######## design 1 ########
==> design_1/detail.png <==
The bar under the picture is 10 um long. Window x 210 to 250, y 119 to 159 um. Cells in grey, sequential cells in the stronger grey; small squares are vias.
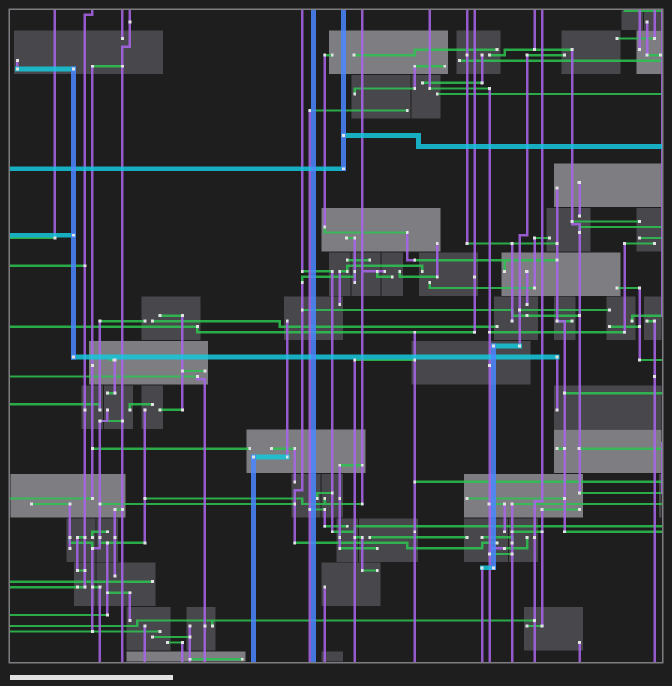

===== config.mk =====
export PLATFORM = sky130hd
export DESIGN_NAME = axis_to_stream_rx_flat
export DESIGN_NICKNAME = d
export VERILOG_FILES = /design/src/rtl/axis_to_stream_rx_pkg.sv /design/src/rtl/axis_to_stream_rx_if.sv /design/src/rtl/axis_to_stream_rx_skid_buf.sv /design/src/rtl/axis_to_stream_rx.sv /design/src/flat_wrapper.sv
export SDC_FILE = /design/constraint.sdc
export NUM_CORES = 2
export LEC_CHECK = 0
export CORE_AREA = 2 2 458 460
export DETAILED_ROUTE_END_ITERATION = 8
export DIE_AREA = 0 0 460 462
export PLACE_DENSITY_LB_ADDON = 0.05
export SLEW_MARGIN = 20
export SYNTH_ARGS = -nofsm -noshare
export SYNTH_HDL_FRONTEND = slang
export SYNTH_HIERARCHICAL = 1
export SYNTH_SLANG_ARGS = --single-unit

===== constraint.sdc =====
create_clock -name i_clk -period 12.5 [get_ports i_clk]
set_input_delay 3.75 -clock i_clk [delete_from_list [all_inputs] [get_ports i_clk]]
set_output_delay 3.75 -clock i_clk [all_outputs]
set_load 0.01 [all_outputs]

===== src/rtl/axis_to_stream_rx_pkg.sv =====
// Shared helpers for the AXI4-Stream ingress bridge: keep-to-mod conversion
// and keep contiguity check, sized for up to MAX_BYTS byte lanes.
package axis_to_stream_rx_pkg;

  localparam int ERR_CNT_BITS = 16;
  localparam int MAX_BYTS     = 128;

  // Popcount of the byte enables; callers truncate to their MOD_BITS.
  function automatic logic [7:0] keep_to_mod(input logic [MAX_BYTS-1:0] keep);
    logic [7:0] cnt;
    cnt = '0;
    for (int i = 0; i < MAX_BYTS; i++) begin
      cnt = cnt + 8'(keep[i]);
    end
    return cnt;
  endfunction

  // True when keep is of the form 0..01..1 (all-zero also qualifies).
  function automatic logic keep_is_contig(input logic [MAX_BYTS-1:0] keep);
    return (keep & (keep + MAX_BYTS'(1))) == '0;
  endfunction

endpackage


===== src/rtl/axis_to_stream_rx_if.sv =====
// Internal valid/ready stream bus with packet framing, modulo and sideband.
interface if_axi_stream #(
  parameter int DAT_BYTS = 64,
  parameter int CTL_BITS = 8,
  parameter int MOD_BITS = (DAT_BYTS == 1) ? 1 : $clog2(DAT_BYTS)
) ();

  logic                  val;
  logic                  rdy;
  logic                  sop;
  logic                  eop;
  logic                  err;
  logic [MOD_BITS-1:0]   mod;
  logic [CTL_BITS-1:0]   ctl;
  logic [DAT_BYTS*8-1:0] dat;

  modport source (output val, sop, eop, err, mod, ctl, dat, input rdy);
  modport sink   (input val, sop, eop, err, mod, ctl, dat, output rdy);
  modport master (output val, sop, eop, err, mod, ctl, dat, input rdy);
  modport slave  (input val, sop, eop, err, mod, ctl, dat, output rdy);

endinterface


===== src/rtl/axis_to_stream_rx_skid_buf.sv =====
// Generic 2-entry register slice (output register + skid register) with a
// registered upstream ready, so no combinational path from i_rdy to o_rdy.
module stream_skid_buf #(
  parameter int W = 8
) (
  input  logic         i_clk,
  input  logic         i_rst,
  input  logic         i_vld,
  output logic         o_rdy,
  input  logic [W-1:0] i_dat,
  output logic         o_vld,
  input  logic         i_rdy,
  output logic [W-1:0] o_dat
);

  logic         out_vld_p1;
  logic         skid_vld_p1;
  logic         rdy_p1;
  logic [W-1:0] out_dat_p1;
  logic [W-1:0] skid_dat_p1;
  logic         acc;
  logic         out_free;
  logic         skid_vld_nxt;

  assign acc      = i_vld && rdy_p1;
  assign out_free = !out_vld_p1 || i_rdy;
  // A full skid register always empties into a free output register first.
  assign skid_vld_nxt = out_free ? 1'b0 : (skid_vld_p1 || acc);

  // p0 -> p1: output and skid registers
  always_ff @(posedge i_clk) begin
    if (i_rst) begin
      out_vld_p1  <= 1'b0;
      skid_vld_p1 <= 1'b0;
      rdy_p1      <= 1'b0;
      out_dat_p1  <= '0;
      skid_dat_p1 <= '0;
    end else begin
      skid_vld_p1 <= skid_vld_nxt;
      rdy_p1      <= !skid_vld_nxt;
      if (out_free) begin
        if (skid_vld_p1) begin
          out_vld_p1 <= 1'b1;
          out_dat_p1 <= skid_dat_p1;
        end else begin
          out_vld_p1 <= acc;
          if (acc) out_dat_p1 <= i_dat;
        end
      end else if (acc) begin
        skid_dat_p1 <= i_dat;
      end
    end
  end

  assign o_rdy = rdy_p1;
  assign o_vld = out_vld_p1;
  assign o_dat = out_dat_p1;

endmodule


===== src/rtl/axis_to_stream_rx.sv =====
// AXI4-Stream to internal stream ingress bridge: regenerates sop, converts
// tkeep to mod, flags illegal keeps, and counts packets and error beats.
module axis_to_stream_rx
  import axis_to_stream_rx_pkg::*;
#(
  parameter int DAT_BYTS = 64,
  parameter int CTL_BITS = 8,
  parameter int MOD_BITS = (DAT_BYTS == 1) ? 1 : $clog2(DAT_BYTS),
  parameter int CNT_BITS = 32
) (
  input  logic                    i_clk,
  input  logic                    i_rst,
  input  logic                    i_axis_tvalid,
  output logic                    o_axis_tready,
  input  logic [DAT_BYTS*8-1:0]   i_axis_tdata,
  input  logic [DAT_BYTS-1:0]     i_axis_tkeep,
  input  logic                    i_axis_tlast,
  input  logic [CTL_BITS-1:0]     i_axis_tuser,
  if_axi_stream.source            o_str,
  output logic [CNT_BITS-1:0]     o_pkt_cnt,
  output logic [ERR_CNT_BITS-1:0] o_err_cnt
);

  localparam int W = DAT_BYTS*8 + CTL_BITS + MOD_BITS + 3;

  logic [MAX_BYTS-1:0] keep_ext;
  logic                acc;
  logic                is_null;
  logic                in_pkt;
  logic                sop_p0;
  logic                err_p0;
  logic [MOD_BITS-1:0] mod_p0;
  logic [W-1:0]        word_p0;
  logic [W-1:0]        word_p1;
  logic                hs;

  assign keep_ext = MAX_BYTS'(i_axis_tkeep);
  assign acc      = i_axis_tvalid && o_axis_tready;
  assign is_null  = (i_axis_tkeep == '0) && !i_axis_tlast;
  assign sop_p0   = !in_pkt;
  assign mod_p0   = i_axis_tlast ? MOD_BITS'(keep_to_mod(keep_ext)) : '0;
  assign err_p0   = i_axis_tlast ? (!keep_is_contig(keep_ext) || (i_axis_tkeep == '0))
                                 : (i_axis_tkeep != '1);
  assign word_p0  = {i_axis_tdata, i_axis_tuser, mod_p0, sop_p0, i_axis_tlast, err_p0};

  always_ff @(posedge i_clk) begin
    if (i_rst) begin
      in_pkt <= 1'b0;
    end else if (acc && !is_null) begin
      in_pkt <= !i_axis_tlast;
    end
  end

  // p0 -> p1: skid buffer; null beats are consumed upstream but never pushed
  stream_skid_buf #(.W(W)) u_skid (
    .i_clk (i_clk),
    .i_rst (i_rst),
    .i_vld (i_axis_tvalid && !is_null),
    .o_rdy (o_axis_tready),
    .i_dat (word_p0),
    .o_vld (o_str.val),
    .i_rdy (o_str.rdy),
    .o_dat (word_p1)
  );

  assign {o_str.dat, o_str.ctl, o_str.mod, o_str.sop, o_str.eop, o_str.err} = word_p1;

  assign hs = o_str.val && o_str.rdy;

  always_ff @(posedge i_clk) begin
    if (i_rst) begin
      o_pkt_cnt <= '0;
      o_err_cnt <= '0;
    end else if (hs) begin
      if (o_str.eop) o_pkt_cnt <= o_pkt_cnt + CNT_BITS'(1);
      if (o_str.err && (o_err_cnt != '1)) o_err_cnt <= o_err_cnt + ERR_CNT_BITS'(1);
    end
  end

endmodule


===== src/flat_wrapper.sv =====
// flat-port wrapper written by rule: the top's interface ports become plain ports
module axis_to_stream_rx_flat import axis_to_stream_rx_pkg::*;
#(
  parameter int DAT_BYTS = 64,
  parameter int CTL_BITS = 8,
  parameter int MOD_BITS = (DAT_BYTS == 1) ? 1 : $clog2(DAT_BYTS),
  parameter int CNT_BITS = 32
)
  (i_clk, i_rst, i_axis_tvalid, o_axis_tready, i_axis_tdata, i_axis_tkeep, i_axis_tlast, i_axis_tuser, o_pkt_cnt, o_err_cnt, o_str_val, o_str_sop, o_str_eop, o_str_err, o_str_mod, o_str_ctl, o_str_dat, o_str_rdy);
  if_axi_stream #(.DAT_BYTS(DAT_BYTS), .CTL_BITS(CTL_BITS), .MOD_BITS(MOD_BITS)) o_str_i ();
  input  logic i_clk;
  input  logic i_rst;
  input  logic i_axis_tvalid;
  output logic o_axis_tready;
  input  logic [DAT_BYTS*8-1:0] i_axis_tdata;
  input  logic [DAT_BYTS-1:0] i_axis_tkeep;
  input  logic i_axis_tlast;
  input  logic [CTL_BITS-1:0] i_axis_tuser;
  output logic [CNT_BITS-1:0] o_pkt_cnt;
  output logic [ERR_CNT_BITS-1:0] o_err_cnt;
  output wire logic [$bits(o_str_i.val)-1:0] o_str_val;
  output wire logic [$bits(o_str_i.sop)-1:0] o_str_sop;
  output wire logic [$bits(o_str_i.eop)-1:0] o_str_eop;
  output wire logic [$bits(o_str_i.err)-1:0] o_str_err;
  output wire logic [$bits(o_str_i.mod)-1:0] o_str_mod;
  output wire logic [$bits(o_str_i.ctl)-1:0] o_str_ctl;
  output wire logic [$bits(o_str_i.dat)-1:0] o_str_dat;
  input wire logic [$bits(o_str_i.rdy)-1:0] o_str_rdy;
  assign o_str_val = o_str_i.val;
  assign o_str_sop = o_str_i.sop;
  assign o_str_eop = o_str_i.eop;
  assign o_str_err = o_str_i.err;
  assign o_str_mod = o_str_i.mod;
  assign o_str_ctl = o_str_i.ctl;
  assign o_str_dat = o_str_i.dat;
  assign o_str_i.rdy = o_str_rdy;
  axis_to_stream_rx #(.DAT_BYTS(DAT_BYTS), .CTL_BITS(CTL_BITS), .MOD_BITS(MOD_BITS), .CNT_BITS(CNT_BITS)) u_core (.i_clk(i_clk), .i_rst(i_rst), .i_axis_tvalid(i_axis_tvalid), .o_axis_tready(o_axis_tready), .i_axis_tdata(i_axis_tdata), .i_axis_tkeep(i_axis_tkeep), .i_axis_tlast(i_axis_tlast), .i_axis_tuser(i_axis_tuser), .o_str(o_str_i), .o_pkt_cnt(o_pkt_cnt), .o_err_cnt(o_err_cnt));
endmodule

######## design 2 ########
--- src/rtl/calc_seq.sv ---
// rtl/calc_seq.sv - calculator keystroke sequencer with serial BCD add/sub and display sweep
//
// Accepts digit/operator commands, keeps an 8-digit BCD entry buffer and the
// pending operation, evaluates add/subtract one digit per cycle, and rewrites
// all 8 display digits (one position per cycle) after every visible change.
//
// Ports:
//   clock      system clock, rising edge
//   reset      synchronous, active-high
//   cmd_valid  command strobe, taken only while cmd_ready
//   cmd[3:0]   0-9 digit, 10 add, 11 sub, 14 equals, 15 clear, 12/13 ignored
//   cmd_ready  high only while idle
//   wr_en      display write strobe
//   wr_pos     display position, 0 = least significant
//   wr_dig     BCD digit for wr_pos
//   neg        last result was negative (magnitude displayed)
//   err        add overflow latched until clear
module calc_seq (
  input  logic       clock,
  input  logic       reset,
  input  logic       cmd_valid,
  input  logic [3:0] cmd,
  output logic       cmd_ready,
  output logic       wr_en,
  output logic [3:0] wr_pos,
  output logic [3:0] wr_dig,
  output logic       neg,
  output logic       err
);

  typedef enum logic [1:0] {S_IDLE, S_REFRESH, S_CALC, S_CALC2} state_t;
  typedef enum logic [1:0] {OP_NONE, OP_ADD, OP_SUB} op_t;

  state_t      state_q, state_d;
  op_t         op_q, op_d;
  logic [2:0]  idx_q, idx_d;
  logic [31:0] buf_q, buf_d;
  logic [31:0] opa_q, opa_d;
  logic [31:0] b_q, b_d;
  logic [3:0]  cnt_q, cnt_d;
  logic        fresh_q, fresh_d;
  logic        neg_q, neg_d;
  logic        err_q, err_d;
  logic        cy_q, cy_d;

  // Digit ALU operands: CALC does opa op b, CALC2 does b - opa.
  logic [3:0]  alu_x, alu_y, alu_dig;
  logic [4:0]  alu_raw;
  logic        alu_sub, alu_cy;
  logic [4:0]  nib;

  // Entry buffer as seen by a digit key: a fresh number starts from zero.
  logic [31:0] buf_eff;
  logic [3:0]  cnt_eff;

  assign nib     = {idx_q, 2'b00};
  assign buf_eff = fresh_q ? 32'd0 : buf_q;
  assign cnt_eff = fresh_q ? 4'd0  : cnt_q;

  always_comb begin
    alu_sub = (state_q == S_CALC2) || (op_q == OP_SUB);
    if (state_q == S_CALC2) begin
      alu_x = b_q[nib +: 4];
      alu_y = opa_q[nib +: 4];
    end else begin
      alu_x = opa_q[nib +: 4];
      alu_y = b_q[nib +: 4];
    end
    if (alu_sub) begin
      alu_raw = {1'b0, alu_x} - {1'b0, alu_y} - {4'd0, cy_q};
      alu_cy  = alu_raw[4];
      // Low nibble plus 10 wraps a -10..-1 difference back to 0..9.
      alu_dig = alu_cy ? (alu_raw[3:0] + 4'd10) : alu_raw[3:0];
    end else begin
      alu_raw = {1'b0, alu_x} + {1'b0, alu_y} + {4'd0, cy_q};
      alu_cy  = (alu_raw > 5'd9);
      alu_dig = alu_cy ? (alu_raw[3:0] - 4'd10) : alu_raw[3:0];
    end
  end

  always_comb begin
    state_d = state_q;
    op_d    = op_q;
    idx_d   = idx_q;
    buf_d   = buf_q;
    opa_d   = opa_q;
    b_d     = b_q;
    cnt_d   = cnt_q;
    fresh_d = fresh_q;
    neg_d   = neg_q;
    err_d   = err_q;
    cy_d    = cy_q;
    case (state_q)
      S_IDLE: begin
        idx_d = 3'd0;
        if (cmd_valid) begin
          if (cmd == 4'd15) begin
            buf_d   = 32'd0;
            opa_d   = 32'd0;
            op_d    = OP_NONE;
            cnt_d   = 4'd0;
            neg_d   = 1'b0;
            err_d   = 1'b0;
            fresh_d = 1'b0;
            state_d = S_REFRESH;
          end else if (!err_q) begin
            if (cmd <= 4'd9) begin
              // A full buffer can only be hit when not fresh.
              if (cnt_eff != 4'd8) begin
                fresh_d = 1'b0;
                if (fresh_q) neg_d = 1'b0;
                if (cnt_eff == 4'd0 && cmd == 4'd0) begin
                  buf_d = 32'd0;
                  cnt_d = 4'd0;
                end else begin
                  buf_d = {buf_eff[27:0], cmd};
                  cnt_d = cnt_eff + 4'd1;
                end
                state_d = S_REFRESH;
              end
            end else if (cmd == 4'd10 || cmd == 4'd11) begin
              opa_d   = buf_q;
              op_d    = (cmd == 4'd10) ? OP_ADD : OP_SUB;
              fresh_d = 1'b1;
            end else if (cmd == 4'd14 && op_q != OP_NONE) begin
              b_d     = buf_q;
              cy_d    = 1'b0;
              state_d = S_CALC;
            end
          end
        end
      end
      S_REFRESH: begin
        idx_d = idx_q + 3'd1;
        if (idx_q == 3'd7) state_d = S_IDLE;
      end
      S_CALC: begin
        buf_d[nib +: 4] = alu_dig;
        cy_d  = alu_cy;
        idx_d = idx_q + 3'd1;
        if (idx_q == 3'd7) begin
          if (op_q == OP_SUB && alu_cy) begin
            // opa < b: redo as b - opa to get the magnitude.
            cy_d    = 1'b0;
            state_d = S_CALC2;
          end else begin
            // An add or a non-borrowing subtract is never negative.
            neg_d = 1'b0;
            if (op_q == OP_ADD && alu_cy) begin
              err_d = 1'b1;
              buf_d = 32'd0;
            end
            op_d    = OP_NONE;
            fresh_d = 1'b1;
            state_d = S_REFRESH;
          end
        end
      end
      S_CALC2: begin
        buf_d[nib +: 4] = alu_dig;
        cy_d  = alu_cy;
        idx_d = idx_q + 3'd1;
        if (idx_q == 3'd7) begin
          neg_d   = 1'b1;
          op_d    = OP_NONE;
          fresh_d = 1'b1;
          state_d = S_REFRESH;
        end
      end
      default: state_d = S_IDLE;
    endcase
  end

  always_ff @(posedge clock) begin
    if (reset) begin
      state_q <= S_IDLE;
      op_q    <= OP_NONE;
      idx_q   <= 3'd0;
      buf_q   <= 32'd0;
      opa_q   <= 32'd0;
      b_q     <= 32'd0;
      cnt_q   <= 4'd0;
      fresh_q <= 1'b0;
      neg_q   <= 1'b0;
      err_q   <= 1'b0;
      cy_q    <= 1'b0;
    end else begin
      state_q <= state_d;
      op_q    <= op_d;
      idx_q   <= idx_d;
      buf_q   <= buf_d;
      opa_q   <= opa_d;
      b_q     <= b_d;
      cnt_q   <= cnt_d;
      fresh_q <= fresh_d;
      neg_q   <= neg_d;
      err_q   <= err_d;
      cy_q    <= cy_d;
    end
  end

  assign cmd_ready = (state_q == S_IDLE);
  assign wr_en     = (state_q == S_REFRESH);
  assign wr_pos    = wr_en ? {1'b0, idx_q} : 4'd0;
  assign wr_dig    = wr_en ? buf_q[nib +: 4] : 4'd0;
  assign neg       = neg_q;
  assign err       = err_q;

endmodule

--- config.mk ---
export PLATFORM = sky130hd
export DESIGN_NAME = calc_seq
export DESIGN_NICKNAME = d
export VERILOG_FILES = /design/src/rtl/calc_seq.sv
export SDC_FILE = /design/constraint.sdc
export NUM_CORES = 1
export LEC_CHECK = 0
export ABC_CLOCK_PERIOD_IN_PS = 4300
export CORE_ASPECT_RATIO = 0.8
export CORE_MARGIN = 3
export CORE_UTILIZATION = 50
export DETAILED_ROUTE_END_ITERATION = 7
export PLACE_DENSITY = 0.69
export SKIP_CTS_REPAIR_TIMING = 1
export SLEW_MARGIN = 10
export SYNTH_ARGS = -nofsm -noshare
export SYNTH_HDL_FRONTEND = slang
export SYNTH_SLANG_ARGS = --single-unit
--- constraint.sdc ---
create_clock -name clock -period 4.3 [get_ports clock]
set_input_delay 0.43 -clock clock [delete_from_list [all_inputs] [get_ports clock]]
set_output_delay 0.43 -clock clock [all_outputs]
set_load 0.01 [all_outputs]
######## design 3 ########
==> config.mk <==
export PLATFORM = sky130hd
export DESIGN_NAME = seven_scanner_flat
export DESIGN_NICKNAME = d
export VERILOG_FILES = /design/src/rtl/seven_pkg.sv /design/src/rtl/seven_scanner_if.sv /design/src/rtl/seven_scanner.sv /design/src/flat_wrapper.sv
export SDC_FILE = /design/constraint.sdc
export NUM_CORES = 1
export LEC_CHECK = 0
export CAP_MARGIN = 10
export CORE_UTILIZATION = 45
export CTS_BUF_LIST = sky130_fd_sc_hd__clkbuf_4
export CTS_CLUSTER_DIAMETER = 40
export DETAILED_ROUTE_END_ITERATION = 8
export PLACE_DENSITY = 0.75
export SYNTH_ARGS = -nofsm -noshare
export SYNTH_HDL_FRONTEND = slang
export SYNTH_SLANG_ARGS = --single-unit
==> constraint.sdc <==
create_clock -name clk -period 6.2 [get_ports clk]
set_clock_uncertainty 0.15 [all_clocks]
set_input_delay 0.62 -clock clk [delete_from_list [all_inputs] [get_ports clk]]
set_output_delay 0.62 -clock clk [all_outputs]
set_load 0.01 [all_outputs]
==> src/rtl/seven_pkg.sv <==
// Shared types and constants for the seven-segment display path.
// Used by both the segment generator and the scanner.
package seven_pkg;

  localparam int NUM_DIGITS = 8;

  typedef logic [7:0] seg_t;

  localparam seg_t SEG_OFF = 8'hFF;

  typedef seg_t [NUM_DIGITS-1:0] seg_bank_t;

  // Active-low one-hot anode select for a digit index.
  function automatic logic [NUM_DIGITS-1:0] anode_sel(input logic [2:0] idx);
    anode_sel = ~(NUM_DIGITS'(1) << idx);
  endfunction

endpackage

==> src/rtl/seven_scanner_if.sv <==
// Segment-generator to scanner connection: per-digit patterns in, anode/cathode drive out.
interface seven_scanner_if;
  import seven_pkg::*;

  logic                  enable;
  seg_bank_t             segments;
  logic [NUM_DIGITS-1:0] an;
  seg_t                  ca;
  logic                  frame_tick;

  modport master (
    output enable,
    output segments,
    input  an,
    input  ca,
    input  frame_tick
  );

  modport slave (
    input  enable,
    input  segments,
    output an,
    output ca,
    output frame_tick
  );

endinterface

==> src/rtl/seven_scanner.sv <==
// Time-multiplexed 8-digit common-anode scanner with per-slot blanking and
// a once-per-frame snapshot of the segment patterns.
module seven_scanner
  import seven_pkg::*;
#(
  parameter int DIGIT_CYCLES = 100000,
  parameter int BLANK_CYCLES = 2000
) (
  input logic            clk,
  input logic            reset,
  seven_scanner_if.slave bus
);

  localparam int            CW       = $clog2(DIGIT_CYCLES);
  localparam logic [CW-1:0] CNT_LAST = CW'(DIGIT_CYCLES - 1);

  if (DIGIT_CYCLES < 2) begin : g_chk_digit
    $error("seven_scanner: DIGIT_CYCLES must be at least 2");
  end
  if (BLANK_CYCLES < 0 || BLANK_CYCLES >= DIGIT_CYCLES) begin : g_chk_blank
    $error("seven_scanner: BLANK_CYCLES must be in 0..DIGIT_CYCLES-1");
  end

  logic [CW-1:0]         cnt, cnt_nxt;
  logic [2:0]            idx, idx_nxt;
  seg_bank_t             snap, snap_nxt;
  logic [NUM_DIGITS-1:0] an_nxt;
  seg_t                  ca_nxt;
  logic                  ft_nxt;
  logic                  slot_end;
  logic                  frame_wrap;
  logic                  blank;

  assign slot_end   = (cnt == CNT_LAST);
  assign frame_wrap = slot_end && (idx == 3'd7);

  // With no blanking the compare would be constant, so drop it entirely.
  if (BLANK_CYCLES == 0) begin : g_no_blank
    assign blank = 1'b0;
  end else begin : g_blank
    assign blank = (cnt < CW'(BLANK_CYCLES));
  end

  always_comb begin
    cnt_nxt  = cnt;
    idx_nxt  = idx;
    snap_nxt = snap;
    an_nxt   = '1;
    ca_nxt   = SEG_OFF;
    ft_nxt   = 1'b0;
    if (!bus.enable) begin
      cnt_nxt  = '0;
      idx_nxt  = '0;
      snap_nxt = bus.segments;
    end else begin
      if (slot_end) begin
        cnt_nxt = '0;
        idx_nxt = idx + 3'd1;
      end else begin
        cnt_nxt = cnt + CW'(1);
      end
      // Snapshot only at the frame boundary so a frame never tears.
      if (frame_wrap) begin
        snap_nxt = bus.segments;
        ft_nxt   = 1'b1;
      end
      if (!blank) begin
        an_nxt = anode_sel(idx);
        ca_nxt = snap[idx];
      end
    end
  end

  always_ff @(posedge clk or posedge reset) begin
    if (reset) begin
      cnt            <= '0;
      idx            <= '0;
      snap           <= {NUM_DIGITS{SEG_OFF}};
      bus.an         <= '1;
      bus.ca         <= SEG_OFF;
      bus.frame_tick <= 1'b0;
    end else begin
      cnt            <= cnt_nxt;
      idx            <= idx_nxt;
      snap           <= snap_nxt;
      bus.an         <= an_nxt;
      bus.ca         <= ca_nxt;
      bus.frame_tick <= ft_nxt;
    end
  end

endmodule
==> src/flat_wrapper.sv <==
// flat-port wrapper written by rule: the top's interface ports become plain ports
module seven_scanner_flat import seven_pkg::*;
#(
  parameter int DIGIT_CYCLES = 100000,
  parameter int BLANK_CYCLES = 2000
)
  (clk, reset, bus_enable, bus_segments, bus_an, bus_ca, bus_frame_tick);
  seven_scanner_if bus_i ();
  input logic clk;
  input logic reset;
  input wire logic [$bits(bus_i.enable)-1:0] bus_enable;
  input wire logic [$bits(bus_i.segments)-1:0] bus_segments;
  output wire logic [$bits(bus_i.an)-1:0] bus_an;
  output wire logic [$bits(bus_i.ca)-1:0] bus_ca;
  output wire logic [$bits(bus_i.frame_tick)-1:0] bus_frame_tick;
  assign bus_i.enable = bus_enable;
  assign bus_i.segments = bus_segments;
  assign bus_an = bus_i.an;
  assign bus_ca = bus_i.ca;
  assign bus_frame_tick = bus_i.frame_tick;
  seven_scanner #(.DIGIT_CYCLES(DIGIT_CYCLES), .BLANK_CYCLES(BLANK_CYCLES)) u_core (.clk(clk), .reset(reset), .bus(bus_i));
endmodule
######## design 4 ########
--- src/rtl/instr_encoder_pkg.sv ---
// Shared definitions for the RV32I instruction encoder: request formats, opcodes
// and the signed immediate limits each format can represent.
package instr_encoder_pkg;

  typedef enum logic [2:0] {
    FMT_R    = 3'd0,
    FMT_I    = 3'd1,
    FMT_S    = 3'd2,
    FMT_L    = 3'd3,
    FMT_B    = 3'd4,
    FMT_JAL  = 3'd5,
    FMT_JALR = 3'd6,
    FMT_HALT = 3'd7
  } fmt_e;

  typedef enum logic [1:0] {
    S_IDLE = 2'd0,
    S_LOAD = 2'd1,
    S_DONE = 2'd2
  } state_e;

  localparam logic [6:0] OP_R    = 7'b0110011;
  localparam logic [6:0] OP_I    = 7'b0010011;
  localparam logic [6:0] OP_S    = 7'b0100011;
  localparam logic [6:0] OP_L    = 7'b0000011;
  localparam logic [6:0] OP_B    = 7'b1100011;
  localparam logic [6:0] OP_JAL  = 7'b1101111;
  localparam logic [6:0] OP_JALR = 7'b1100111;

  localparam logic [31:0] HALT_WORD = 32'h0000_007F;

  localparam logic signed [31:0] IMM12_MIN = -32'sd2048;
  localparam logic signed [31:0] IMM12_MAX = 32'sd2047;
  localparam logic signed [31:0] SHAMT_MAX = 32'sd31;
  localparam logic signed [31:0] IMMB_MIN  = -32'sd4096;
  localparam logic signed [31:0] IMMB_MAX  = 32'sd4094;
  localparam logic signed [31:0] IMMJ_MIN  = -32'sd1048576;
  localparam logic signed [31:0] IMMJ_MAX  = 32'sd1048574;

endpackage

--- src/rtl/instr_encoder_pack.sv ---
// Combinational field packer: turns one field-level request into a 32-bit RV32I
// word and flags whether the immediate fits the chosen format.
module instr_pack
  import instr_encoder_pkg::*;
(
  input  fmt_e               fmt,
  input  logic [2:0]         funct3,
  input  logic [6:0]         funct7,
  input  logic [4:0]         rd,
  input  logic [4:0]         rs1,
  input  logic [4:0]         rs2,
  input  logic signed [31:0] imm,
  output logic [31:0]        word,
  output logic               range_ok
);

  logic is_shift;
  logic in12;

  assign is_shift = (funct3 == 3'b001) || (funct3 == 3'b101);
  assign in12     = (imm >= IMM12_MIN) && (imm <= IMM12_MAX);

  always_comb begin
    word     = 32'h0;
    range_ok = 1'b1;
    case (fmt)
      FMT_R: word = {funct7, rs2, rs1, funct3, rd, OP_R};
      FMT_I: begin
        if (is_shift) begin
          word     = {funct7, imm[4:0], rs1, funct3, rd, OP_I};
          range_ok = (imm >= 32'sd0) && (imm <= SHAMT_MAX);
        end else begin
          word     = {imm[11:0], rs1, funct3, rd, OP_I};
          range_ok = in12;
        end
      end
      FMT_L: begin
        word     = {imm[11:0], rs1, funct3, rd, OP_L};
        range_ok = in12;
      end
      FMT_JALR: begin
        word     = {imm[11:0], rs1, 3'b000, rd, OP_JALR};
        range_ok = in12;
      end
      FMT_S: begin
        word     = {imm[11:5], rs2, rs1, funct3, imm[4:0], OP_S};
        range_ok = in12;
      end
      FMT_B: begin
        word     = {imm[12], imm[10:5], rs2, rs1, funct3, imm[4:1], imm[11], OP_B};
        range_ok = !imm[0] && (imm >= IMMB_MIN) && (imm <= IMMB_MAX);
      end
      FMT_JAL: begin
        word     = {imm[20], imm[10:1], imm[11], imm[19:12], rd, OP_JAL};
        range_ok = !imm[0] && (imm >= IMMJ_MIN) && (imm <= IMMJ_MAX);
      end
      FMT_HALT: word = HALT_WORD;
      default: begin
        word     = 32'h0;
        range_ok = 1'b1;
      end
    endcase
  end

endmodule

--- src/rtl/instr_encoder.sv ---
// Sequential RV32I encoder: accepts field requests in LOAD, packs them and writes
// consecutive words to instruction memory one cycle after acceptance.
module instr_encoder
  import instr_encoder_pkg::*;
#(
  parameter int ADDR_W    = 8,
  parameter int BASE_ADDR = 0
) (
  input  logic              clk,
  input  logic              rst,
  input  logic              start,
  input  logic              req_valid,
  output logic              req_ready,
  input  logic [2:0]        req_fmt,
  input  logic [2:0]        req_funct3,
  input  logic [6:0]        req_funct7,
  input  logic [4:0]        req_rd,
  input  logic [4:0]        req_rs1,
  input  logic [4:0]        req_rs2,
  input  logic [31:0]       req_imm,
  output logic              imem_we,
  output logic [ADDR_W-1:0] imem_addr,
  output logic [31:0]       imem_wdata,
  output logic              busy,
  output logic              done,
  output logic              err,
  output logic [ADDR_W:0]   word_count
);

  localparam logic [ADDR_W-1:0] BASE = ADDR_W'(BASE_ADDR);
  localparam logic [ADDR_W:0]   CAP  = {1'b1, {ADDR_W{1'b0}}};

  state_e            state, state_nxt;
  logic [31:0]       word_p0;
  logic              range_ok_p0;
  logic              acc_p0, full_p0, halt_p0, wr_p0;
  logic [ADDR_W-1:0] addr_q;
  logic              vld_p1;
  logic [ADDR_W-1:0] addr_p1;
  logic [31:0]       wdata_p1;

  instr_pack u_pack (
    .fmt      (fmt_e'(req_fmt)),
    .funct3   (req_funct3),
    .funct7   (req_funct7),
    .rd       (req_rd),
    .rs1      (req_rs1),
    .rs2      (req_rs2),
    .imm      (signed'(req_imm)),
    .word     (word_p0),
    .range_ok (range_ok_p0)
  );

  // p0: acceptance decision; a full image or bad immediate never reaches imem
  assign acc_p0  = req_valid && (state == S_LOAD);
  assign full_p0 = (word_count == CAP);
  assign halt_p0 = (req_fmt == FMT_HALT);
  assign wr_p0   = acc_p0 && !full_p0 && range_ok_p0;

  always_ff @(posedge clk or posedge rst) begin
    if (rst) state <= S_IDLE;
    else     state <= state_nxt;
  end

  always_comb begin
    state_nxt = state;
    case (state)
      S_IDLE: if (start) state_nxt = S_LOAD;
      S_LOAD: begin
        if (start)                     state_nxt = S_LOAD;
        else if (acc_p0 && full_p0)    state_nxt = S_DONE;
        else if (wr_p0 && halt_p0)     state_nxt = S_DONE;
      end
      S_DONE: if (start) state_nxt = S_LOAD;
      default: state_nxt = S_IDLE;
    endcase
  end

  // p1: registered write port; a restart still lets the accepted word land
  always_ff @(posedge clk or posedge rst) begin
    if (rst) begin
      vld_p1     <= 1'b0;
      addr_p1    <= BASE;
      wdata_p1   <= 32'h0;
      addr_q     <= BASE;
      word_count <= '0;
      err        <= 1'b0;
      done       <= 1'b0;
    end else begin
      vld_p1 <= wr_p0;
      if (wr_p0) begin
        addr_p1  <= addr_q;
        wdata_p1 <= word_p0;
      end
      if (start) begin
        addr_q     <= BASE;
        word_count <= '0;
        err        <= 1'b0;
        done       <= 1'b0;
      end else begin
        if (wr_p0) begin
          addr_q     <= addr_q + 1'b1;
          word_count <= word_count + 1'b1;
        end
        if (acc_p0 && (full_p0 || !range_ok_p0)) err <= 1'b1;
        if (wr_p0 && halt_p0) done <= 1'b1;
      end
    end
  end

  assign imem_we    = vld_p1;
  assign imem_addr  = addr_p1;
  assign imem_wdata = wdata_p1;
  assign busy       = (state == S_LOAD);
  assign req_ready  = (state == S_LOAD);

endmodule

--- config.mk ---
export PLATFORM = sky130hd
export DESIGN_NAME = instr_encoder
export DESIGN_NICKNAME = d
export VERILOG_FILES = /design/src/rtl/instr_encoder_pkg.sv /design/src/rtl/instr_encoder_pack.sv /design/src/rtl/instr_encoder.sv
export SDC_FILE = /design/constraint.sdc
export NUM_CORES = 1
export LEC_CHECK = 0
export CORE_MARGIN = 5
export CORE_UTILIZATION = 49
export DETAILED_ROUTE_END_ITERATION = 8
export PLACE_DENSITY = 0.87
export SYNTH_ARGS = -nofsm -noshare
export SYNTH_HDL_FRONTEND = slang
export SYNTH_SLANG_ARGS = --single-unit
--- constraint.sdc ---
create_clock -name clk -period 2.97 [get_ports clk]
set_input_delay 0.7425 -clock clk [delete_from_list [all_inputs] [get_ports clk]]
set_output_delay 0.7425 -clock clk [all_outputs]
set_load 0.01 [all_outputs]

==> layout pictures side by side <==
Met1 routing.
shot_01.png
The bar under the picture is 20 um long. Supply wires on this layer in grey.
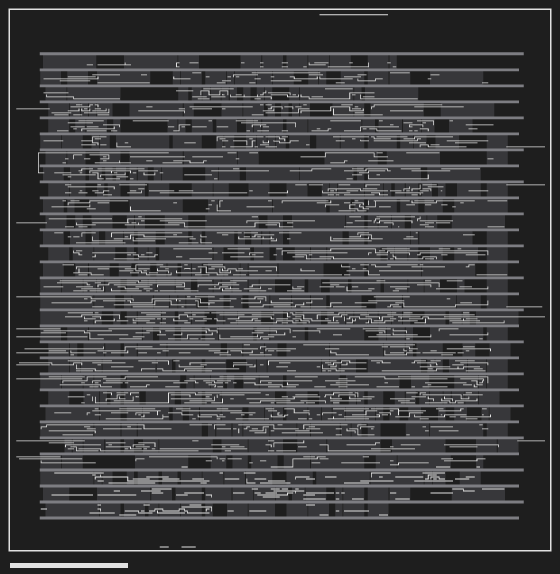
shot_02.png
The bar under the picture is 100 um long. Supply wires on this layer in grey.
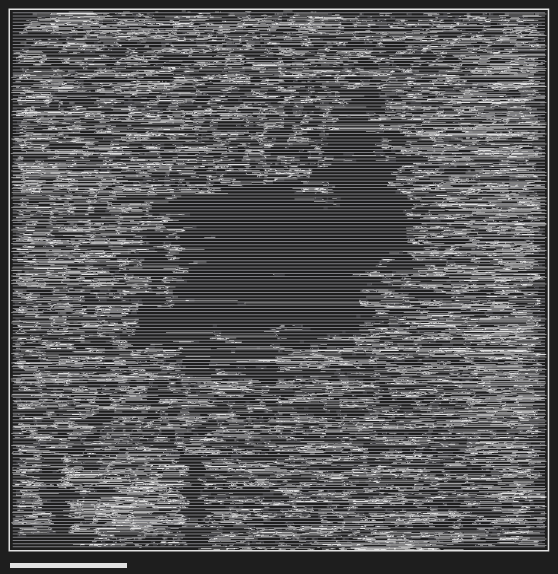
shot_03.png
The bar under the picture is 20 um long. Supply wires on this layer in grey.
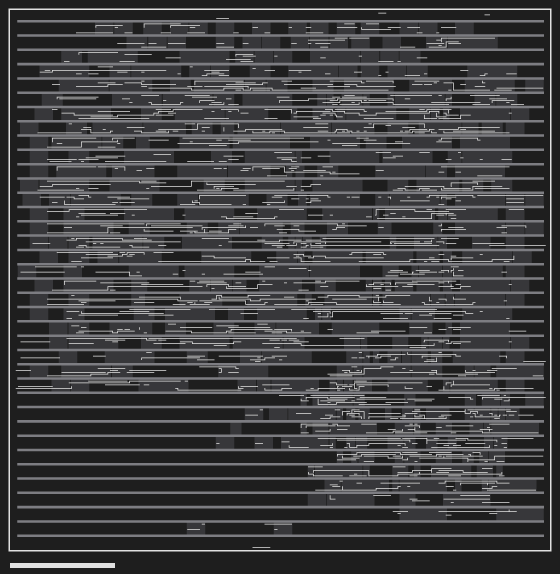
shot_04.png
The bar under the picture is 50 um long. Supply wires on this layer in grey.
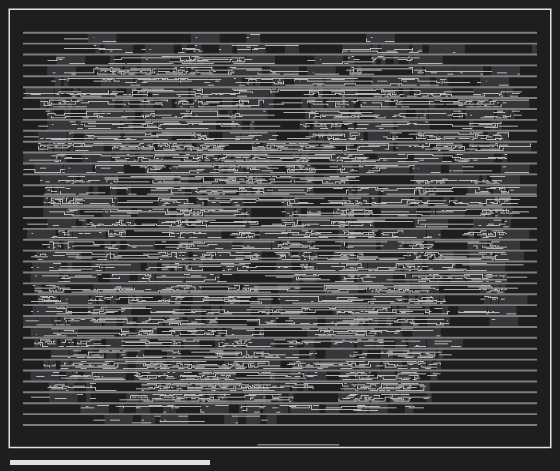
- smallest die: shot_01.png
shot_03.png is design 3.
shot_04.png is design 2.
shot_01.png is design 4.
shot_02.png is design 1.

==> design_2/sizes.png <==
The bar under the picture is 50 um long.
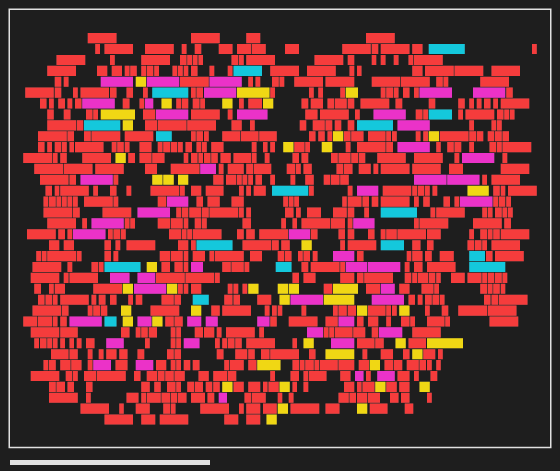
- yellow: _3 and _4 cells (cells 47)
- cyan: _6 and larger (cells 17)
- red: _0 and _1 cells (cells 721)
- magenta: _2 cells (cells 52)

==> metrics.csv, design 2 <==
metric,value,unit
synth.most_common_cell,nand2_1,
warnings,37,
drc,0,
ios,19,
syn-cell-area,6630,um^2
chipArea,14700,um^2
fill_cells,1127,
die_w,135,um
cts.sinks,111,
cts_buffer_depth,2,
placedCellCount,988,
rsz0062_at_grt,false,
xor_share,0.660,%
fin_util,59.3,%
grt_use_total,27.1,%
grt_pass1_wl,31.4,mm
ir_drop,335,uV
reg_top3,"b_q (32), buf_q (32), opa_q (32)",
p_comb,558,uW
slew_violations,0,
worst_pin_slew,1210,ps
wl_per_cell,19.4,um
taps,171,
dp_slack,-152,ps
fin_area,7450,um^2
top_area_share,33.5,%
yosys-top-cells-count,"161 x nand2_1, 111 x dfxtp_1, 97 x a21oi_1",
status,finished clean,
clock-root-buffer,clkbuf_16,
diodes,0,
viasPerCell,6.38,
mappedNetlistNets,854,
ys_top_logic_family,simple AND/OR/NAND/NOR gates,
initCoreUtil,52.8,%
[design 2: routing by layer]
metal | up-vias | share of wire [%] | GRT usage [%] | wire length [um]
met5 | - | 0 | 0 | 0
met4 | 0 | 1.8 | 8.21 | 349
met3 | 30 | 6.8 | 4.57 | 1330
met2 | 264 | 46 | 42.1 | 8900
met1 | 3150 | 46 | 38.9 | 8940
li1 | 2990 | - | - | -
[design 2: logic make-up (layout without fill, tap and decap cells)]
family          after synthesis  in the layout
simple gates                344            344
compound gates              220            220
flops                       111            111
buf+inv                      85             97
mux                          37             37
fa+ha+maj                    22             22
xor+xnor                      5              5
other cells                   1              1
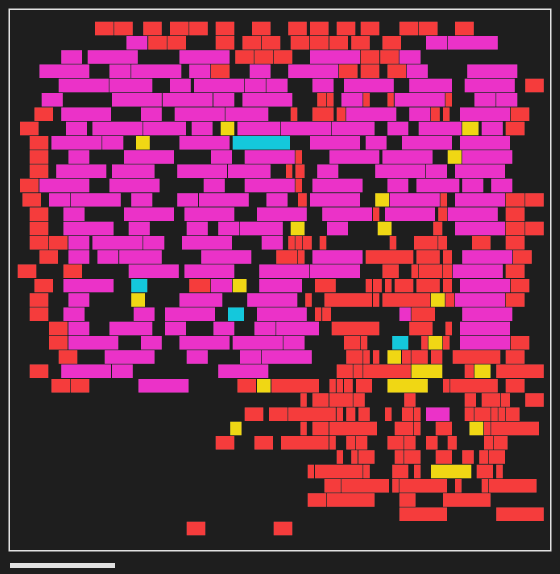
(design_3/sizes.png)
The bar under the picture is 20 um long.
- red: _0 and _1 cells (cells 225)
- cyan: _6 and larger (cells 4)
- magenta: _2 cells (cells 158)
- yellow: _3 and _4 cells (cells 19)

==> metrics.csv, design 3 <==
metric,value,unit
layout-drive-gt1-share,44.6,%
wl,8.73,mm
cts_resized,0,
syn-cell-area,4570,um^2
fa_ha_area_share,1.92,%
worst_pin_slew,925,ps
tritoncts,built,
clock_area_share,2.64,%
status,finished clean,
r2r.worst_path.cells,6,
syn_avg_cell_area,14.3,um^2
cts_buffers,9,
die_w,103,um
crit_arrival,3240,ps
taps,133,
ff_count,101,
setup_viol,0,
[design 3: critical path: cells and delay by family, from the launching register on]
kind                     cells  cell delay, ps
adder cells (fa/ha/maj)      2             490
buffers and inverters        2             730
AND-OR/OR-AND                1             140
multiplexers                 1             420
flip-flops                   1             980
[design 3: layout by cell type, fill, tap and decap left out, types with 9 or more instances in the layout]
cell type,netlist,layout
clkbuf_4,0,9
clkdlybuf4s50_1,0,83
dfrtp_1,21,21
dfstp_2,80,80
mux2_2,60,60
mux4_2,16,16
nand2_1,24,24
nand3_1,21,21
nor2_1,19,19
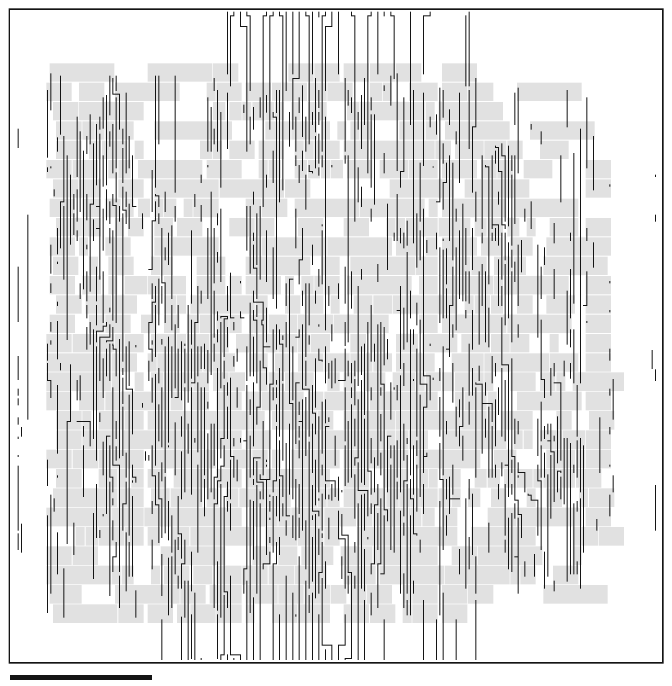
(design_4/layer_met2.png)
The bar under the picture is 20 um long.
- main direction: vertical
- nets with wire on the layer: 519

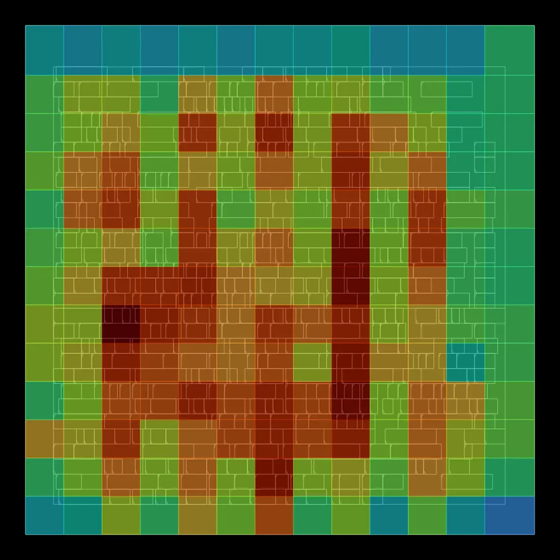
(design_4/congestion.png)
Final Core Density: 78.6%
grt met2 use: 40.4%
Most Used Layer, Global Route: met2
Total GRT Usage: 23.1%
GR met1 Demand/Resource: 25.7%

==> metrics.csv, design 4 <==
metric,value,unit
status,finished clean,
mappedNetlistNets,422,
grt-ovfl-total,0,
cp_top_family,simple AND/OR/NAND/NOR gates,
taps,77,
drc,0,
grt_pass1_wl,15.7,mm
sh_seq_area,30.2,%
sh_comb_area,32.8,%
clkbuf_count,10,
cts.sinks,61,
wl_met3,769,um
hold_buffers,0,
cp-endpoint,addr_q[4]$_DFFE_PP0P_,
port_buffers,117,
syn_inst,355,
[design 4: timing repair]
item | in CTS | in global routing
setup buffers | 1 | 0
gates cloned | 0 | 1
resized | 2 | 26
endpoints found under the setup margin | 3 | 47
pin swaps | 3 | 8
[design 4: per-stage QoR]
stage | instance area (um^2) | util (%)
after global routing | 5050 | 78.6
after global placement | 4710 | 73.3
after CTS | 4930 | 76.7
final | 5050 | 78.6
after detailed placement | 4710 | 73.3
after floorplan | 3280 | -
[design 4: where the power goes]
part	internal, mW	switching (mW)
clock	0.407	0.335
sequential	0.959	0.0832
combinational	0.424	0.338
total	1.79	0.756
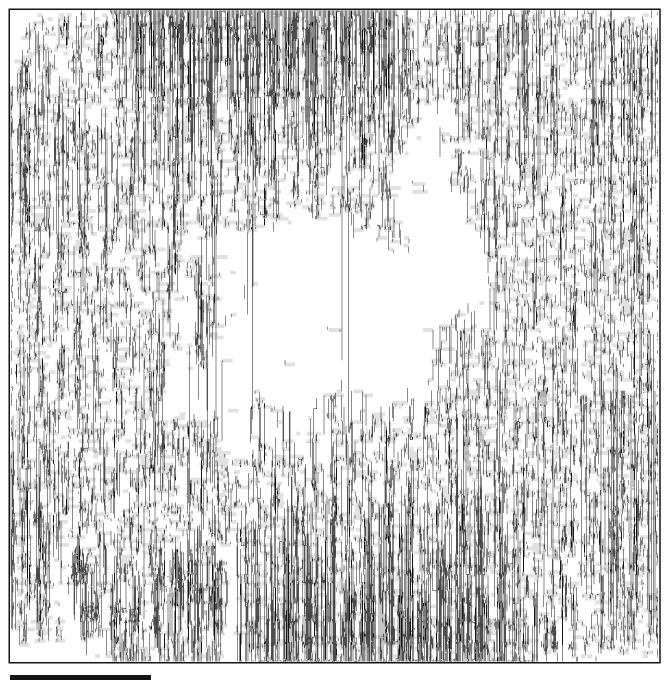
(design_1/layer_met2.png)
The bar under the picture is 100 um long.
- wire length on this layer: 102 mm
- main direction: vertical
- nets with wire on the layer: 5486

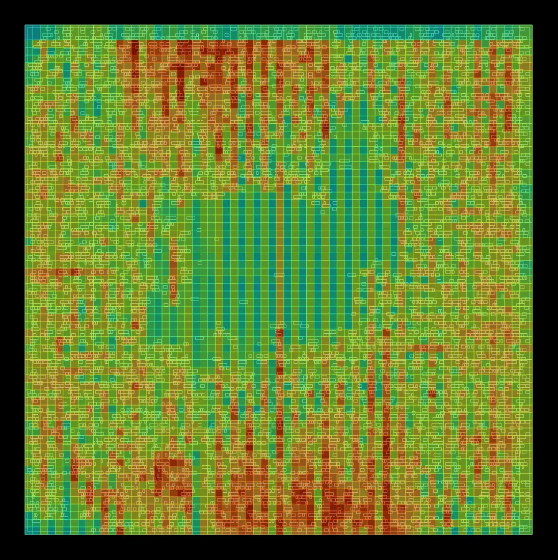
(design_1/congestion.png)
met3 capacity usage during global routing: 9.85%
Final Core Density: 31.7%

Notes on design_1/detail.png above:
- blue: metal 4
- purple: metal 2
- cyan: metal 3
- green: metal 1
- netlist names of flops here include: u_core/u_skid/o_dat (5), u_core/u_skid/skid_dat_p1 (4)
- cells with their middle in the window: 44
- sequential cells in the window: 9
- most frequent: a21oi_1 (9), dfxtp_1 (9), nand2_1 (8)

==> metrics.csv, design 1 <==
metric,value,unit
path_common_cell,fa_1,
slew_violations,0,
taps,2720,
cts_resized,0,
clkbuf_count,236,
initCoreUtil,22.9,%
comb_power_share,24.5,%
final.setup.tns,0,ps
synth.most_common_cell,nand2_1,
flop_area,22200,um^2
h-tree-depth,4,
diodes,35,
hold_path.class,register to register,
yosys_area,47600,um^2
tritoncts,built,
r2r_setup_slack,7530,ps
cp_top_family,adder cells,
yosys_warnings,6,
grt-ovfl-total,0,
buffers,1213,
finalPower,10.6,mW
highest_layer,met5,
grt_antenna_before_repair,121,
die_h,462,um
grt_pass1_wl,315,mm
status,finished clean,
## design 1: worst paths after layout
kind | endpoint | cells after the start
setup / recovery | u_core/u_skid/o_dat[8]$_SDFFE_PP0P_ | 24
hold / removal | u_core/u_skid/skid_dat_p1[282]$_SDFFE_PP0P_ | 2
setup reg to reg | u_core/u_skid/o_dat[137]$_SDFFE_PP0P_ | 6
hold reg to reg | u_core/u_skid/skid_dat_p1[282]$_SDFFE_PP0P_ | 2
## design 1: worst reg2reg max path: stages (launching register included)
cell and delay [ps]:
dfxtp_4 960, buf_12 560, buf_4 1110, buf_4 850, buf_4 820, mux2i_1 390, a211oi_1 110

######## design 5 ########
==> design_5/detail.png <==
The bar under the picture is 10 um long. Window x 38 to 78, y 15 to 55 um. Cells in grey, sequential cells in the stronger grey; small squares are vias.
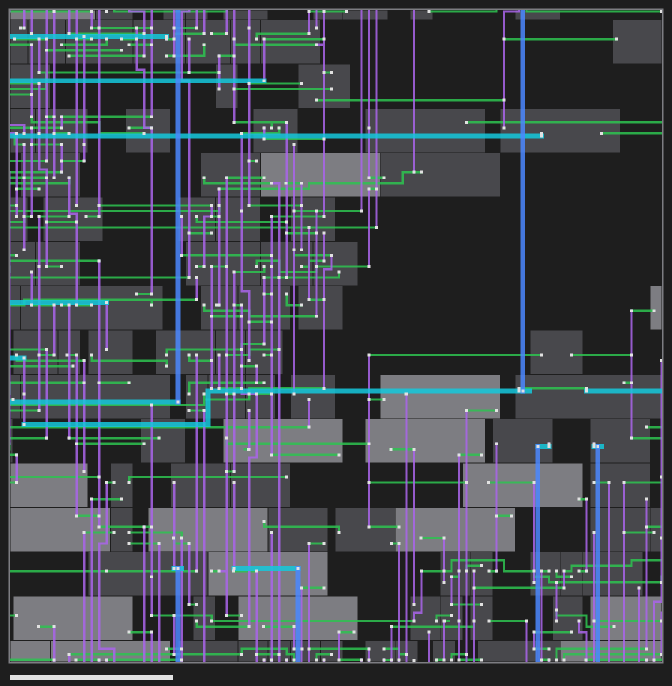

File: src/rtl/alu_pkg.sv
// Shared op codes, FSM state type and sizing helper for the ALU command driver.
package alu_pkg;

  localparam int unsigned ALU_WIDTH = 32;

  localparam logic [2:0] OP_AND = 3'd0;
  localparam logic [2:0] OP_OR  = 3'd1;
  localparam logic [2:0] OP_XOR = 3'd2;
  localparam logic [2:0] OP_NOR = 3'd3;
  localparam logic [2:0] OP_SLT = 3'd4;
  localparam logic [2:0] OP_ADD = 3'd5;
  localparam logic [2:0] OP_SUB = 3'd6;
  localparam logic [2:0] OP_MOD = 3'd7;

  typedef enum logic [1:0] {
    ST_IDLE,
    ST_MODRST,
    ST_WAIT,
    ST_RESP
  } drv_state_t;

  // Wide enough to hold the larger wait value without wrapping.
  function automatic int unsigned wait_cnt_width(input int unsigned op_wait,
                                                 input int unsigned mod_wait);
    int unsigned m;
    m = (op_wait > mod_wait) ? op_wait : mod_wait;
    return (m < 1) ? 1 : $clog2(m + 1);
  endfunction

endpackage

File: src/rtl/alu_driver_if.sv
// Command, ALU-side and response signals of the driver grouped into one bundle.
interface alu_driver_if #(
  parameter int unsigned WIDTH = alu_pkg::ALU_WIDTH
);

  logic             cmd_valid;
  logic             cmd_ready;
  logic [2:0]       cmd_sel;
  logic [WIDTH-1:0] cmd_a;
  logic [WIDTH-1:0] cmd_b;

  logic [2:0]       alu_sel;
  logic [WIDTH-1:0] alu_a;
  logic [WIDTH-1:0] alu_b;
  logic             alu_reset;
  logic [WIDTH-1:0] alu_result;

  logic             rsp_valid;
  logic             rsp_ready;
  logic [WIDTH-1:0] rsp_result;
  logic [2:0]       rsp_sel;

  modport slave (
    input  cmd_valid, cmd_sel, cmd_a, cmd_b, alu_result, rsp_ready,
    output cmd_ready, alu_sel, alu_a, alu_b, alu_reset,
           rsp_valid, rsp_result, rsp_sel
  );

  modport master (
    output cmd_valid, cmd_sel, cmd_a, cmd_b, alu_result, rsp_ready,
    input  cmd_ready, alu_sel, alu_a, alu_b, alu_reset,
           rsp_valid, rsp_result, rsp_sel
  );

endinterface

File: src/rtl/alu_wait_timer.sv
// Loadable down-counter that saturates at zero and flags when it gets there.
module alu_wait_timer #(
  parameter int unsigned CW = 9
) (
  input  logic          clk,
  input  logic          reset,
  input  logic          i_load,
  input  logic [CW-1:0] i_load_val,
  input  logic          i_dec,
  output logic          o_zero
);

  logic [CW-1:0] r_count;

  always_ff @(posedge clk) begin
    if (reset) begin
      r_count <= '0;
    end else if (i_load) begin
      r_count <= i_load_val;
    end else if (i_dec && (r_count != '0)) begin
      r_count <= r_count - 1'b1;
    end
  end

  assign o_zero = (r_count == '0);

endmodule

File: src/rtl/alu_driver.sv
// Sequences one command at a time into an external ALU, waits a fixed number
// of cycles for the result and returns it over a valid/ready response port.
module alu_driver
  import alu_pkg::*;
#(
  parameter int unsigned WIDTH    = ALU_WIDTH,
  parameter int unsigned OP_WAIT  = 2,
  parameter int unsigned MOD_WAIT = 256
) (
  input logic         clk,
  input logic         reset,
  alu_driver_if.slave bus
);

  localparam int unsigned   CW       = wait_cnt_width(OP_WAIT, MOD_WAIT);
  localparam logic [CW-1:0] OP_LOAD  = CW'(OP_WAIT - 1);
  localparam logic [CW-1:0] MOD_LOAD = CW'(MOD_WAIT - 1);

  drv_state_t       r_state;
  drv_state_t       w_next;
  logic             w_accept;
  logic             w_load;
  logic [CW-1:0]    w_load_val;
  logic             w_dec;
  logic             w_zero;

  logic [2:0]       r_alu_sel;
  logic [WIDTH-1:0] r_alu_a;
  logic [WIDTH-1:0] r_alu_b;
  logic             r_alu_reset;
  logic             r_rsp_valid;
  logic [WIDTH-1:0] r_rsp_result;
  logic [2:0]       r_rsp_sel;

  alu_wait_timer #(
    .CW(CW)
  ) u_timer (
    .clk       (clk),
    .reset     (reset),
    .i_load    (w_load),
    .i_load_val(w_load_val),
    .i_dec     (w_dec),
    .o_zero    (w_zero)
  );

  always_ff @(posedge clk) begin
    if (reset) begin
      r_state <= ST_IDLE;
    end else begin
      r_state <= w_next;
    end
  end

  always_comb begin
    w_next     = r_state;
    w_accept   = 1'b0;
    w_load     = 1'b0;
    w_load_val = '0;
    unique case (r_state)
      ST_IDLE: begin
        if (bus.cmd_valid) begin
          w_accept = 1'b1;
          if (bus.cmd_sel == OP_MOD) begin
            w_next = ST_MODRST;
          end else begin
            w_next     = ST_WAIT;
            w_load     = 1'b1;
            w_load_val = OP_LOAD;
          end
        end
      end
      ST_MODRST: begin
        w_next     = ST_WAIT;
        w_load     = 1'b1;
        w_load_val = MOD_LOAD;
      end
      ST_WAIT: begin
        if (w_zero) begin
          w_next = ST_RESP;
        end
      end
      ST_RESP: begin
        if (bus.rsp_ready) begin
          w_next = ST_IDLE;
        end
      end
      default: w_next = ST_IDLE;
    endcase
  end

  assign w_dec = (r_state == ST_WAIT) && !w_zero;

  // Strobes are registered from the next state so they line up with it.
  always_ff @(posedge clk) begin
    if (reset) begin
      r_alu_sel    <= '0;
      r_alu_a      <= '0;
      r_alu_b      <= '0;
      r_alu_reset  <= 1'b0;
      r_rsp_valid  <= 1'b0;
      r_rsp_result <= '0;
      r_rsp_sel    <= '0;
    end else begin
      if (w_accept) begin
        r_alu_sel <= bus.cmd_sel;
        r_alu_a   <= bus.cmd_a;
        r_alu_b   <= bus.cmd_b;
        r_rsp_sel <= bus.cmd_sel;
      end
      if ((r_state == ST_WAIT) && w_zero) begin
        r_rsp_result <= bus.alu_result;
      end
      r_alu_reset <= (w_next == ST_MODRST);
      r_rsp_valid <= (w_next == ST_RESP);
    end
  end

  assign bus.cmd_ready  = (r_state == ST_IDLE) && !reset;
  assign bus.alu_sel    = r_alu_sel;
  assign bus.alu_a      = r_alu_a;
  assign bus.alu_b      = r_alu_b;
  assign bus.alu_reset  = r_alu_reset;
  assign bus.rsp_valid  = r_rsp_valid;
  assign bus.rsp_result = r_rsp_result;
  assign bus.rsp_sel    = r_rsp_sel;

endmodule

File: src/flat_wrapper.sv
// flat-port wrapper written by rule: the top's interface ports become plain ports
module alu_driver_flat import alu_pkg::*;
#(
  parameter int unsigned WIDTH    = ALU_WIDTH,
  parameter int unsigned OP_WAIT  = 2,
  parameter int unsigned MOD_WAIT = 256
)
  (clk, reset, bus_cmd_valid, bus_cmd_sel, bus_cmd_a, bus_cmd_b, bus_alu_result, bus_rsp_ready, bus_cmd_ready, bus_alu_sel, bus_alu_a, bus_alu_b, bus_alu_reset, bus_rsp_valid, bus_rsp_result, bus_rsp_sel);
  alu_driver_if #(.WIDTH(WIDTH)) bus_i ();
  input logic clk;
  input logic reset;
  input wire logic [$bits(bus_i.cmd_valid)-1:0] bus_cmd_valid;
  input wire logic [$bits(bus_i.cmd_sel)-1:0] bus_cmd_sel;
  input wire logic [$bits(bus_i.cmd_a)-1:0] bus_cmd_a;
  input wire logic [$bits(bus_i.cmd_b)-1:0] bus_cmd_b;
  input wire logic [$bits(bus_i.alu_result)-1:0] bus_alu_result;
  input wire logic [$bits(bus_i.rsp_ready)-1:0] bus_rsp_ready;
  output wire logic [$bits(bus_i.cmd_ready)-1:0] bus_cmd_ready;
  output wire logic [$bits(bus_i.alu_sel)-1:0] bus_alu_sel;
  output wire logic [$bits(bus_i.alu_a)-1:0] bus_alu_a;
  output wire logic [$bits(bus_i.alu_b)-1:0] bus_alu_b;
  output wire logic [$bits(bus_i.alu_reset)-1:0] bus_alu_reset;
  output wire logic [$bits(bus_i.rsp_valid)-1:0] bus_rsp_valid;
  output wire logic [$bits(bus_i.rsp_result)-1:0] bus_rsp_result;
  output wire logic [$bits(bus_i.rsp_sel)-1:0] bus_rsp_sel;
  assign bus_i.cmd_valid = bus_cmd_valid;
  assign bus_i.cmd_sel = bus_cmd_sel;
  assign bus_i.cmd_a = bus_cmd_a;
  assign bus_i.cmd_b = bus_cmd_b;
  assign bus_i.alu_result = bus_alu_result;
  assign bus_i.rsp_ready = bus_rsp_ready;
  assign bus_cmd_ready = bus_i.cmd_ready;
  assign bus_alu_sel = bus_i.alu_sel;
  assign bus_alu_a = bus_i.alu_a;
  assign bus_alu_b = bus_i.alu_b;
  assign bus_alu_reset = bus_i.alu_reset;
  assign bus_rsp_valid = bus_i.rsp_valid;
  assign bus_rsp_result = bus_i.rsp_result;
  assign bus_rsp_sel = bus_i.rsp_sel;
  alu_driver #(.WIDTH(WIDTH), .OP_WAIT(OP_WAIT), .MOD_WAIT(MOD_WAIT)) u_core (.clk(clk), .reset(reset), .bus(bus_i));
endmodule
File: config.mk
export PLATFORM = sky130hd
export DESIGN_NAME = alu_driver_flat
export DESIGN_NICKNAME = d
export VERILOG_FILES = /design/src/rtl/alu_pkg.sv /design/src/rtl/alu_driver_if.sv /design/src/rtl/alu_wait_timer.sv /design/src/rtl/alu_driver.sv /design/src/flat_wrapper.sv
export SDC_FILE = /design/constraint.sdc
export NUM_CORES = 1
export LEC_CHECK = 0
export CAP_MARGIN = 10
export CORE_MARGIN = 4
export CORE_UTILIZATION = 37
export DETAILED_ROUTE_END_ITERATION = 6
export PLACE_DENSITY = 0.85
export SLEW_MARGIN = 20
export SYNTH_ARGS = -nofsm -noshare
export SYNTH_HDL_FRONTEND = slang
export SYNTH_HIERARCHICAL = 1
export SYNTH_SLANG_ARGS = --single-unit
File: constraint.sdc
create_clock -name clk -period 2.15 [get_ports clk]
set_input_delay 0.645 -clock clk [delete_from_list [all_inputs] [get_ports clk]]
set_output_delay 0.645 -clock clk [all_outputs]
set_load 0.03 [all_outputs]
######## design 6 ########
## config.mk

```make
export PLATFORM = sky130hd
export DESIGN_NAME = fas_serial
export DESIGN_NICKNAME = d
export VERILOG_FILES = /design/src/rtl/fas_serial_pkg.sv /design/src/rtl/fas_bit.sv /design/src/rtl/fas_serial.sv
export SDC_FILE = /design/constraint.sdc
export NUM_CORES = 1
export LEC_CHECK = 0
export CAP_MARGIN = 20
export CORE_ASPECT_RATIO = 1.4
export CORE_MARGIN = 5
export CORE_UTILIZATION = 51
export CTS_CLUSTER_DIAMETER = 40
export CTS_CLUSTER_SIZE = 25
export DETAILED_ROUTE_END_ITERATION = 6
export PLACE_DENSITY = 0.78
export SKIP_CTS_REPAIR_TIMING = 1
export SYNTH_ARGS = -nofsm -noshare
export SYNTH_HDL_FRONTEND = slang
export SYNTH_SLANG_ARGS = --single-unit
```

## constraint.sdc

```tcl
create_clock -name clk -period 1.8 [get_ports clk]
set_input_delay 0.27 -clock clk [delete_from_list [all_inputs] [get_ports clk]]
set_output_delay 0.27 -clock clk [all_outputs]
set_load 0.05 [all_outputs]
```

## src/rtl/fas_serial_pkg.sv

```systemverilog
// Shared types and constants for the bit-serial adder/subtractor.
package fas_serial_pkg;

    typedef enum logic [1:0] {
        IDLE = 2'd0,
        RUN  = 2'd1,
        DONE = 2'd2
    } state_t;

    localparam int FAS_SERIAL_DEFAULT_N = 8;

    function automatic int cnt_width(input int n);
        return (n > 1) ? $clog2(n) : 1;
    endfunction

endpackage

```

## src/rtl/fas_bit.sv

```systemverilog
// One-bit full adder/subtractor slice; B is inverted internally when a_ns=0.
module fas_bit (
    input  logic a,
    input  logic b,
    input  logic cin,
    input  logic a_ns,
    output logic s,
    output logic cout
);

    logic bx;

    assign bx   = b ^ ~a_ns;
    assign s    = a ^ bx ^ cin;
    assign cout = (a & bx) | (a & cin) | (bx & cin);

endmodule

```

## src/rtl/fas_serial.sv

```systemverilog
// Bit-serial N-bit adder/subtractor, LSB first, one bit per clock.
// Define FAS_SERIAL_OVF_EN to enable signed-overflow detection on ovf.
module fas_serial
    import fas_serial_pkg::*;
#(
    parameter int N = FAS_SERIAL_DEFAULT_N
) (
    input  logic         clk,
    input  logic         rst_n,
    input  logic         start,
    input  logic [N-1:0] a,
    input  logic [N-1:0] b,
    input  logic         a_ns,
    output logic         busy,
    output logic         done,
    output logic [N-1:0] s,
    output logic         cout,
    output logic         ovf
);

    localparam int CW = cnt_width(N);

    state_t         state_q, state_d;
    logic [N-1:0]   a_sr_q, a_sr_d;
    logic [N-1:0]   b_sr_q, b_sr_d;
    logic [N-2:0]   res_q, res_d;
    logic [N-1:0]   s_q, s_d;
    logic [CW-1:0]  cnt_q, cnt_d;
    logic           op_q, op_d;
    logic           c_q, c_d;
    logic           cout_q, cout_d;
    logic           busy_q, busy_d;
    logic           done_q, done_d;
    logic           bit_s, bit_cout;
    logic           last_bit;

    fas_bit u_bit (
        .a    (a_sr_q[0]),
        .b    (b_sr_q[0]),
        .cin  (c_q),
        .a_ns (op_q),
        .s    (bit_s),
        .cout (bit_cout)
    );

    assign last_bit = (cnt_q == CW'(N - 1));

`ifdef FAS_SERIAL_OVF_EN
    logic ovf_q, ovf_d;
`endif

    always_comb begin
        state_d = state_q;
        a_sr_d  = a_sr_q;
        b_sr_d  = b_sr_q;
        res_d   = res_q;
        s_d     = s_q;
        cnt_d   = cnt_q;
        op_d    = op_q;
        c_d     = c_q;
        cout_d  = cout_q;
        busy_d  = busy_q;
        done_d  = done_q;
`ifdef FAS_SERIAL_OVF_EN
        ovf_d   = ovf_q;
`endif
        unique case (state_q)
            IDLE: begin
                if (start) begin
                    a_sr_d  = a;
                    b_sr_d  = b;
                    op_d    = a_ns;
                    c_d     = ~a_ns;
                    cnt_d   = '0;
                    res_d   = '0;
                    busy_d  = 1'b1;
                    state_d = RUN;
                end
            end
            RUN: begin
                // res holds the N-1 bits already produced; the final sum bit joins them at the MSB
                a_sr_d = a_sr_q >> 1;
                b_sr_d = b_sr_q >> 1;
                res_d  = (res_q >> 1) | ((N-1)'(bit_s) << (N - 2));
                c_d    = bit_cout;
                cnt_d  = cnt_q + CW'(1);
                if (last_bit) begin
                    s_d     = {bit_s, res_q};
                    cout_d  = bit_cout;
`ifdef FAS_SERIAL_OVF_EN
                    ovf_d   = c_q ^ bit_cout;
`endif
                    done_d  = 1'b1;
                    state_d = DONE;
                end
            end
            DONE: begin
                done_d  = 1'b0;
                busy_d  = 1'b0;
                state_d = IDLE;
            end
            default: begin
                done_d  = 1'b0;
                busy_d  = 1'b0;
                state_d = IDLE;
            end
        endcase
    end

    always_ff @(posedge clk or negedge rst_n) begin
        if (!rst_n) begin
            state_q <= IDLE;
            a_sr_q  <= '0;
            b_sr_q  <= '0;
            res_q   <= '0;
            s_q     <= '0;
            cnt_q   <= '0;
            op_q    <= 1'b0;
            c_q     <= 1'b0;
            cout_q  <= 1'b0;
            busy_q  <= 1'b0;
            done_q  <= 1'b0;
        end else begin
            state_q <= state_d;
            a_sr_q  <= a_sr_d;
            b_sr_q  <= b_sr_d;
            res_q   <= res_d;
            s_q     <= s_d;
            cnt_q   <= cnt_d;
            op_q    <= op_d;
            c_q     <= c_d;
            cout_q  <= cout_d;
            busy_q  <= busy_d;
            done_q  <= done_d;
        end
    end

`ifdef FAS_SERIAL_OVF_EN
    always_ff @(posedge clk or negedge rst_n) begin
        if (!rst_n) begin
            ovf_q <= 1'b0;
        end else begin
            ovf_q <= ovf_d;
        end
    end

    assign ovf = ovf_q;
`else
    assign ovf = 1'b0;
`endif

    assign busy = busy_q;
    assign done = done_q;
    assign s    = s_q;
    assign cout = cout_q;

endmodule

```

######## design 7 ########
`config.mk`:
```
export PLATFORM = sky130hd
export DESIGN_NAME = can_tx_frame_tail
export DESIGN_NICKNAME = d
export VERILOG_FILES = /design/src/rtl/can_tx_frame_tail.sv
export SDC_FILE = /design/constraint.sdc
export NUM_CORES = 1
export LEC_CHECK = 0
export ABC_AREA = 1
export CORE_UTILIZATION = 55
export DETAILED_ROUTE_END_ITERATION = 8
export HOLD_SLACK_MARGIN = 0.08
export PLACE_DENSITY = 0.82
export SYNTH_ARGS = -nofsm -noshare
export SYNTH_HDL_FRONTEND = slang
export SYNTH_SLANG_ARGS = --single-unit
```
`constraint.sdc`:
```
create_clock -name clk -period 2.8 [get_ports clk]
set_input_delay 0.42 -clock clk [delete_from_list [all_inputs] [get_ports clk]]
set_output_delay 0.42 -clock clk [all_outputs]
set_load 0.1 [all_outputs]
```
`src/rtl/can_tx_frame_tail.sv`:
```
// can_tx_frame_tail
// Serializes the tail of a CAN data/remote frame: stuffed 15-bit CRC, CRC
// delimiter, ACK slot, ACK delimiter, 7 EOF bits and 3 intermission bits.
// The bus is checked at every sample point for acknowledge, bit errors,
// form errors and overload conditions in intermission.
module can_tx_frame_tail (
    input  logic        clk,
    input  logic        reset,
    input  logic        tx_pt,
    input  logic        sp,
    input  logic        rx,
    input  logic        start,
    input  logic [14:0] crc,
    input  logic        stuff_lvl,
    input  logic [2:0]  stuff_cnt,
    output logic        tx,
    output logic        busy,
    output logic        ack_ok,
    output logic        ack_err,
    output logic        bit_err,
    output logic        form_err,
    output logic        ovl,
    output logic        done
);

    typedef enum logic [2:0] {
        IDLE,
        CRC,
        CRC_DELIM,
        ACK_SLOT,
        ACK_DELIM,
        EOF,
        IFS
    } state_t;

    state_t      state;
    state_t      state_next;

    logic [14:0] crc_sr;
    logic        run_lvl;
    logic [2:0]  run_cnt;
    logic [3:0]  bit_cnt;

    logic        accept;
    logic        stuff_now;
    logic        emit;
    logic        ack_ok_now;
    logic        ack_err_now;
    logic        bit_err_now;
    logic        form_err_now;
    logic        ovl_now;
    logic        end_now;
    logic        abort_now;

    // State register; reset parks the machine in IDLE
    always_ff @(posedge clk or posedge reset) begin
        if (reset) begin
            state <= IDLE;
        end else begin
            state <= state_next;
        end
    end

    // Next state: sample-point events (abort/completion) win over bit-time advances
    always_comb begin
        state_next = state;
        if (abort_now || end_now) begin
            state_next = IDLE;
        end else if (tx_pt) begin
            case (state)
                IDLE:      if (busy) state_next = CRC;
                CRC:       if (bit_cnt == 4'd15 && !stuff_now) state_next = CRC_DELIM;
                CRC_DELIM: state_next = ACK_SLOT;
                ACK_SLOT:  state_next = ACK_DELIM;
                ACK_DELIM: state_next = EOF;
                EOF:       if (bit_cnt == 4'd6) state_next = IFS;
                IFS:       state_next = IFS;
                default:   state_next = IDLE;
            endcase
        end
    end

    // Decode of bus checks at the sample point and of what the next bit time drives
    always_comb begin
        ack_ok_now   = 1'b0;
        ack_err_now  = 1'b0;
        bit_err_now  = 1'b0;
        form_err_now = 1'b0;
        ovl_now      = 1'b0;
        end_now      = 1'b0;
        if (sp) begin
            case (state)
                CRC:       bit_err_now = (rx != tx);
                CRC_DELIM,
                ACK_DELIM,
                EOF:       form_err_now = !rx;
                ACK_SLOT: begin
                    ack_ok_now  = !rx;
                    ack_err_now = rx;
                end
                IFS: begin
                    if (bit_cnt == 4'd2) begin
                        end_now = 1'b1;
                    end else begin
                        ovl_now = !rx;
                    end
                end
                default: ;
            endcase
        end
        abort_now = bit_err_now || form_err_now || ack_err_now;
        accept    = start && !busy;
        stuff_now = (run_cnt == 3'd5);
        emit      = tx_pt && !abort_now && !end_now &&
                    ((state == IDLE && busy) ||
                     (state == CRC && (bit_cnt != 4'd15 || stuff_now)));
    end

    // CRC shifter, stuffing run tracker and per-field bit counter
    always_ff @(posedge clk or posedge reset) begin
        if (reset) begin
            crc_sr  <= 15'd0;
            run_lvl <= 1'b0;
            run_cnt <= 3'd0;
            bit_cnt <= 4'd0;
        end else if (accept) begin
            crc_sr  <= crc;
            run_lvl <= stuff_lvl;
            run_cnt <= stuff_cnt;
            bit_cnt <= 4'd0;
        end else if (emit) begin
            if (stuff_now) begin
                run_lvl <= ~run_lvl;
                run_cnt <= 3'd1;
            end else begin
                crc_sr  <= {crc_sr[13:0], 1'b0};
                bit_cnt <= bit_cnt + 4'd1;
                if (crc_sr[14] == run_lvl) begin
                    run_cnt <= run_cnt + 3'd1;
                end else begin
                    run_lvl <= crc_sr[14];
                    run_cnt <= 3'd1;
                end
            end
        end else if (tx_pt && !abort_now && !end_now) begin
            if (state_next != state) begin
                bit_cnt <= 4'd0;
            end else if (state == EOF || (state == IFS && bit_cnt != 4'd2)) begin
                bit_cnt <= bit_cnt + 4'd1;
            end
        end
    end

    // Registered bus drive, busy flag and one-cycle status pulses
    always_ff @(posedge clk or posedge reset) begin
        if (reset) begin
            tx       <= 1'b1;
            busy     <= 1'b0;
            ack_ok   <= 1'b0;
            ack_err  <= 1'b0;
            bit_err  <= 1'b0;
            form_err <= 1'b0;
            ovl      <= 1'b0;
            done     <= 1'b0;
        end else begin
            ack_ok   <= ack_ok_now;
            ack_err  <= ack_err_now;
            bit_err  <= bit_err_now;
            form_err <= form_err_now;
            ovl      <= ovl_now;
            done     <= end_now;
            if (abort_now || end_now) begin
                tx   <= 1'b1;
                busy <= 1'b0;
            end else begin
                if (accept) begin
                    busy <= 1'b1;
                end
                if (emit) begin
                    tx <= stuff_now ? ~run_lvl : crc_sr[14];
                end else if (tx_pt) begin
                    tx <= 1'b1;
                end
            end
        end
    end

endmodule

```
==> design_6/congestion.png <==
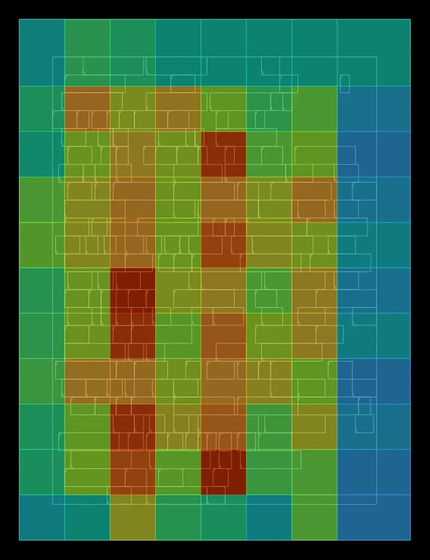
per-cell routed wire length: 16.2 um
Most Used Layer, Global Route: met2

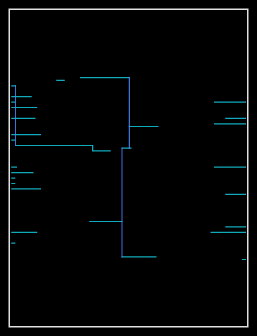
(design_6/wires.png)
Only two layers are drawn.
- cyan: metal 3 (wire length 160 um)
- blue: metal 4 (wire length 59.8 um)

==> metrics.csv, design 6 <==
metric,value,unit
status,finished clean,
ys.flop_type,dfrtp_1,
initCoreUtil,52.1,%
cp_cell_sequence,clkdlybuf4s50_1,
clock_area_share,4.07,%
cp-endpoint,s[3],
skew,3.15,ps
final.setup.tns,0,ps
yosys_warnings,0,
r2r.worst_path.cells,4,
die_w,59.4,um
fin_crit,1720,ps
p_clk,585,uW
ys_cells,144,
clkLatencyLatePin,290,ps
post-dp-hpwl,2.54,mm
seq_power,1.66,mW
power.density,1870,nW/um^2
async_flop_share,100,%
logic_gates,85,
rsz0062_at_grt,false,
crit_arrival,1450,ps
inverters_excl_clock,7,
place_congestion,0.880,
viasPerCell,5.77,
synth.most_common_cell,dfrtp_1,
intPower,2.36,mW
grt_use_total,16.9,%
fin_cells,215,
grt_start_max_net_pins,42,
startpoint_type,register,
cp_slowest_cell,clkdlybuf4s50_1,
r2r-start,cnt_q[0]$_DFFE_PN0P_,
worst-path-stages,1,
sh_seq_area,48.3,%
-- design 6: per-layer routing --
layer	vias up	wire length [um]	track usage (%)
met2	29	1840	28.0
met5	-	0	0
met4	0	59	7.71
li1	587	-	-
met3	8	160	4.88
met1	616	1420	19.6
-- design 6: logic make-up (layout without fill, tap and decap cells) --
kind of cell,after synthesis,after routing,share of synthesized area [%]
flops,41,41,58.9
compound gates,55,55,21.5
other cells,1,1,0.215
buf+inv,18,49,5.60
mux,8,8,5.17
simple gates,17,17,5.53
xor+xnor,1,1,0.503
fa+ha+maj,3,3,2.58
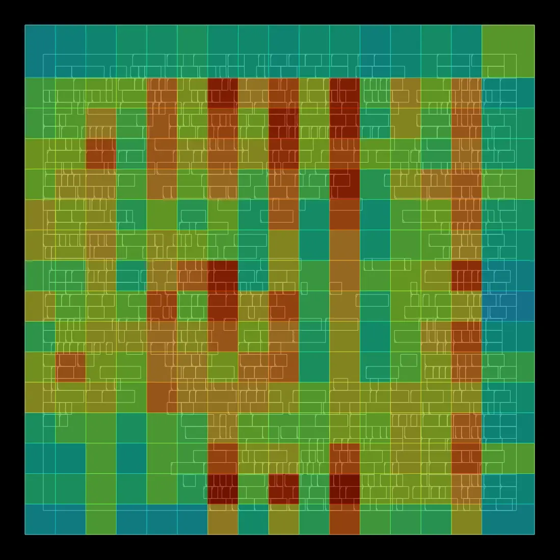
(design_5/congestion.png)
Final Core Density: 61.7%
per-cell routed wire length: 15.0 um
Most Used Layer, Global Route: met2
GR met1 Demand/Resource: 20.7%

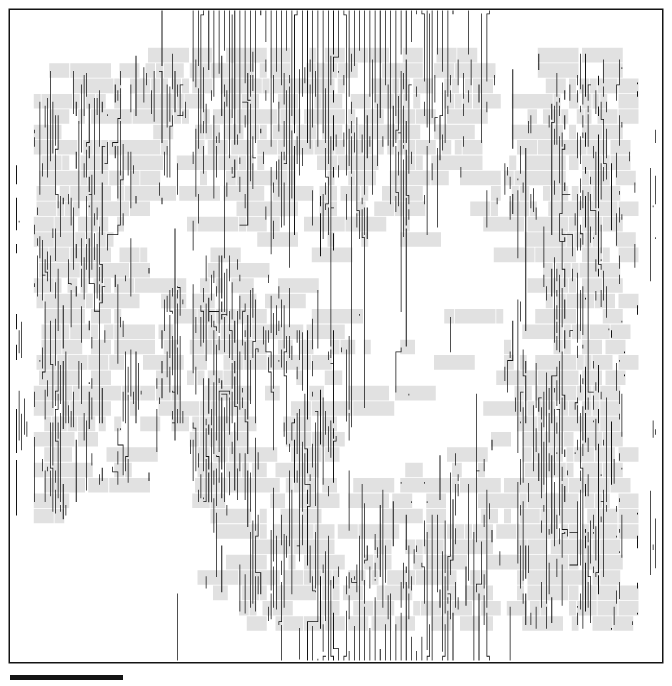
(design_5/layer_met2.png)
The bar under the picture is 20 um long.
- main direction: vertical
- nets with wire on the layer: 695

About design_5/detail.png:
- purple: metal 2
- green: metal 1
- blue: metal 4
- cyan: metal 3
- cells with their middle in the window: 81
- most frequent: dfxtp_1 (12), clkdlybuf4s50_1 (11), buf_4 (11)
- netlist names of flops here include: u_core/bus.alu_a (8), u_core/r_state (2), u_core/u_timer/r_count (2)
- sequential cells in the window: 13

==> metrics.csv, design 5 <==
metric,value,unit
finalClockPeriodUsage,97.4,%
holdPathStages,2,
status,finished clean,
comb_power_share,29.7,%
yosys_warnings,6,
fin_cells,874,
final.setup.tns,0,ps
fin_area,6830,um^2
fill_cells,914,
ios,208,
p_comb,1.72,mW
max_stage_delay,700,ps
intPower,3.96,mW
required,1500,ps
seq_power,2.39,mW
xor_share,0,%
cp-endpoint,bus_alu_sel[2],
finalHoldViolCount,0,
sh_seq_area,32.8,%
async_flop_share,0,%
ys.flop_type,dfxtp_1,
synth.most_common_cell,nand2_1,
place_congestion,0.883,
==> design 5: what timing repair did <==
item	4_1_cts	5_1_grt
resized	0	4
buffers inserted	0	2
setup endpoints to repair	0	4
==> design 5: placed cells by master (no fill, tap or decap), types with 3 or more instances in the layout <==
master,netlist,final
clkdlybuf4s50_1,0,205
nand2_1,201,201
dfxtp_1,112,111
a21oi_1,103,103
buf_4,4,20
clkbuf_16,0,9
nor2_1,9,9
o211ai_1,6,6
nand3b_1,5,5
buf_12,0,5
inv_1,5,5
nor2b_1,4,4
o21ai_0,3,3
a311oi_1,4,3
nor3_1,4,3
or3_1,3,3
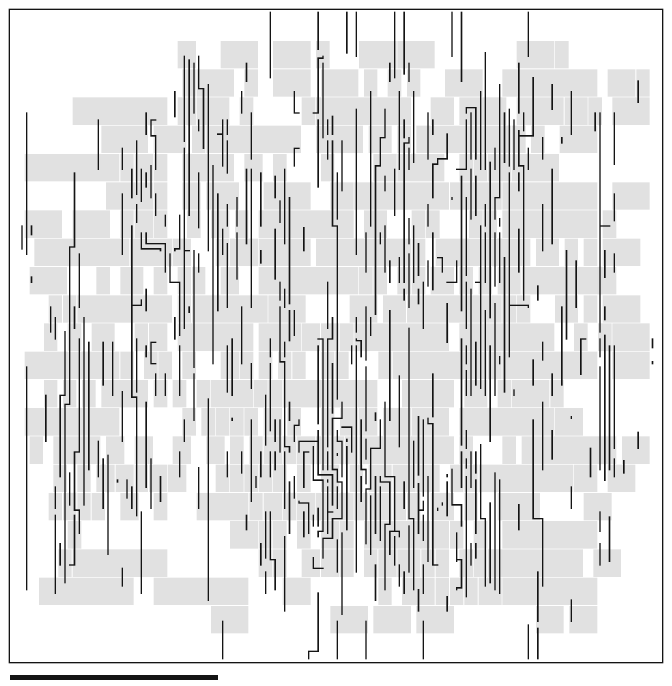
(design_7/layer_met2.png)
The bar under the picture is 20 um long.
- share of all routed wire: 47%
- main direction: vertical
- longest straight run: 21.8 um
- wire length on this layer: 1940 um
- nets with wire on the layer: 250

==> metrics.csv, design 7 <==
metric,value,unit
top_area_share,40.6,%
status,finished clean,
intPower,1.32,mW
ant_nets,0,
mappedNetlistNets,289,
grt_antenna_before_repair,0,
p_clk,337,uW
warnings,28,
syn_avg_cell_area,7.82,um^2
cp_cell_sequence,inv_1 > ha_1 > nand3_1 > nor2_1 > nor2_4 > nand3_4 > nor2_4 > nand2_4 > nand2_8 > inv_6 > nor2_8 > nor2_1 > a31oi_1,
mux_share,0,%
yosys_warnings,0,
crit_arrival,2490,ps
whs,498,ps
synth_cell_types,32,
grt_start_max_net_pins,35,
top_cells_by_area,"dfrtp_1 41%, nand2_1 13%, nor2_1 7.4%",
post-dp-hpwl,3.03,mm
finalPower,2.56,mW
synth_seq_share,41.9,%
wl,4.12,mm
cts_setup_buffers,0,
vias,1770,
endpoint_kind,register,
hold_buffers,0,
power.density,1040,nW/um^2
fmax,436,MHz
edf_count,0,
die_w,62.8,um
critPathMaxFanout,28,
met2_usage,35.7,%
coreArea,3440,um^2
grt_pass1_wl,7.09,mm
leakagePower,1.22,nW
final.setup.tns,0,ps
## design 7: sequential cells by signal, indices dropped and copies added, names as in the netlist
signal    count
form_err      1
ack_err       1
tx            1
ovl           1
run_cnt       3
bit_cnt       4
busy          1
run_lvl       1
bit_err       1
state         3
crc_sr       15
done          1
ack_ok        1
## design 7: layout make-up
type                       count  area (um^2)  area share (%)
timing repair buffer          35          323            13.2
multi-input combinational    190         1020            41.6
clock buffer                   5         68.8            2.81
clock inverter                 2         10.0           0.409
inverter                      30          118            4.81
tap                           46         57.6            2.35
sequential                    34          852            34.8

==> screenshots <==
Met1 routing.
The bar under the picture is 20 um long. Supply wires on this layer in grey.
image #1
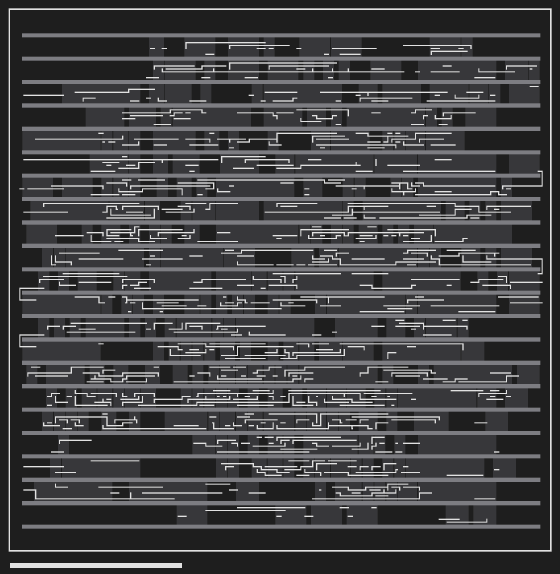
image #2
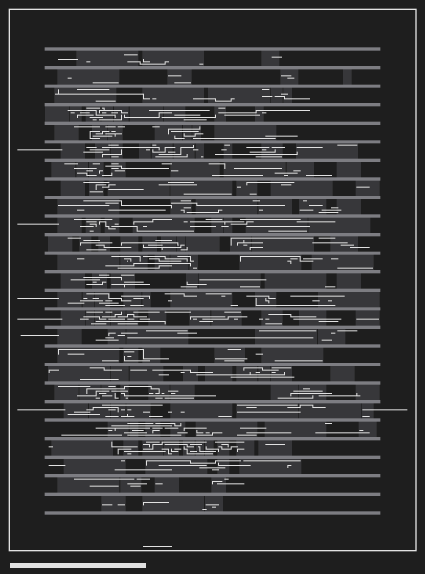
image #3
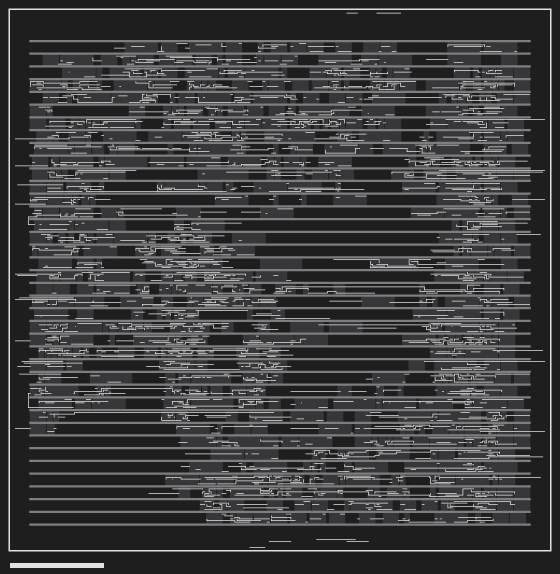
| from | picture |
|---|---|
| design 6 | image #2 |
| design 5 | image #3 |
| design 7 | image #1 |
Of these, smallest die: image #1


######## design 8 ########
==> design_8/detail.png <==
The bar under the picture is 10 um long. Window x 13 to 53, y 0 to 40 um. Cells in grey, sequential cells in the stronger grey; small squares are vias.
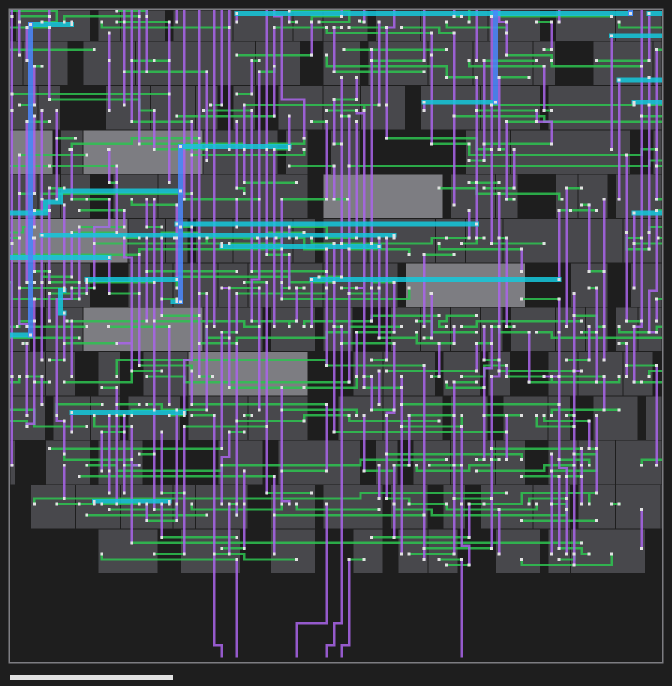

--- src/rtl/regfile_wr_arbiter_if.sv ---
// rtl/regfile_wr_arbiter_if.sv - write-port bundle between the writeback sources and the arbiter
interface regfile_wr_arbiter_if #(
  parameter int W    = 16,
  parameter int NREG = 4,
  parameter int AW   = 2
);
  logic [2:0]      req;
  logic [2:0]      lock;
  logic [AW-1:0]   addr0;
  logic [AW-1:0]   addr1;
  logic [AW-1:0]   addr2;
  logic [W-1:0]    data0;
  logic [W-1:0]    data1;
  logic [W-1:0]    data2;
  logic [2:0]      gnt;
  logic [NREG-1:0] reg_en;
  logic [W-1:0]    wr_data;
  logic            busy;
  logic            lock_err;

  modport master (
    output req, lock, addr0, addr1, addr2, data0, data1, data2,
    input  gnt, reg_en, wr_data, busy, lock_err
  );

  modport slave (
    input  req, lock, addr0, addr1, addr2, data0, data1, data2,
    output gnt, reg_en, wr_data, busy, lock_err
  );
endinterface

--- src/rtl/regfile_wr_arbiter.sv ---
// rtl/regfile_wr_arbiter.sv - round-robin write-port arbiter with locked bursts and watchdog
module regfile_wr_arbiter #(
  parameter int W        = 16,
  parameter int NREG     = 4,
  parameter int AW       = 2,
  parameter int LOCK_MAX = 8
) (
  input  logic                clk,
  input  logic                rst_b,
  regfile_wr_arbiter_if.slave bus
);
  localparam int LW = $clog2(LOCK_MAX + 1);

  typedef enum logic {S_IDLE, S_LOCKED} state_e;

  state_e        state_q, state_d;
  logic [1:0]    owner_q, owner_d;
  logic [1:0]    rr_ptr_q, rr_ptr_d;
  logic [LW-1:0] lcnt_q, lcnt_d;
  logic          lock_err_q, lock_err_d;

  logic          gnt_vld;
  logic [1:0]    gnt_src;
  logic [1:0]    cand0, cand1, cand2, pick;
  logic          pick_vld;
  logic [AW-1:0] sel_addr;
  logic [W-1:0]  sel_data;

  function automatic logic [1:0] nxt(input logic [1:0] s);
    return (s >= 2'd2) ? 2'd0 : s + 2'd1;
  endfunction

  // Round-robin scan starting at rr_ptr
  always_comb begin
    cand0    = rr_ptr_q;
    cand1    = nxt(cand0);
    cand2    = nxt(cand1);
    pick     = cand0;
    pick_vld = 1'b1;
    if (bus.req[cand0])      pick = cand0;
    else if (bus.req[cand1]) pick = cand1;
    else if (bus.req[cand2]) pick = cand2;
    else                     pick_vld = 1'b0;
  end

  always_comb begin
    state_d    = state_q;
    owner_d    = owner_q;
    rr_ptr_d   = rr_ptr_q;
    lcnt_d     = lcnt_q;
    lock_err_d = lock_err_q;
    gnt_vld    = 1'b0;
    gnt_src    = 2'd0;
    case (state_q)
      S_IDLE: begin
        if (pick_vld) begin
          gnt_vld  = 1'b1;
          gnt_src  = pick;
          rr_ptr_d = nxt(pick);
          if (bus.lock[pick]) begin
            state_d = S_LOCKED;
            owner_d = pick;
            lcnt_d  = LW'(1);
          end
        end
      end
      S_LOCKED: begin
        if (lcnt_q == LW'(LOCK_MAX)) begin
          lock_err_d = 1'b1;
          state_d    = S_IDLE;
          lcnt_d     = '0;
        end else if (bus.req[owner_q]) begin
          gnt_vld  = 1'b1;
          gnt_src  = owner_q;
          rr_ptr_d = nxt(owner_q);
          if (bus.lock[owner_q]) begin
            lcnt_d = lcnt_q + LW'(1);
          end else begin
            state_d = S_IDLE;
            lcnt_d  = '0;
          end
        end else begin
          state_d = S_IDLE;
          lcnt_d  = '0;
        end
      end
      default: state_d = S_IDLE;
    endcase
    // Nothing may reach the register cells while reset is held
    if (!rst_b) gnt_vld = 1'b0;
  end

  always_comb begin
    sel_addr = bus.addr0;
    sel_data = bus.data0;
    case (gnt_src)
      2'd1: begin
        sel_addr = bus.addr1;
        sel_data = bus.data1;
      end
      2'd2: begin
        sel_addr = bus.addr2;
        sel_data = bus.data2;
      end
      default: ;
    endcase
    bus.gnt     = '0;
    bus.reg_en  = '0;
    bus.wr_data = '0;
    if (gnt_vld) begin
      bus.gnt     = 3'b001 << gnt_src;
      bus.wr_data = sel_data;
      // Out-of-range index still completes the handshake, but writes nothing
      if (32'(sel_addr) < NREG) bus.reg_en = NREG'(1) << sel_addr;
    end
  end

  assign bus.busy     = rst_b && (state_q == S_LOCKED);
  assign bus.lock_err = lock_err_q;

  always_ff @(posedge clk) begin
    if (!rst_b) begin
      state_q    <= S_IDLE;
      owner_q    <= 2'd0;
      rr_ptr_q   <= 2'd0;
      lcnt_q     <= '0;
      lock_err_q <= 1'b0;
    end else begin
      state_q    <= state_d;
      owner_q    <= owner_d;
      rr_ptr_q   <= rr_ptr_d;
      lcnt_q     <= lcnt_d;
      lock_err_q <= lock_err_d;
    end
  end
endmodule

--- src/flat_wrapper.sv ---
// flat-port wrapper written by rule: the top's interface ports become plain ports
module regfile_wr_arbiter_flat 
#(
  parameter int W        = 16,
  parameter int NREG     = 4,
  parameter int AW       = 2,
  parameter int LOCK_MAX = 8
)
  (clk, rst_b, bus_req, bus_lock, bus_addr0, bus_addr1, bus_addr2, bus_data0, bus_data1, bus_data2, bus_gnt, bus_reg_en, bus_wr_data, bus_busy, bus_lock_err);
  regfile_wr_arbiter_if #(.W(W), .NREG(NREG), .AW(AW)) bus_i ();
  input  logic clk;
  input  logic rst_b;
  input wire logic [$bits(bus_i.req)-1:0] bus_req;
  input wire logic [$bits(bus_i.lock)-1:0] bus_lock;
  input wire logic [$bits(bus_i.addr0)-1:0] bus_addr0;
  input wire logic [$bits(bus_i.addr1)-1:0] bus_addr1;
  input wire logic [$bits(bus_i.addr2)-1:0] bus_addr2;
  input wire logic [$bits(bus_i.data0)-1:0] bus_data0;
  input wire logic [$bits(bus_i.data1)-1:0] bus_data1;
  input wire logic [$bits(bus_i.data2)-1:0] bus_data2;
  output wire logic [$bits(bus_i.gnt)-1:0] bus_gnt;
  output wire logic [$bits(bus_i.reg_en)-1:0] bus_reg_en;
  output wire logic [$bits(bus_i.wr_data)-1:0] bus_wr_data;
  output wire logic [$bits(bus_i.busy)-1:0] bus_busy;
  output wire logic [$bits(bus_i.lock_err)-1:0] bus_lock_err;
  assign bus_i.req = bus_req;
  assign bus_i.lock = bus_lock;
  assign bus_i.addr0 = bus_addr0;
  assign bus_i.addr1 = bus_addr1;
  assign bus_i.addr2 = bus_addr2;
  assign bus_i.data0 = bus_data0;
  assign bus_i.data1 = bus_data1;
  assign bus_i.data2 = bus_data2;
  assign bus_gnt = bus_i.gnt;
  assign bus_reg_en = bus_i.reg_en;
  assign bus_wr_data = bus_i.wr_data;
  assign bus_busy = bus_i.busy;
  assign bus_lock_err = bus_i.lock_err;
  regfile_wr_arbiter #(.W(W), .NREG(NREG), .AW(AW), .LOCK_MAX(LOCK_MAX)) u_core (.clk(clk), .rst_b(rst_b), .bus(bus_i));
endmodule
--- config.mk ---
export PLATFORM = sky130hd
export DESIGN_NAME = regfile_wr_arbiter_flat
export DESIGN_NICKNAME = d
export VERILOG_FILES = /design/src/rtl/regfile_wr_arbiter_if.sv /design/src/rtl/regfile_wr_arbiter.sv /design/src/flat_wrapper.sv
export SDC_FILE = /design/constraint.sdc
export NUM_CORES = 1
export LEC_CHECK = 0
export CAP_MARGIN = 20
export CORE_MARGIN = 4
export CORE_UTILIZATION = 36
export DETAILED_ROUTE_END_ITERATION = 8
export GPL_TIMING_DRIVEN = 1
export HOLD_SLACK_MARGIN = 0.08
export PLACE_DENSITY = 0.81
export RECOVER_POWER = 50
export SLEW_MARGIN = 20
export SYNTH_ARGS = -nofsm -noshare
export SYNTH_HDL_FRONTEND = slang
export SYNTH_SLANG_ARGS = --single-unit
--- constraint.sdc ---
create_clock -name clk -period 3.7 [get_ports clk]
set_input_delay 0.74 -clock clk [delete_from_list [all_inputs] [get_ports clk]]
set_output_delay 0.74 -clock clk [all_outputs]
set_load 0.1 [all_outputs]
######## design 9 ########
### src/rtl/reg_file_mp.sv
// Multi-read-port register file with a byte-enabled write port, write-first
// bypass on reads and a per-register busy scoreboard (reserve/write/flush).
module reg_file_mp #(
  parameter  int XLEN = 32,
  parameter  int NREG = 32,
  parameter  int NRD  = 2,
  localparam int AW   = $clog2(NREG)
) (
  input  logic                  clk,
  input  logic                  rst,
  input  logic [NRD*AW-1:0]     i_rd_addr,
  output logic [NRD*XLEN-1:0]   o_rd_dat,
  output logic [NRD-1:0]        o_rd_busy,
  input  logic                  i_wr_en,
  input  logic [AW-1:0]         i_wr_addr,
  input  logic [XLEN-1:0]       i_wr_dat,
  input  logic [XLEN/8-1:0]     i_wr_be,
  input  logic                  i_rsv_en,
  input  logic [AW-1:0]         i_rsv_addr,
  input  logic                  i_flush,
  output logic [NREG-1:0]       o_busy_vec
);

  logic [XLEN-1:0] regs [NREG];
  logic [NREG-1:0] busy;
  logic [NREG-1:0] busy_nxt;
  logic            wr_hit;
  logic [XLEN-1:0] wr_val;
  logic [AW-1:0]   rd_a   [NRD];
  logic [XLEN-1:0] rd_val [NRD];
  logic            rd_bsy [NRD];

  function automatic logic [XLEN-1:0] merge(input logic [XLEN-1:0]   old,
                                            input logic [XLEN-1:0]   dat,
                                            input logic [XLEN/8-1:0] be);
    merge = old;
    for (int unsigned b = 0; b < XLEN/8; b++)
      if (be[b]) merge[8*b +: 8] = dat[8*b +: 8];
  endfunction

  assign wr_hit = i_wr_en && (i_wr_addr != '0);
  assign wr_val = merge(regs[i_wr_addr], i_wr_dat, i_wr_be);

  // Write clears first, then reserve sets, so reserve outranks a same-cycle write.
  always_comb begin
    busy_nxt = busy;
    if (i_flush) begin
      busy_nxt = '0;
    end else begin
      if (wr_hit) busy_nxt[i_wr_addr] = 1'b0;
      if (i_rsv_en && (i_rsv_addr != '0)) busy_nxt[i_rsv_addr] = 1'b1;
    end
    busy_nxt[0] = 1'b0;
  end

  always_comb begin
    for (int unsigned k = 0; k < NRD; k++) begin
      rd_a[k]   = i_rd_addr[k*AW +: AW];
      rd_val[k] = (wr_hit && (i_wr_addr == rd_a[k])) ? wr_val : regs[rd_a[k]];
      rd_bsy[k] = busy_nxt[rd_a[k]];
    end
  end

  // Entry 0 is only ever reset, so it stays a constant zero.
  always_ff @(posedge clk or posedge rst) begin
    if (rst) begin
      for (int unsigned r = 0; r < NREG; r++) regs[r] <= '0;
      busy      <= '0;
      o_rd_dat  <= '0;
      o_rd_busy <= '0;
    end else begin
      for (int unsigned r = 1; r < NREG; r++)
        if (wr_hit && (i_wr_addr == AW'(r))) regs[r] <= wr_val;
      busy <= busy_nxt;
      for (int unsigned k = 0; k < NRD; k++) begin
        o_rd_dat[k*XLEN +: XLEN] <= rd_val[k];
        o_rd_busy[k]             <= rd_bsy[k];
      end
    end
  end

  assign o_busy_vec = busy;

endmodule

### config.mk
export PLATFORM = sky130hd
export DESIGN_NAME = reg_file_mp
export DESIGN_NICKNAME = d
export VERILOG_FILES = /design/src/rtl/reg_file_mp.sv
export SDC_FILE = /design/constraint.sdc
export NUM_CORES = 2
export LEC_CHECK = 0
export CAP_MARGIN = 20
export CORE_MARGIN = 2
export CORE_UTILIZATION = 30
export CTS_BUF_LIST = sky130_fd_sc_hd__clkbuf_4 sky130_fd_sc_hd__clkbuf_8
export CTS_CLUSTER_SIZE = 30
export DETAILED_ROUTE_END_ITERATION = 8
export SYNTH_ARGS = -nofsm -noshare
export SYNTH_HDL_FRONTEND = slang
export SYNTH_SLANG_ARGS = --single-unit
export TNS_END_PERCENT = 20
### constraint.sdc
create_clock -name clk -period 68.6 [get_ports clk]
set_input_delay 10.29 -clock clk [delete_from_list [all_inputs] [get_ports clk]]
set_output_delay 10.29 -clock clk [all_outputs]
set_load 0.01 [all_outputs]
######## design 10 ########
--- src/rtl/fft_seq_ctrl.sv ---
// Frame sequencer for a radix-2^2 SDF FFT pipeline: handshakes samples in,
// zero-pads partial frames, flushes the pipe and tags output bins.
// Ports: clk/rst (sync, active-high), start/flush requests,
// in_valid/in_ready sample handshake, fft_en/zero_in/ctrl_cnt datapath
// control, out_valid/out_first/out_last/out_index output tagging,
// busy/done session status.
module fft_seq_ctrl #(
  parameter int N_POINTS     = 16,
  parameter int PIPE_LATENCY = 15,
  localparam int LOG2N       = $clog2(N_POINTS)
) (
  input  logic             clk,
  input  logic             rst,
  input  logic             start,
  input  logic             flush,
  input  logic             in_valid,
  output logic             in_ready,
  output logic             fft_en,
  output logic             zero_in,
  output logic [LOG2N-1:0] ctrl_cnt,
  output logic             out_valid,
  output logic             out_first,
  output logic             out_last,
  output logic [LOG2N-1:0] out_index,
  output logic             busy,
  output logic             done
);

  localparam int FW = $clog2(4 * N_POINTS + 1);
  localparam logic [FW-1:0] LAT = FW'(PIPE_LATENCY);
  localparam logic [LOG2N-1:0] LAST_IDX = LOG2N'(N_POINTS - 1);

  typedef enum logic [1:0] {
    IDLE,
    RUN,
    PAD,
    FLUSH
  } state_t;

  state_t           state;
  state_t           state_nx;
  logic [LOG2N-1:0] ctrl_nx;
  logic [LOG2N-1:0] out_cnt;
  logic [LOG2N-1:0] out_nx;
  logic [FW-1:0]    fill_cnt;
  logic [FW-1:0]    fill_nx;
  logic [FW-1:0]    flush_cnt;
  logic [FW-1:0]    flush_nx;
  logic             done_nx;

  always_comb begin
    in_ready  = (state == RUN);
    zero_in   = (state == PAD) || (state == FLUSH);
    fft_en    = (in_ready && in_valid) || zero_in;
    out_valid = fft_en && (fill_cnt == LAT);
    out_first = out_valid && (out_cnt == '0);
    out_last  = out_valid && (out_cnt == LAST_IDX);
    busy      = (state != IDLE);
    for (int i = 0; i < LOG2N; i++) begin
      out_index[i] = out_cnt[LOG2N-1-i];
    end
  end

  always_comb begin
    state_nx = state;
    ctrl_nx  = fft_en ? ctrl_cnt + 1'b1 : ctrl_cnt;
    fill_nx  = (fft_en && fill_cnt != LAT) ? fill_cnt + 1'b1 : fill_cnt;
    out_nx   = out_valid ? out_cnt + 1'b1 : out_cnt;
    flush_nx = flush_cnt;
    done_nx  = 1'b0;
    unique case (state)
      IDLE: begin
        if (start) state_nx = RUN;
      end
      RUN: begin
        // Decision uses post-step counts so a sample accepted together
        // with flush is part of the final frame.
        if (flush) begin
          if (ctrl_nx != '0) begin
            state_nx = PAD;
          end else if (fill_nx != '0) begin
            state_nx = FLUSH;
            flush_nx = LAT;
          end else begin
            state_nx = IDLE;
          end
        end
      end
      PAD: begin
        if (ctrl_cnt == LAST_IDX) begin
          state_nx = FLUSH;
          flush_nx = LAT;
        end
      end
      FLUSH: begin
        flush_nx = flush_cnt - 1'b1;
        if (flush_cnt == FW'(1)) begin
          state_nx = IDLE;
          done_nx  = 1'b1;
          fill_nx  = '0;
          out_nx   = '0;
        end
      end
      default: state_nx = IDLE;
    endcase
  end

  always_ff @(posedge clk) begin
    if (rst) begin
      state     <= IDLE;
      ctrl_cnt  <= '0;
      fill_cnt  <= '0;
      out_cnt   <= '0;
      flush_cnt <= '0;
      done      <= 1'b0;
    end else begin
      state     <= state_nx;
      ctrl_cnt  <= ctrl_nx;
      fill_cnt  <= fill_nx;
      out_cnt   <= out_nx;
      flush_cnt <= flush_nx;
      done      <= done_nx;
    end
  end

endmodule

--- config.mk ---
export PLATFORM = sky130hd
export DESIGN_NAME = fft_seq_ctrl
export DESIGN_NICKNAME = d
export VERILOG_FILES = /design/src/rtl/fft_seq_ctrl.sv
export SDC_FILE = /design/constraint.sdc
export NUM_CORES = 1
export LEC_CHECK = 0
export ABC_CLOCK_PERIOD_IN_PS = 5100
export CORE_MARGIN = 3
export CORE_UTILIZATION = 57
export CTS_BUF_LIST = sky130_fd_sc_hd__clkbuf_16
export CTS_CLUSTER_DIAMETER = 40
export DETAILED_ROUTE_END_ITERATION = 10
export GPL_TIMING_DRIVEN = 0
export PLACE_DENSITY = 0.9
export SYNTH_ARGS = -nofsm -noshare
export SYNTH_HDL_FRONTEND = slang
export SYNTH_SLANG_ARGS = --single-unit
export TNS_END_PERCENT = 50
--- constraint.sdc ---
create_clock -name clk -period 5.1 [get_ports clk]
set_input_delay 1.53 -clock clk [delete_from_list [all_inputs] [get_ports clk]]
set_output_delay 1.53 -clock clk [all_outputs]
set_load 0.05 [all_outputs]
==> design_10/layer_met1.png <==
The bar under the picture is 20 um long. Supply wires on this layer in grey.
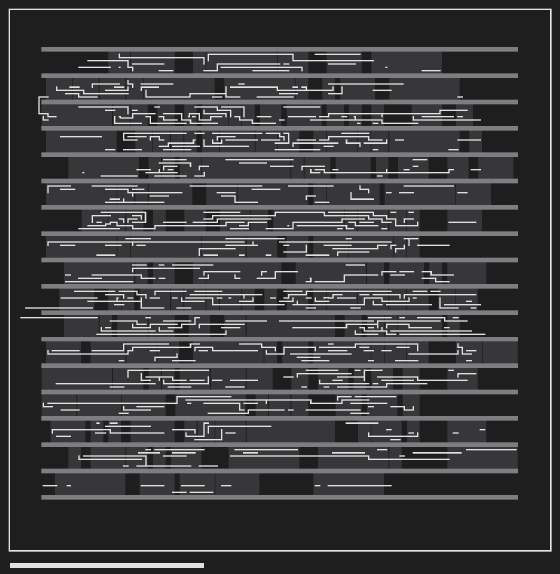
- wire length on this layer: 1380 um
- share of all routed wire: 41%
- nets with wire on the layer: 188
- main direction: horizontal
- longest straight run: 20.2 um

==> metrics.csv, design 10 <==
metric,value,unit
path_common_cell,clkdlybuf4s50_1,
synth_flops,25,
status,finished clean,
required,3570,ps
path_buffers,3,
critPathMaxFanout,10,
seq_power,222,uW
met2_usage,38.7,%
final.setup.tns,0,ps
yosysTopAreaCell,dfxtp_1,
grt-ovfl-total,0,
wl_met3,212,um
startpoint_type,input pin,
leakagePower,0.680,nW
cts.sinks,25,
p_clk_share,31.4,%
intPower,375,uW
==> design 10: state kept, by name, summed over array words and instances, names as in the netlist, named ones only <==
| register | count |
|---|---|
| fill_cnt | 7 |
| flush_cnt | 7 |
| ctrl_cnt | 4 |
| out_cnt | 4 |
| done | 1 |
| state | 1 |
==> design 10: through the flow <==
step | setup WS [ps] | hold WS (ps) | std cells | total power [mW]
after detailed placement | 17.1 | 489 | 218 | 0.385
after floorplan | 698 | 449 | 170 | 0.345
after CTS | 19.2 | 504 | 222 | 0.561
after global routing | 122 | 533 | 222 | 0.586
after global placement | 66.0 | 466 | 218 | 0.378
final | 182 | 518 | 222 | 0.558
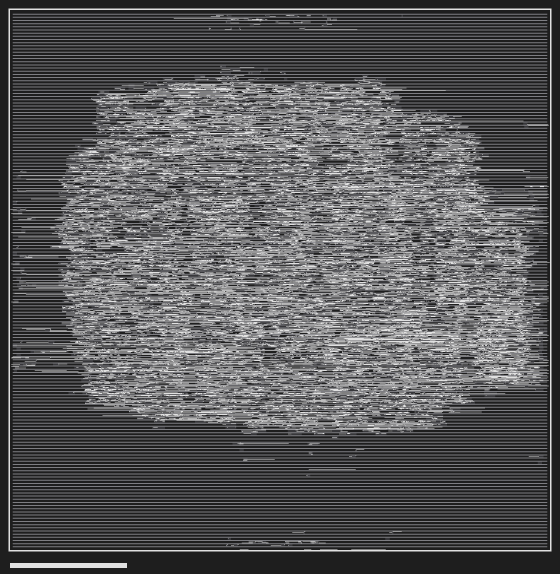
(design_9/layer_met1.png)
The bar under the picture is 100 um long. Supply wires on this layer in grey.
- longest straight run: 104 um
- nets with wire on the layer: 5090
- share of all routed wire: 40%

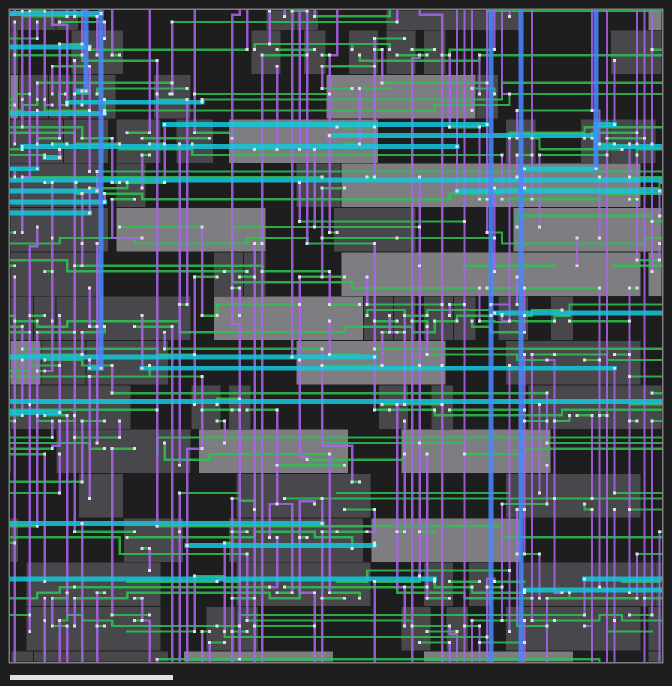
(design_9/detail.png)
The bar under the picture is 10 um long. Window x 212 to 252, y 119 to 159 um. Cells in grey, sequential cells in the stronger grey; small squares are vias.
- purple: metal 2
- blue: metal 4
- green: metal 1
- cyan: metal 3
- sequential cells in the window: 13
- netlist names of flops here include: regs (12), o_rd_dat (1)
- cells with their middle in the window: 76
- most frequent: o21ai_0 (17), mux4_2 (16), nand2_1 (15)

==> metrics.csv, design 9 <==
metric,value,unit
synth.most_common_cell,dfrtp_1,
cts_setup_buffers,0,
grt_use_total,20.9,%
num_rows,168,
ir_drop,15.5,uV
synth_flops,1089,
swShare,31.2,%
fin_cells,8235,
clock-root-buffer,clkbuf_8,
h-tree-depth,4,
synth_seq_share,43.1,%
r2r.worst_path.cells,5,
mappedNetlistNets,5502,
path_common_cell,buf_4,
crit_arrival,15090,ps
hold_path.startpoint,regs[419]$_DFFE_PP0P_,
finalClockPeriodUsage,21.0,%
cp_top_family,buffers and inverters,
yosys-top-cells-count,"1089 x dfrtp_1, 1047 x nand2_1, 1030 x o21ai_0",
tritoncts,built,
die_w,463,um
r2r_end,o_rd_dat[31]$_DFF_PP0_,
finalHoldViolCount,0,
dp_slack,53160,ps
status,finished clean,
holdPathStages,2,
finalPower,2.02,mW
fin_crit,14380,ps
cp_cell_sequence,buf_8 > buf_4 > buf_4 > nor2b_4 > buf_4 > a221oi_1 > o32ai_1 > nor2_1 > a22o_1 > o21ai_0,
clkTransAtPathRegs,60,ps
top_power_group,sequential cells,
r2r_setup_slack,65660,ps
==> design 9: final cells by class <==
class	count	share of cell area, %
tap	2805	4.92
inverter	37	0.226
sequential	1089	38.2
multi-input combinational	3720	47.5
clock buffer	282	4.95
timing repair buffer	264	3.69
antenna	2	0.00701
clock inverter	36	0.582
==> design 9: cells by family (layout without fill, tap and decap cells) <==
kind of cell	after synthesis	after routing	share of synthesized area, %
AND-OR/OR-AND	1360	1360	12.2
AND/OR/NAND/NOR	1375	1375	8.76
flip-flops	1089	1089	43.1
multiplexers	973	973	31.9
XOR/XNOR	11	11	0.152
other	1	3	0.00593
buffers and inverters	632	619	3.92
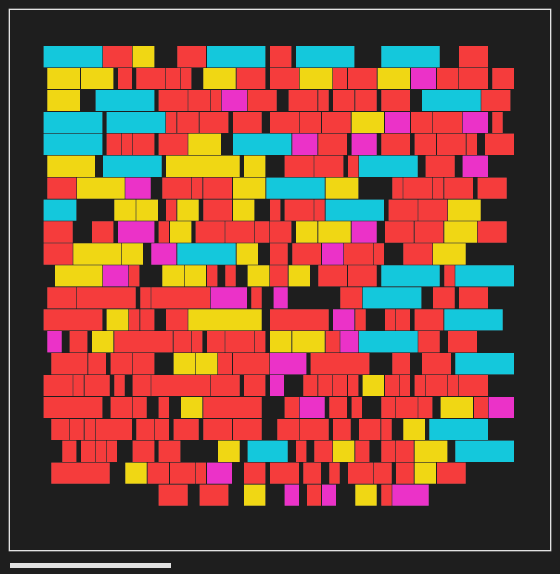
(design_8/sizes.png)
The bar under the picture is 20 um long.
- yellow: _3 and _4 cells (cells 51)
- cyan: _6 and larger (cells 25)
- magenta: _2 cells (cells 26)
- red: _0 and _1 cells (cells 195)

About design_8/detail.png:
- green: metal 1
- purple: metal 2
- cyan: metal 3
- blue: metal 4
- sequential cells in the window: 6
- netlist names of flops here include: u_core.cand0 (2), u_core.owner_q (2)
- cells with their middle in the window: 145
- most frequent: buf_4 (19), clkdlybuf4s50_1 (13), nor2_1 (9)

==> metrics.csv, design 8 <==
metric,value,unit
status,finished clean,
final-nonclk-buf-share,45.9,%
tritoncts,built,
seq_power,151,uW
synth.most_common_cell,nor2_1,
route.met2.wl,3.03,mm
hold_buffers,0,
syn_avg_cell_area,6.49,um^2
r2r_setup_slack,1400,ps
r2r_end,u_core.owner_q[0]$_SDFFE_PN0P_,
die_h,67.0,um
wl_met3,450,um
fill_cells,201,
ys_top_logic_family,AND-OR/OR-AND gates,
wl_per_cell,16.8,um
seqPwrFrac,9.2,%
holdPathStages,1,
clock_area_share,1.29,%
top_area_share,16.0,%
ys_sh_simple,28.0,%
viasPerCell,5.33,
xor_share,0,%
p_clk_share,6.5,%
taps,46,
warnings,30,
yosys_area,1250,um^2
path_buffers,4,
ios,87,
-- design 8: through the flow --
stage / area, um^2 / instances / hold slack, ps / setup WS, ps / util [%]
6_report: 2800 / 343 / 484 / 122 / 84.0
3_3_place_gp: 2760 / 339 / 458 / -219 / 82.7
2_1_floorplan: 1490 / 193 / 439 / -257 / -
3_5_place_dp: 2760 / 339 / 459 / -247 / 82.7
4_1_cts: 2850 / 343 / 479 / 34.2 / 85.3
5_1_grt: 2800 / 343 / 508 / 7.11 / 84.0

######## design 11 ########
==> design_11/sizes.png <==
The bar under the picture is 50 um long.
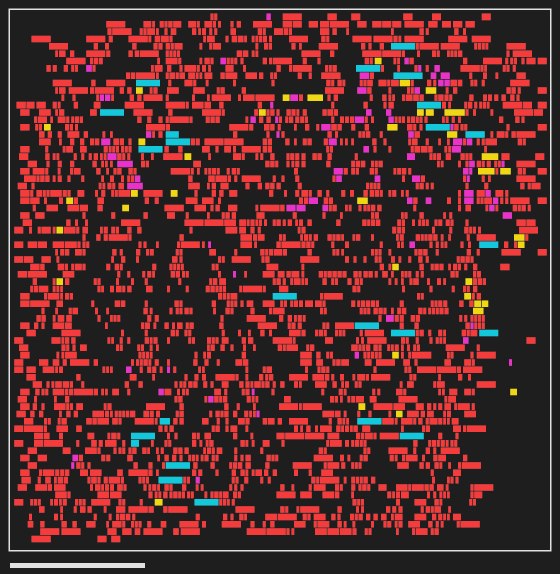
==> design_11/detail.png <==
The bar under the picture is 10 um long. Window x 80 to 120, y 40 to 80 um. Cells in grey, sequential cells in the stronger grey; small squares are vias.
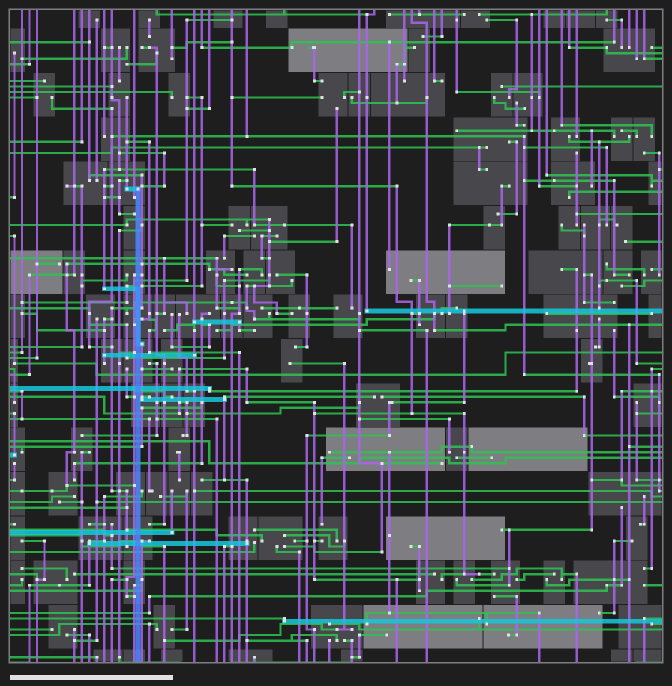
==> src/rtl/fp_add_pkg.sv <==
// rtl/fp_add_pkg.sv - FP32 field widths, constants and helpers shared by the adder pipeline
package fp_add_pkg;

  localparam int SIGN_W  = 1;
  localparam int EXP_W   = 8;
  localparam int FRAC_W  = 23;
  localparam int BIAS    = 127;
  localparam int EXP_MAX = 255;
  localparam int STAGES  = 3;
  localparam logic [31:0] QNAN = 32'h7FC0_0000;

  typedef struct packed {
    logic [SIGN_W-1:0] sign;
    logic [EXP_W-1:0]  exp;
    logic [FRAC_W-1:0] frac;
  } fp_t;

  // Leading-zero count of a 27-bit significand; 27 when the value is zero.
  function automatic logic [4:0] lzc27(input logic [26:0] v);
    logic [4:0] n;
    n = 5'd27;
    for (int i = 0; i < 27; i++) begin
      if (v[i]) n = 5'(26 - i);
    end
    return n;
  endfunction

endpackage

==> src/rtl/fp_add_lane.sv <==
// rtl/fp_add_lane.sv - one FP32 add/sub lane, 3 register stages; IEEE specials when FP_ADD_SPECIAL_EN is defined
module fp_add_lane
  import fp_add_pkg::*;
(
  input  logic        clock,
  input  logic        aclr,
  input  logic        adv,
  input  logic        sub,
  input  logic [31:0] dataa,
  input  logic [31:0] datab,
  output logic [31:0] result
);

  // ---------------- S1: unpack, flush, swap, align ----------------
  fp_t         w_a, w_b;
  logic        w_a_zero, w_b_zero, w_sb_eff, w_swap;
  logic [23:0] w_ma, w_mb, w_big_m, w_sml_m;
  logic [7:0]  w_big_exp, w_sml_exp, w_shift;
  logic        w_big_sign, w_sml_sign;
  logic [26:0] w_sml_ext, w_shifted, w_lost, w_aligned;

  assign w_a        = dataa;
  assign w_b        = datab;
  assign w_a_zero   = (w_a.exp == '0);
  assign w_b_zero   = (w_b.exp == '0);
  assign w_sb_eff   = w_b.sign ^ sub;
  assign w_ma       = w_a_zero ? 24'd0 : {1'b1, w_a.frac};
  assign w_mb       = w_b_zero ? 24'd0 : {1'b1, w_b.frac};
  assign w_swap     = {w_b.exp, w_b.frac} > {w_a.exp, w_a.frac};
  assign w_big_exp  = w_swap ? w_b.exp : w_a.exp;
  assign w_sml_exp  = w_swap ? w_a.exp : w_b.exp;
  assign w_big_m    = w_swap ? w_mb : w_ma;
  assign w_sml_m    = w_swap ? w_ma : w_mb;
  assign w_big_sign = w_swap ? w_sb_eff : w_a.sign;
  assign w_sml_sign = w_swap ? w_a.sign : w_sb_eff;
  assign w_shift    = w_big_exp - w_sml_exp;
  assign w_sml_ext  = {w_sml_m, 3'b000};

  // Right-align the smaller significand, folding shifted-out bits into sticky
  always_comb begin
    w_shifted = '0;
    w_lost    = '0;
    w_aligned = '0;
    if (w_shift >= 8'd26) begin
      w_aligned = {26'd0, |w_sml_m};
    end else begin
      w_shifted = w_sml_ext >> w_shift;
      w_lost    = w_sml_ext & ~(27'h7FF_FFFF << w_shift);
      w_aligned = {w_shifted[26:1], w_shifted[0] | (|w_lost)};
    end
  end

  logic        r1_sign, r1_eff_sub, r1_zero_sign;
  logic [7:0]  r1_exp;
  logic [26:0] r1_big, r1_sml;

  // S1 register
  always_ff @(posedge clock) begin
    if (aclr) begin
      r1_sign      <= 1'b0;
      r1_eff_sub   <= 1'b0;
      r1_zero_sign <= 1'b0;
      r1_exp       <= '0;
      r1_big       <= '0;
      r1_sml       <= '0;
    end else if (adv) begin
      r1_sign      <= w_big_sign;
      r1_eff_sub   <= w_big_sign ^ w_sml_sign;
      r1_zero_sign <= w_a_zero & w_b_zero & w_a.sign & w_sb_eff;
      r1_exp       <= w_big_exp;
      r1_big       <= {w_big_m, 3'b000};
      r1_sml       <= w_aligned;
    end
  end

  // ---------------- S2: add / subtract magnitudes ----------------
  logic [27:0] w_sum;
  assign w_sum = r1_eff_sub ? ({1'b0, r1_big} - {1'b0, r1_sml})
                            : ({1'b0, r1_big} + {1'b0, r1_sml});

  logic        r2_sign, r2_zero_sign;
  logic [7:0]  r2_exp;
  logic [27:0] r2_sum;

  // S2 register
  always_ff @(posedge clock) begin
    if (aclr) begin
      r2_sign      <= 1'b0;
      r2_zero_sign <= 1'b0;
      r2_exp       <= '0;
      r2_sum       <= '0;
    end else if (adv) begin
      r2_sign      <= r1_sign;
      r2_zero_sign <= r1_zero_sign;
      r2_exp       <= r1_exp;
      r2_sum       <= w_sum;
    end
  end

  // ---------------- S3: normalize, round to nearest even, pack ----------------
  logic [4:0]         w_lz;
  logic [26:0]        w_norm;
  logic signed [9:0]  w_exp_n, w_exp_r;
  logic               w_inc;
  logic [24:0]        w_mant;
  logic [22:0]        w_frac;
  logic [31:0]        w_res;

  assign w_lz = lzc27(r2_sum[26:0]);

`ifdef FP_ADD_SPECIAL_EN
  logic        w_a_nan, w_b_nan, w_a_inf, w_b_inf, w_spec;
  logic [31:0] w_spec_val;
  logic        r1_spec, r2_spec;
  logic [31:0] r1_spec_val, r2_spec_val;

  assign w_a_inf = (w_a.exp == 8'hFF) && (w_a.frac == '0);
  assign w_b_inf = (w_b.exp == 8'hFF) && (w_b.frac == '0);
  assign w_a_nan = (w_a.exp == 8'hFF) && (w_a.frac != '0);
  assign w_b_nan = (w_b.exp == 8'hFF) && (w_b.frac != '0);
  assign w_spec  = (w_a.exp == 8'hFF) || (w_b.exp == 8'hFF);

  // Result for any operand set containing an Inf or NaN
  always_comb begin
    w_spec_val = QNAN;
    if (w_a_nan || w_b_nan)     w_spec_val = QNAN;
    else if (w_a_inf && w_b_inf) w_spec_val = (w_a.sign != w_sb_eff) ? QNAN : {w_a.sign, 8'hFF, 23'd0};
    else if (w_a_inf)           w_spec_val = {w_a.sign, 8'hFF, 23'd0};
    else                        w_spec_val = {w_sb_eff, 8'hFF, 23'd0};
  end

  // Carry the special-case override alongside S1 and S2
  always_ff @(posedge clock) begin
    if (aclr) begin
      r1_spec     <= 1'b0;
      r1_spec_val <= '0;
      r2_spec     <= 1'b0;
      r2_spec_val <= '0;
    end else if (adv) begin
      r1_spec     <= w_spec;
      r1_spec_val <= w_spec_val;
      r2_spec     <= r1_spec;
      r2_spec_val <= r1_spec_val;
    end
  end
`endif

  // Normalize, round and select zero / underflow / overflow / normal encodings
  always_comb begin
    w_norm  = '0;
    w_exp_n = '0;
    if (r2_sum[27]) begin
      w_norm  = {r2_sum[27:2], r2_sum[1] | r2_sum[0]};
      w_exp_n = {2'b00, r2_exp} + 10'd1;
    end else begin
      w_norm  = r2_sum[26:0] << w_lz;
      w_exp_n = {2'b00, r2_exp} - {5'd0, w_lz};
    end
    w_inc   = w_norm[2] & (w_norm[1] | w_norm[0] | w_norm[3]);
    w_mant  = {1'b0, w_norm[26:3]} + {24'd0, w_inc};
    w_exp_r = w_exp_n + {9'd0, w_mant[24]};
    w_frac  = w_mant[24] ? w_mant[23:1] : w_mant[22:0];
    if (r2_sum == '0)                          w_res = {r2_zero_sign, 31'd0};
    else if (w_exp_r <= 10'sd0)                w_res = 32'd0;
    else if (w_exp_r >= $signed(10'(EXP_MAX))) w_res = {r2_sign, 8'hFF, 23'd0};
    else                                       w_res = {r2_sign, w_exp_r[7:0], w_frac};
`ifdef FP_ADD_SPECIAL_EN
    if (r2_spec) w_res = r2_spec_val;
`endif
  end

  // S3 register drives the lane result
  always_ff @(posedge clock) begin
    if (aclr)     result <= '0;
    else if (adv) result <= w_res;
  end

endmodule

==> src/rtl/fp_add_pipe.sv <==
// rtl/fp_add_pipe.sv - LANES-wide FP32 add/sub pipeline with valid/ready flow control (option: FP_ADD_SPECIAL_EN)
module fp_add_pipe
  import fp_add_pkg::*;
#(
  parameter int LANES = 1
) (
  input  logic                clock,
  input  logic                aclr,
  input  logic                in_valid,
  output logic                in_ready,
  input  logic                sub,
  input  logic [32*LANES-1:0] dataa,
  input  logic [32*LANES-1:0] datab,
  output logic                out_valid,
  input  logic                out_ready,
  output logic [32*LANES-1:0] result
);

  logic              w_adv;
  logic [STAGES-1:0] r_valid;

  // The whole pipe moves only when the output slot is free or being drained
  assign w_adv     = out_ready | ~r_valid[STAGES-1];
  assign in_ready  = w_adv;
  assign out_valid = r_valid[STAGES-1];

  // Stage valid bits shift with the datapath; bubbles travel as 0
  always_ff @(posedge clock) begin
    if (aclr)       r_valid <= '0;
    else if (w_adv) r_valid <= {r_valid[STAGES-2:0], in_valid};
  end

  for (genvar i = 0; i < LANES; i++) begin : g_lane
    fp_add_lane u_lane (
      .clock  (clock),
      .aclr   (aclr),
      .adv    (w_adv),
      .sub    (sub),
      .dataa  (dataa[32*i +: 32]),
      .datab  (datab[32*i +: 32]),
      .result (result[32*i +: 32])
    );
  end

endmodule

==> config.mk <==
export PLATFORM = sky130hd
export DESIGN_NAME = fp_add_pipe
export DESIGN_NICKNAME = d
export VERILOG_FILES = /design/src/rtl/fp_add_pkg.sv /design/src/rtl/fp_add_lane.sv /design/src/rtl/fp_add_pipe.sv
export SDC_FILE = /design/constraint.sdc
export NUM_CORES = 1
export LEC_CHECK = 0
export ABC_AREA = 1
export CAP_MARGIN = 10
export CORE_UTILIZATION = 35
export DETAILED_ROUTE_END_ITERATION = 16
export HOLD_SLACK_MARGIN = 0.12
export PLACE_DENSITY_LB_ADDON = 0.08
export SETUP_SLACK_MARGIN = 0.1
export SKIP_LAST_GASP = 1
export SYNTH_ARGS = -nofsm -noshare
export SYNTH_HDL_FRONTEND = slang
export SYNTH_SLANG_ARGS = --single-unit
==> constraint.sdc <==
create_clock -name clock -period 14.99 [get_ports clock]
set_input_delay 2.998 -clock clock [delete_from_list [all_inputs] [get_ports clock]]
set_output_delay 2.998 -clock clock [all_outputs]
set_load 0.01 [all_outputs]
==> metrics.csv <==
metric,value,unit
r2r_setup_slack,7010,ps
p_comb,1.28,mW
worst_pin_slew,1140,ps
cts_setup_buffers,0,
viasPerCell,5.35,
die_w,200,um
crit_arrival,9010,ps
yosysTopAreaCell,dfxtp_1,
yosys-top-cells-count,"686 x nand2_1, 280 x nand3_1, 251 x inv_1",
ir_drop,88.8,uV
port_buffers,102,
cts_resized,0,
die_h,200,um
aoi_share,18.9,%
r2r-start,g_lane[0].u_lane.r2_sum[2]$_SDFFE_PP0P_,
swShare,51.3,%
busiest_layer,met2,
setup_viol,0,
warnings,50,
flop_area,2700,um^2
grt-ovfl-total,0,
fill_cells,4268,
status,finished clean,
logic_area,9520,um^2
r2r_end,g_lane[0].u_lane.result[11]$_SDFFE_PP0P_,
reg_top3,"g_lane.u_lane.result (32), g_lane.u_lane.r2_sum (28), g_lane.u_lane.r1_sml (27)",
cts_buffers,17,
## Picture notes: design_11/sizes.png
- cyan: _6 and larger (cells 24)
- magenta: _2 cells (cells 77)
- yellow: _3 and _4 cells (cells 38)
- red: _0 and _1 cells (cells 2225)

## Picture notes: design_11/detail.png
- blue: metal 4
- purple: metal 2
- green: metal 1
- cyan: metal 3
- netlist names of flops here include: g_lane.u_lane.r1_sml (7)
- cells with their middle in the window: 95
- sequential cells in the window: 7
- most frequent: nand2_1 (24), nand3_1 (11), a21oi_1 (11)

==> per-stage QoR <==
stage | area, um^2 | std cells | utilization (%) | hold slack [ps] | power (mW)
2_1_floorplan | 13700 | 2318 | - | 430 | 1.36
3_3_place_gp | 15000 | 2849 | 38.9 | 444 | 1.74
3_5_place_dp | 15000 | 2850 | 38.9 | 446 | 1.74
4_1_cts | 15600 | 2882 | 40.4 | 457 | 2.17
5_1_grt | 15600 | 2882 | 40.4 | 486 | 2.36
6_report | 15600 | 2882 | 40.4 | 461 | 2.17


## Gallery

The metal 2 layer.
panel A
The bar under the picture is 50 um long.
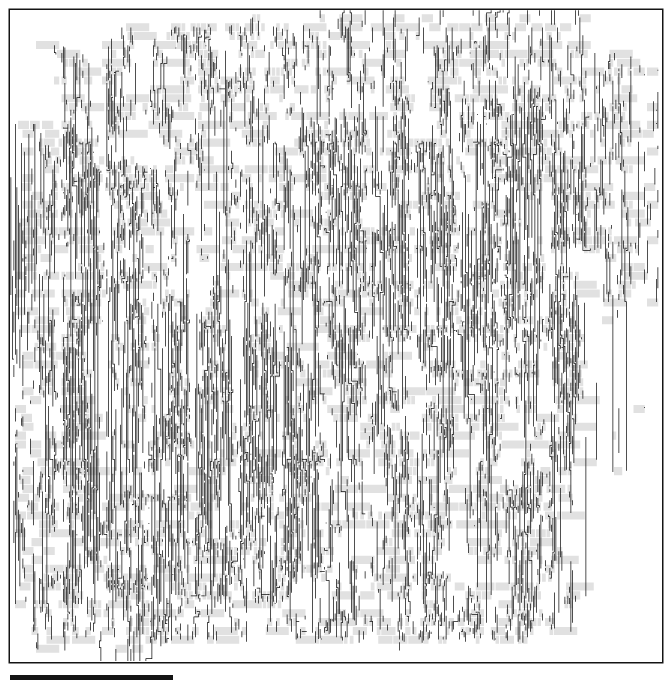
panel B
The bar under the picture is 20 um long.
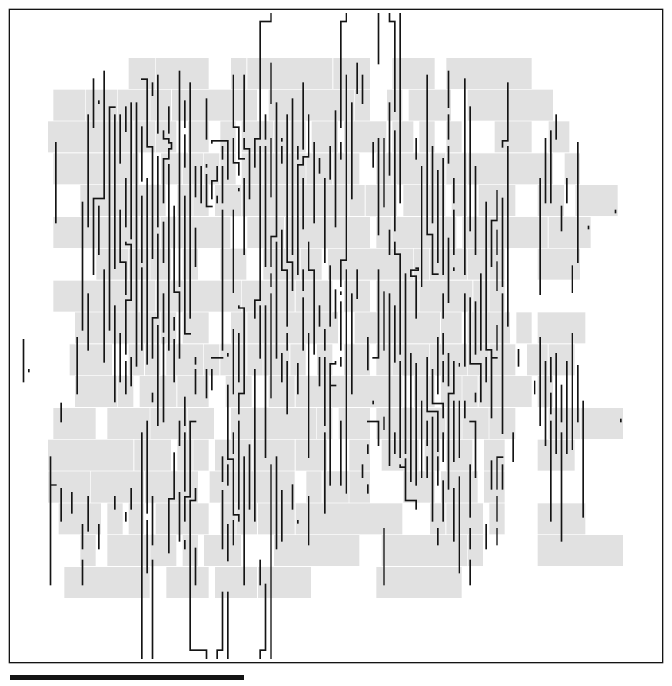
panel C
The bar under the picture is 20 um long.
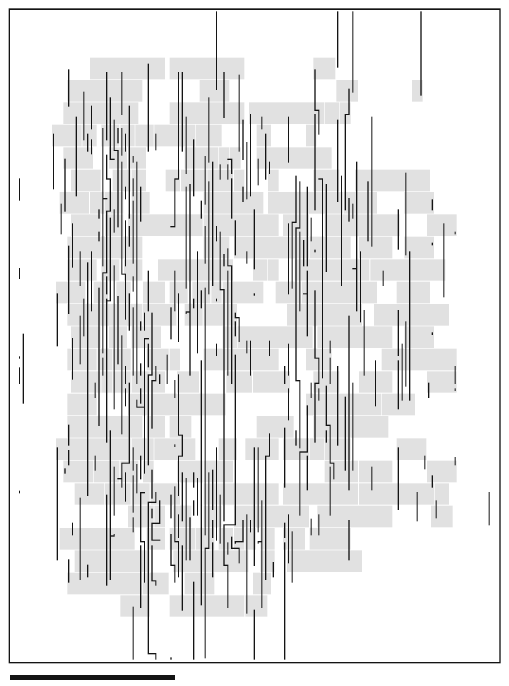
panel D
The bar under the picture is 100 um long.
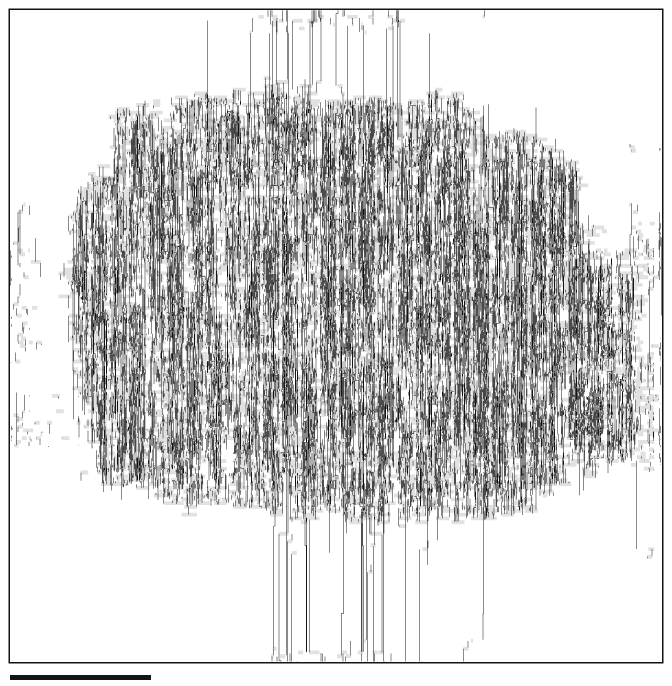
panel E
The bar under the picture is 20 um long.
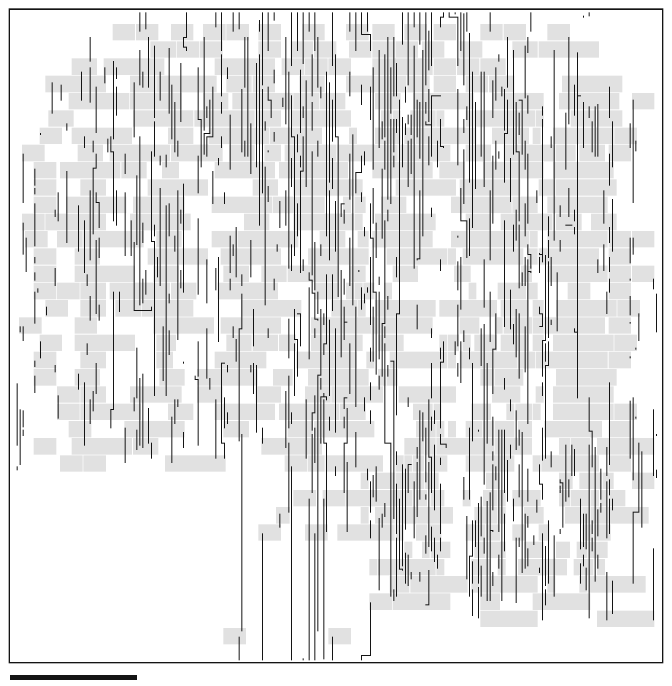
panel F
The bar under the picture is 50 um long.
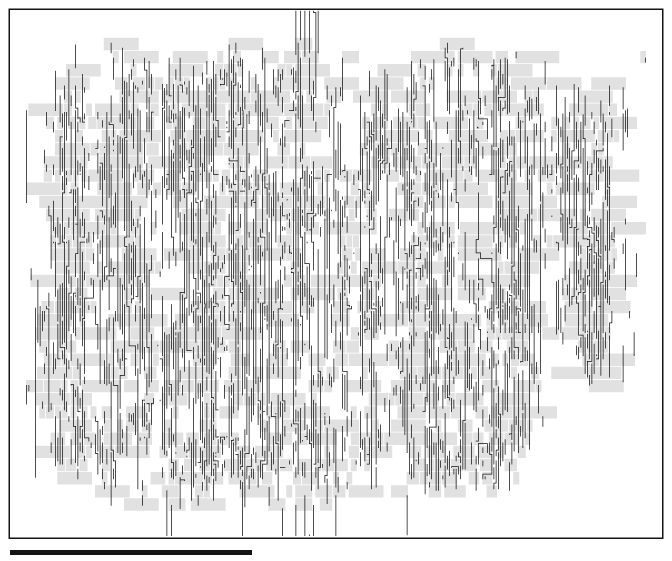
- largest die: panel D
- smallest die: panel B
- design 9 = panel D
- design 10 = panel B
- design 11 = panel A
- design 3 = panel E
- design 2 = panel F
- design 6 = panel C

No activity file was given, so power comes from the tool's default toggle rates.
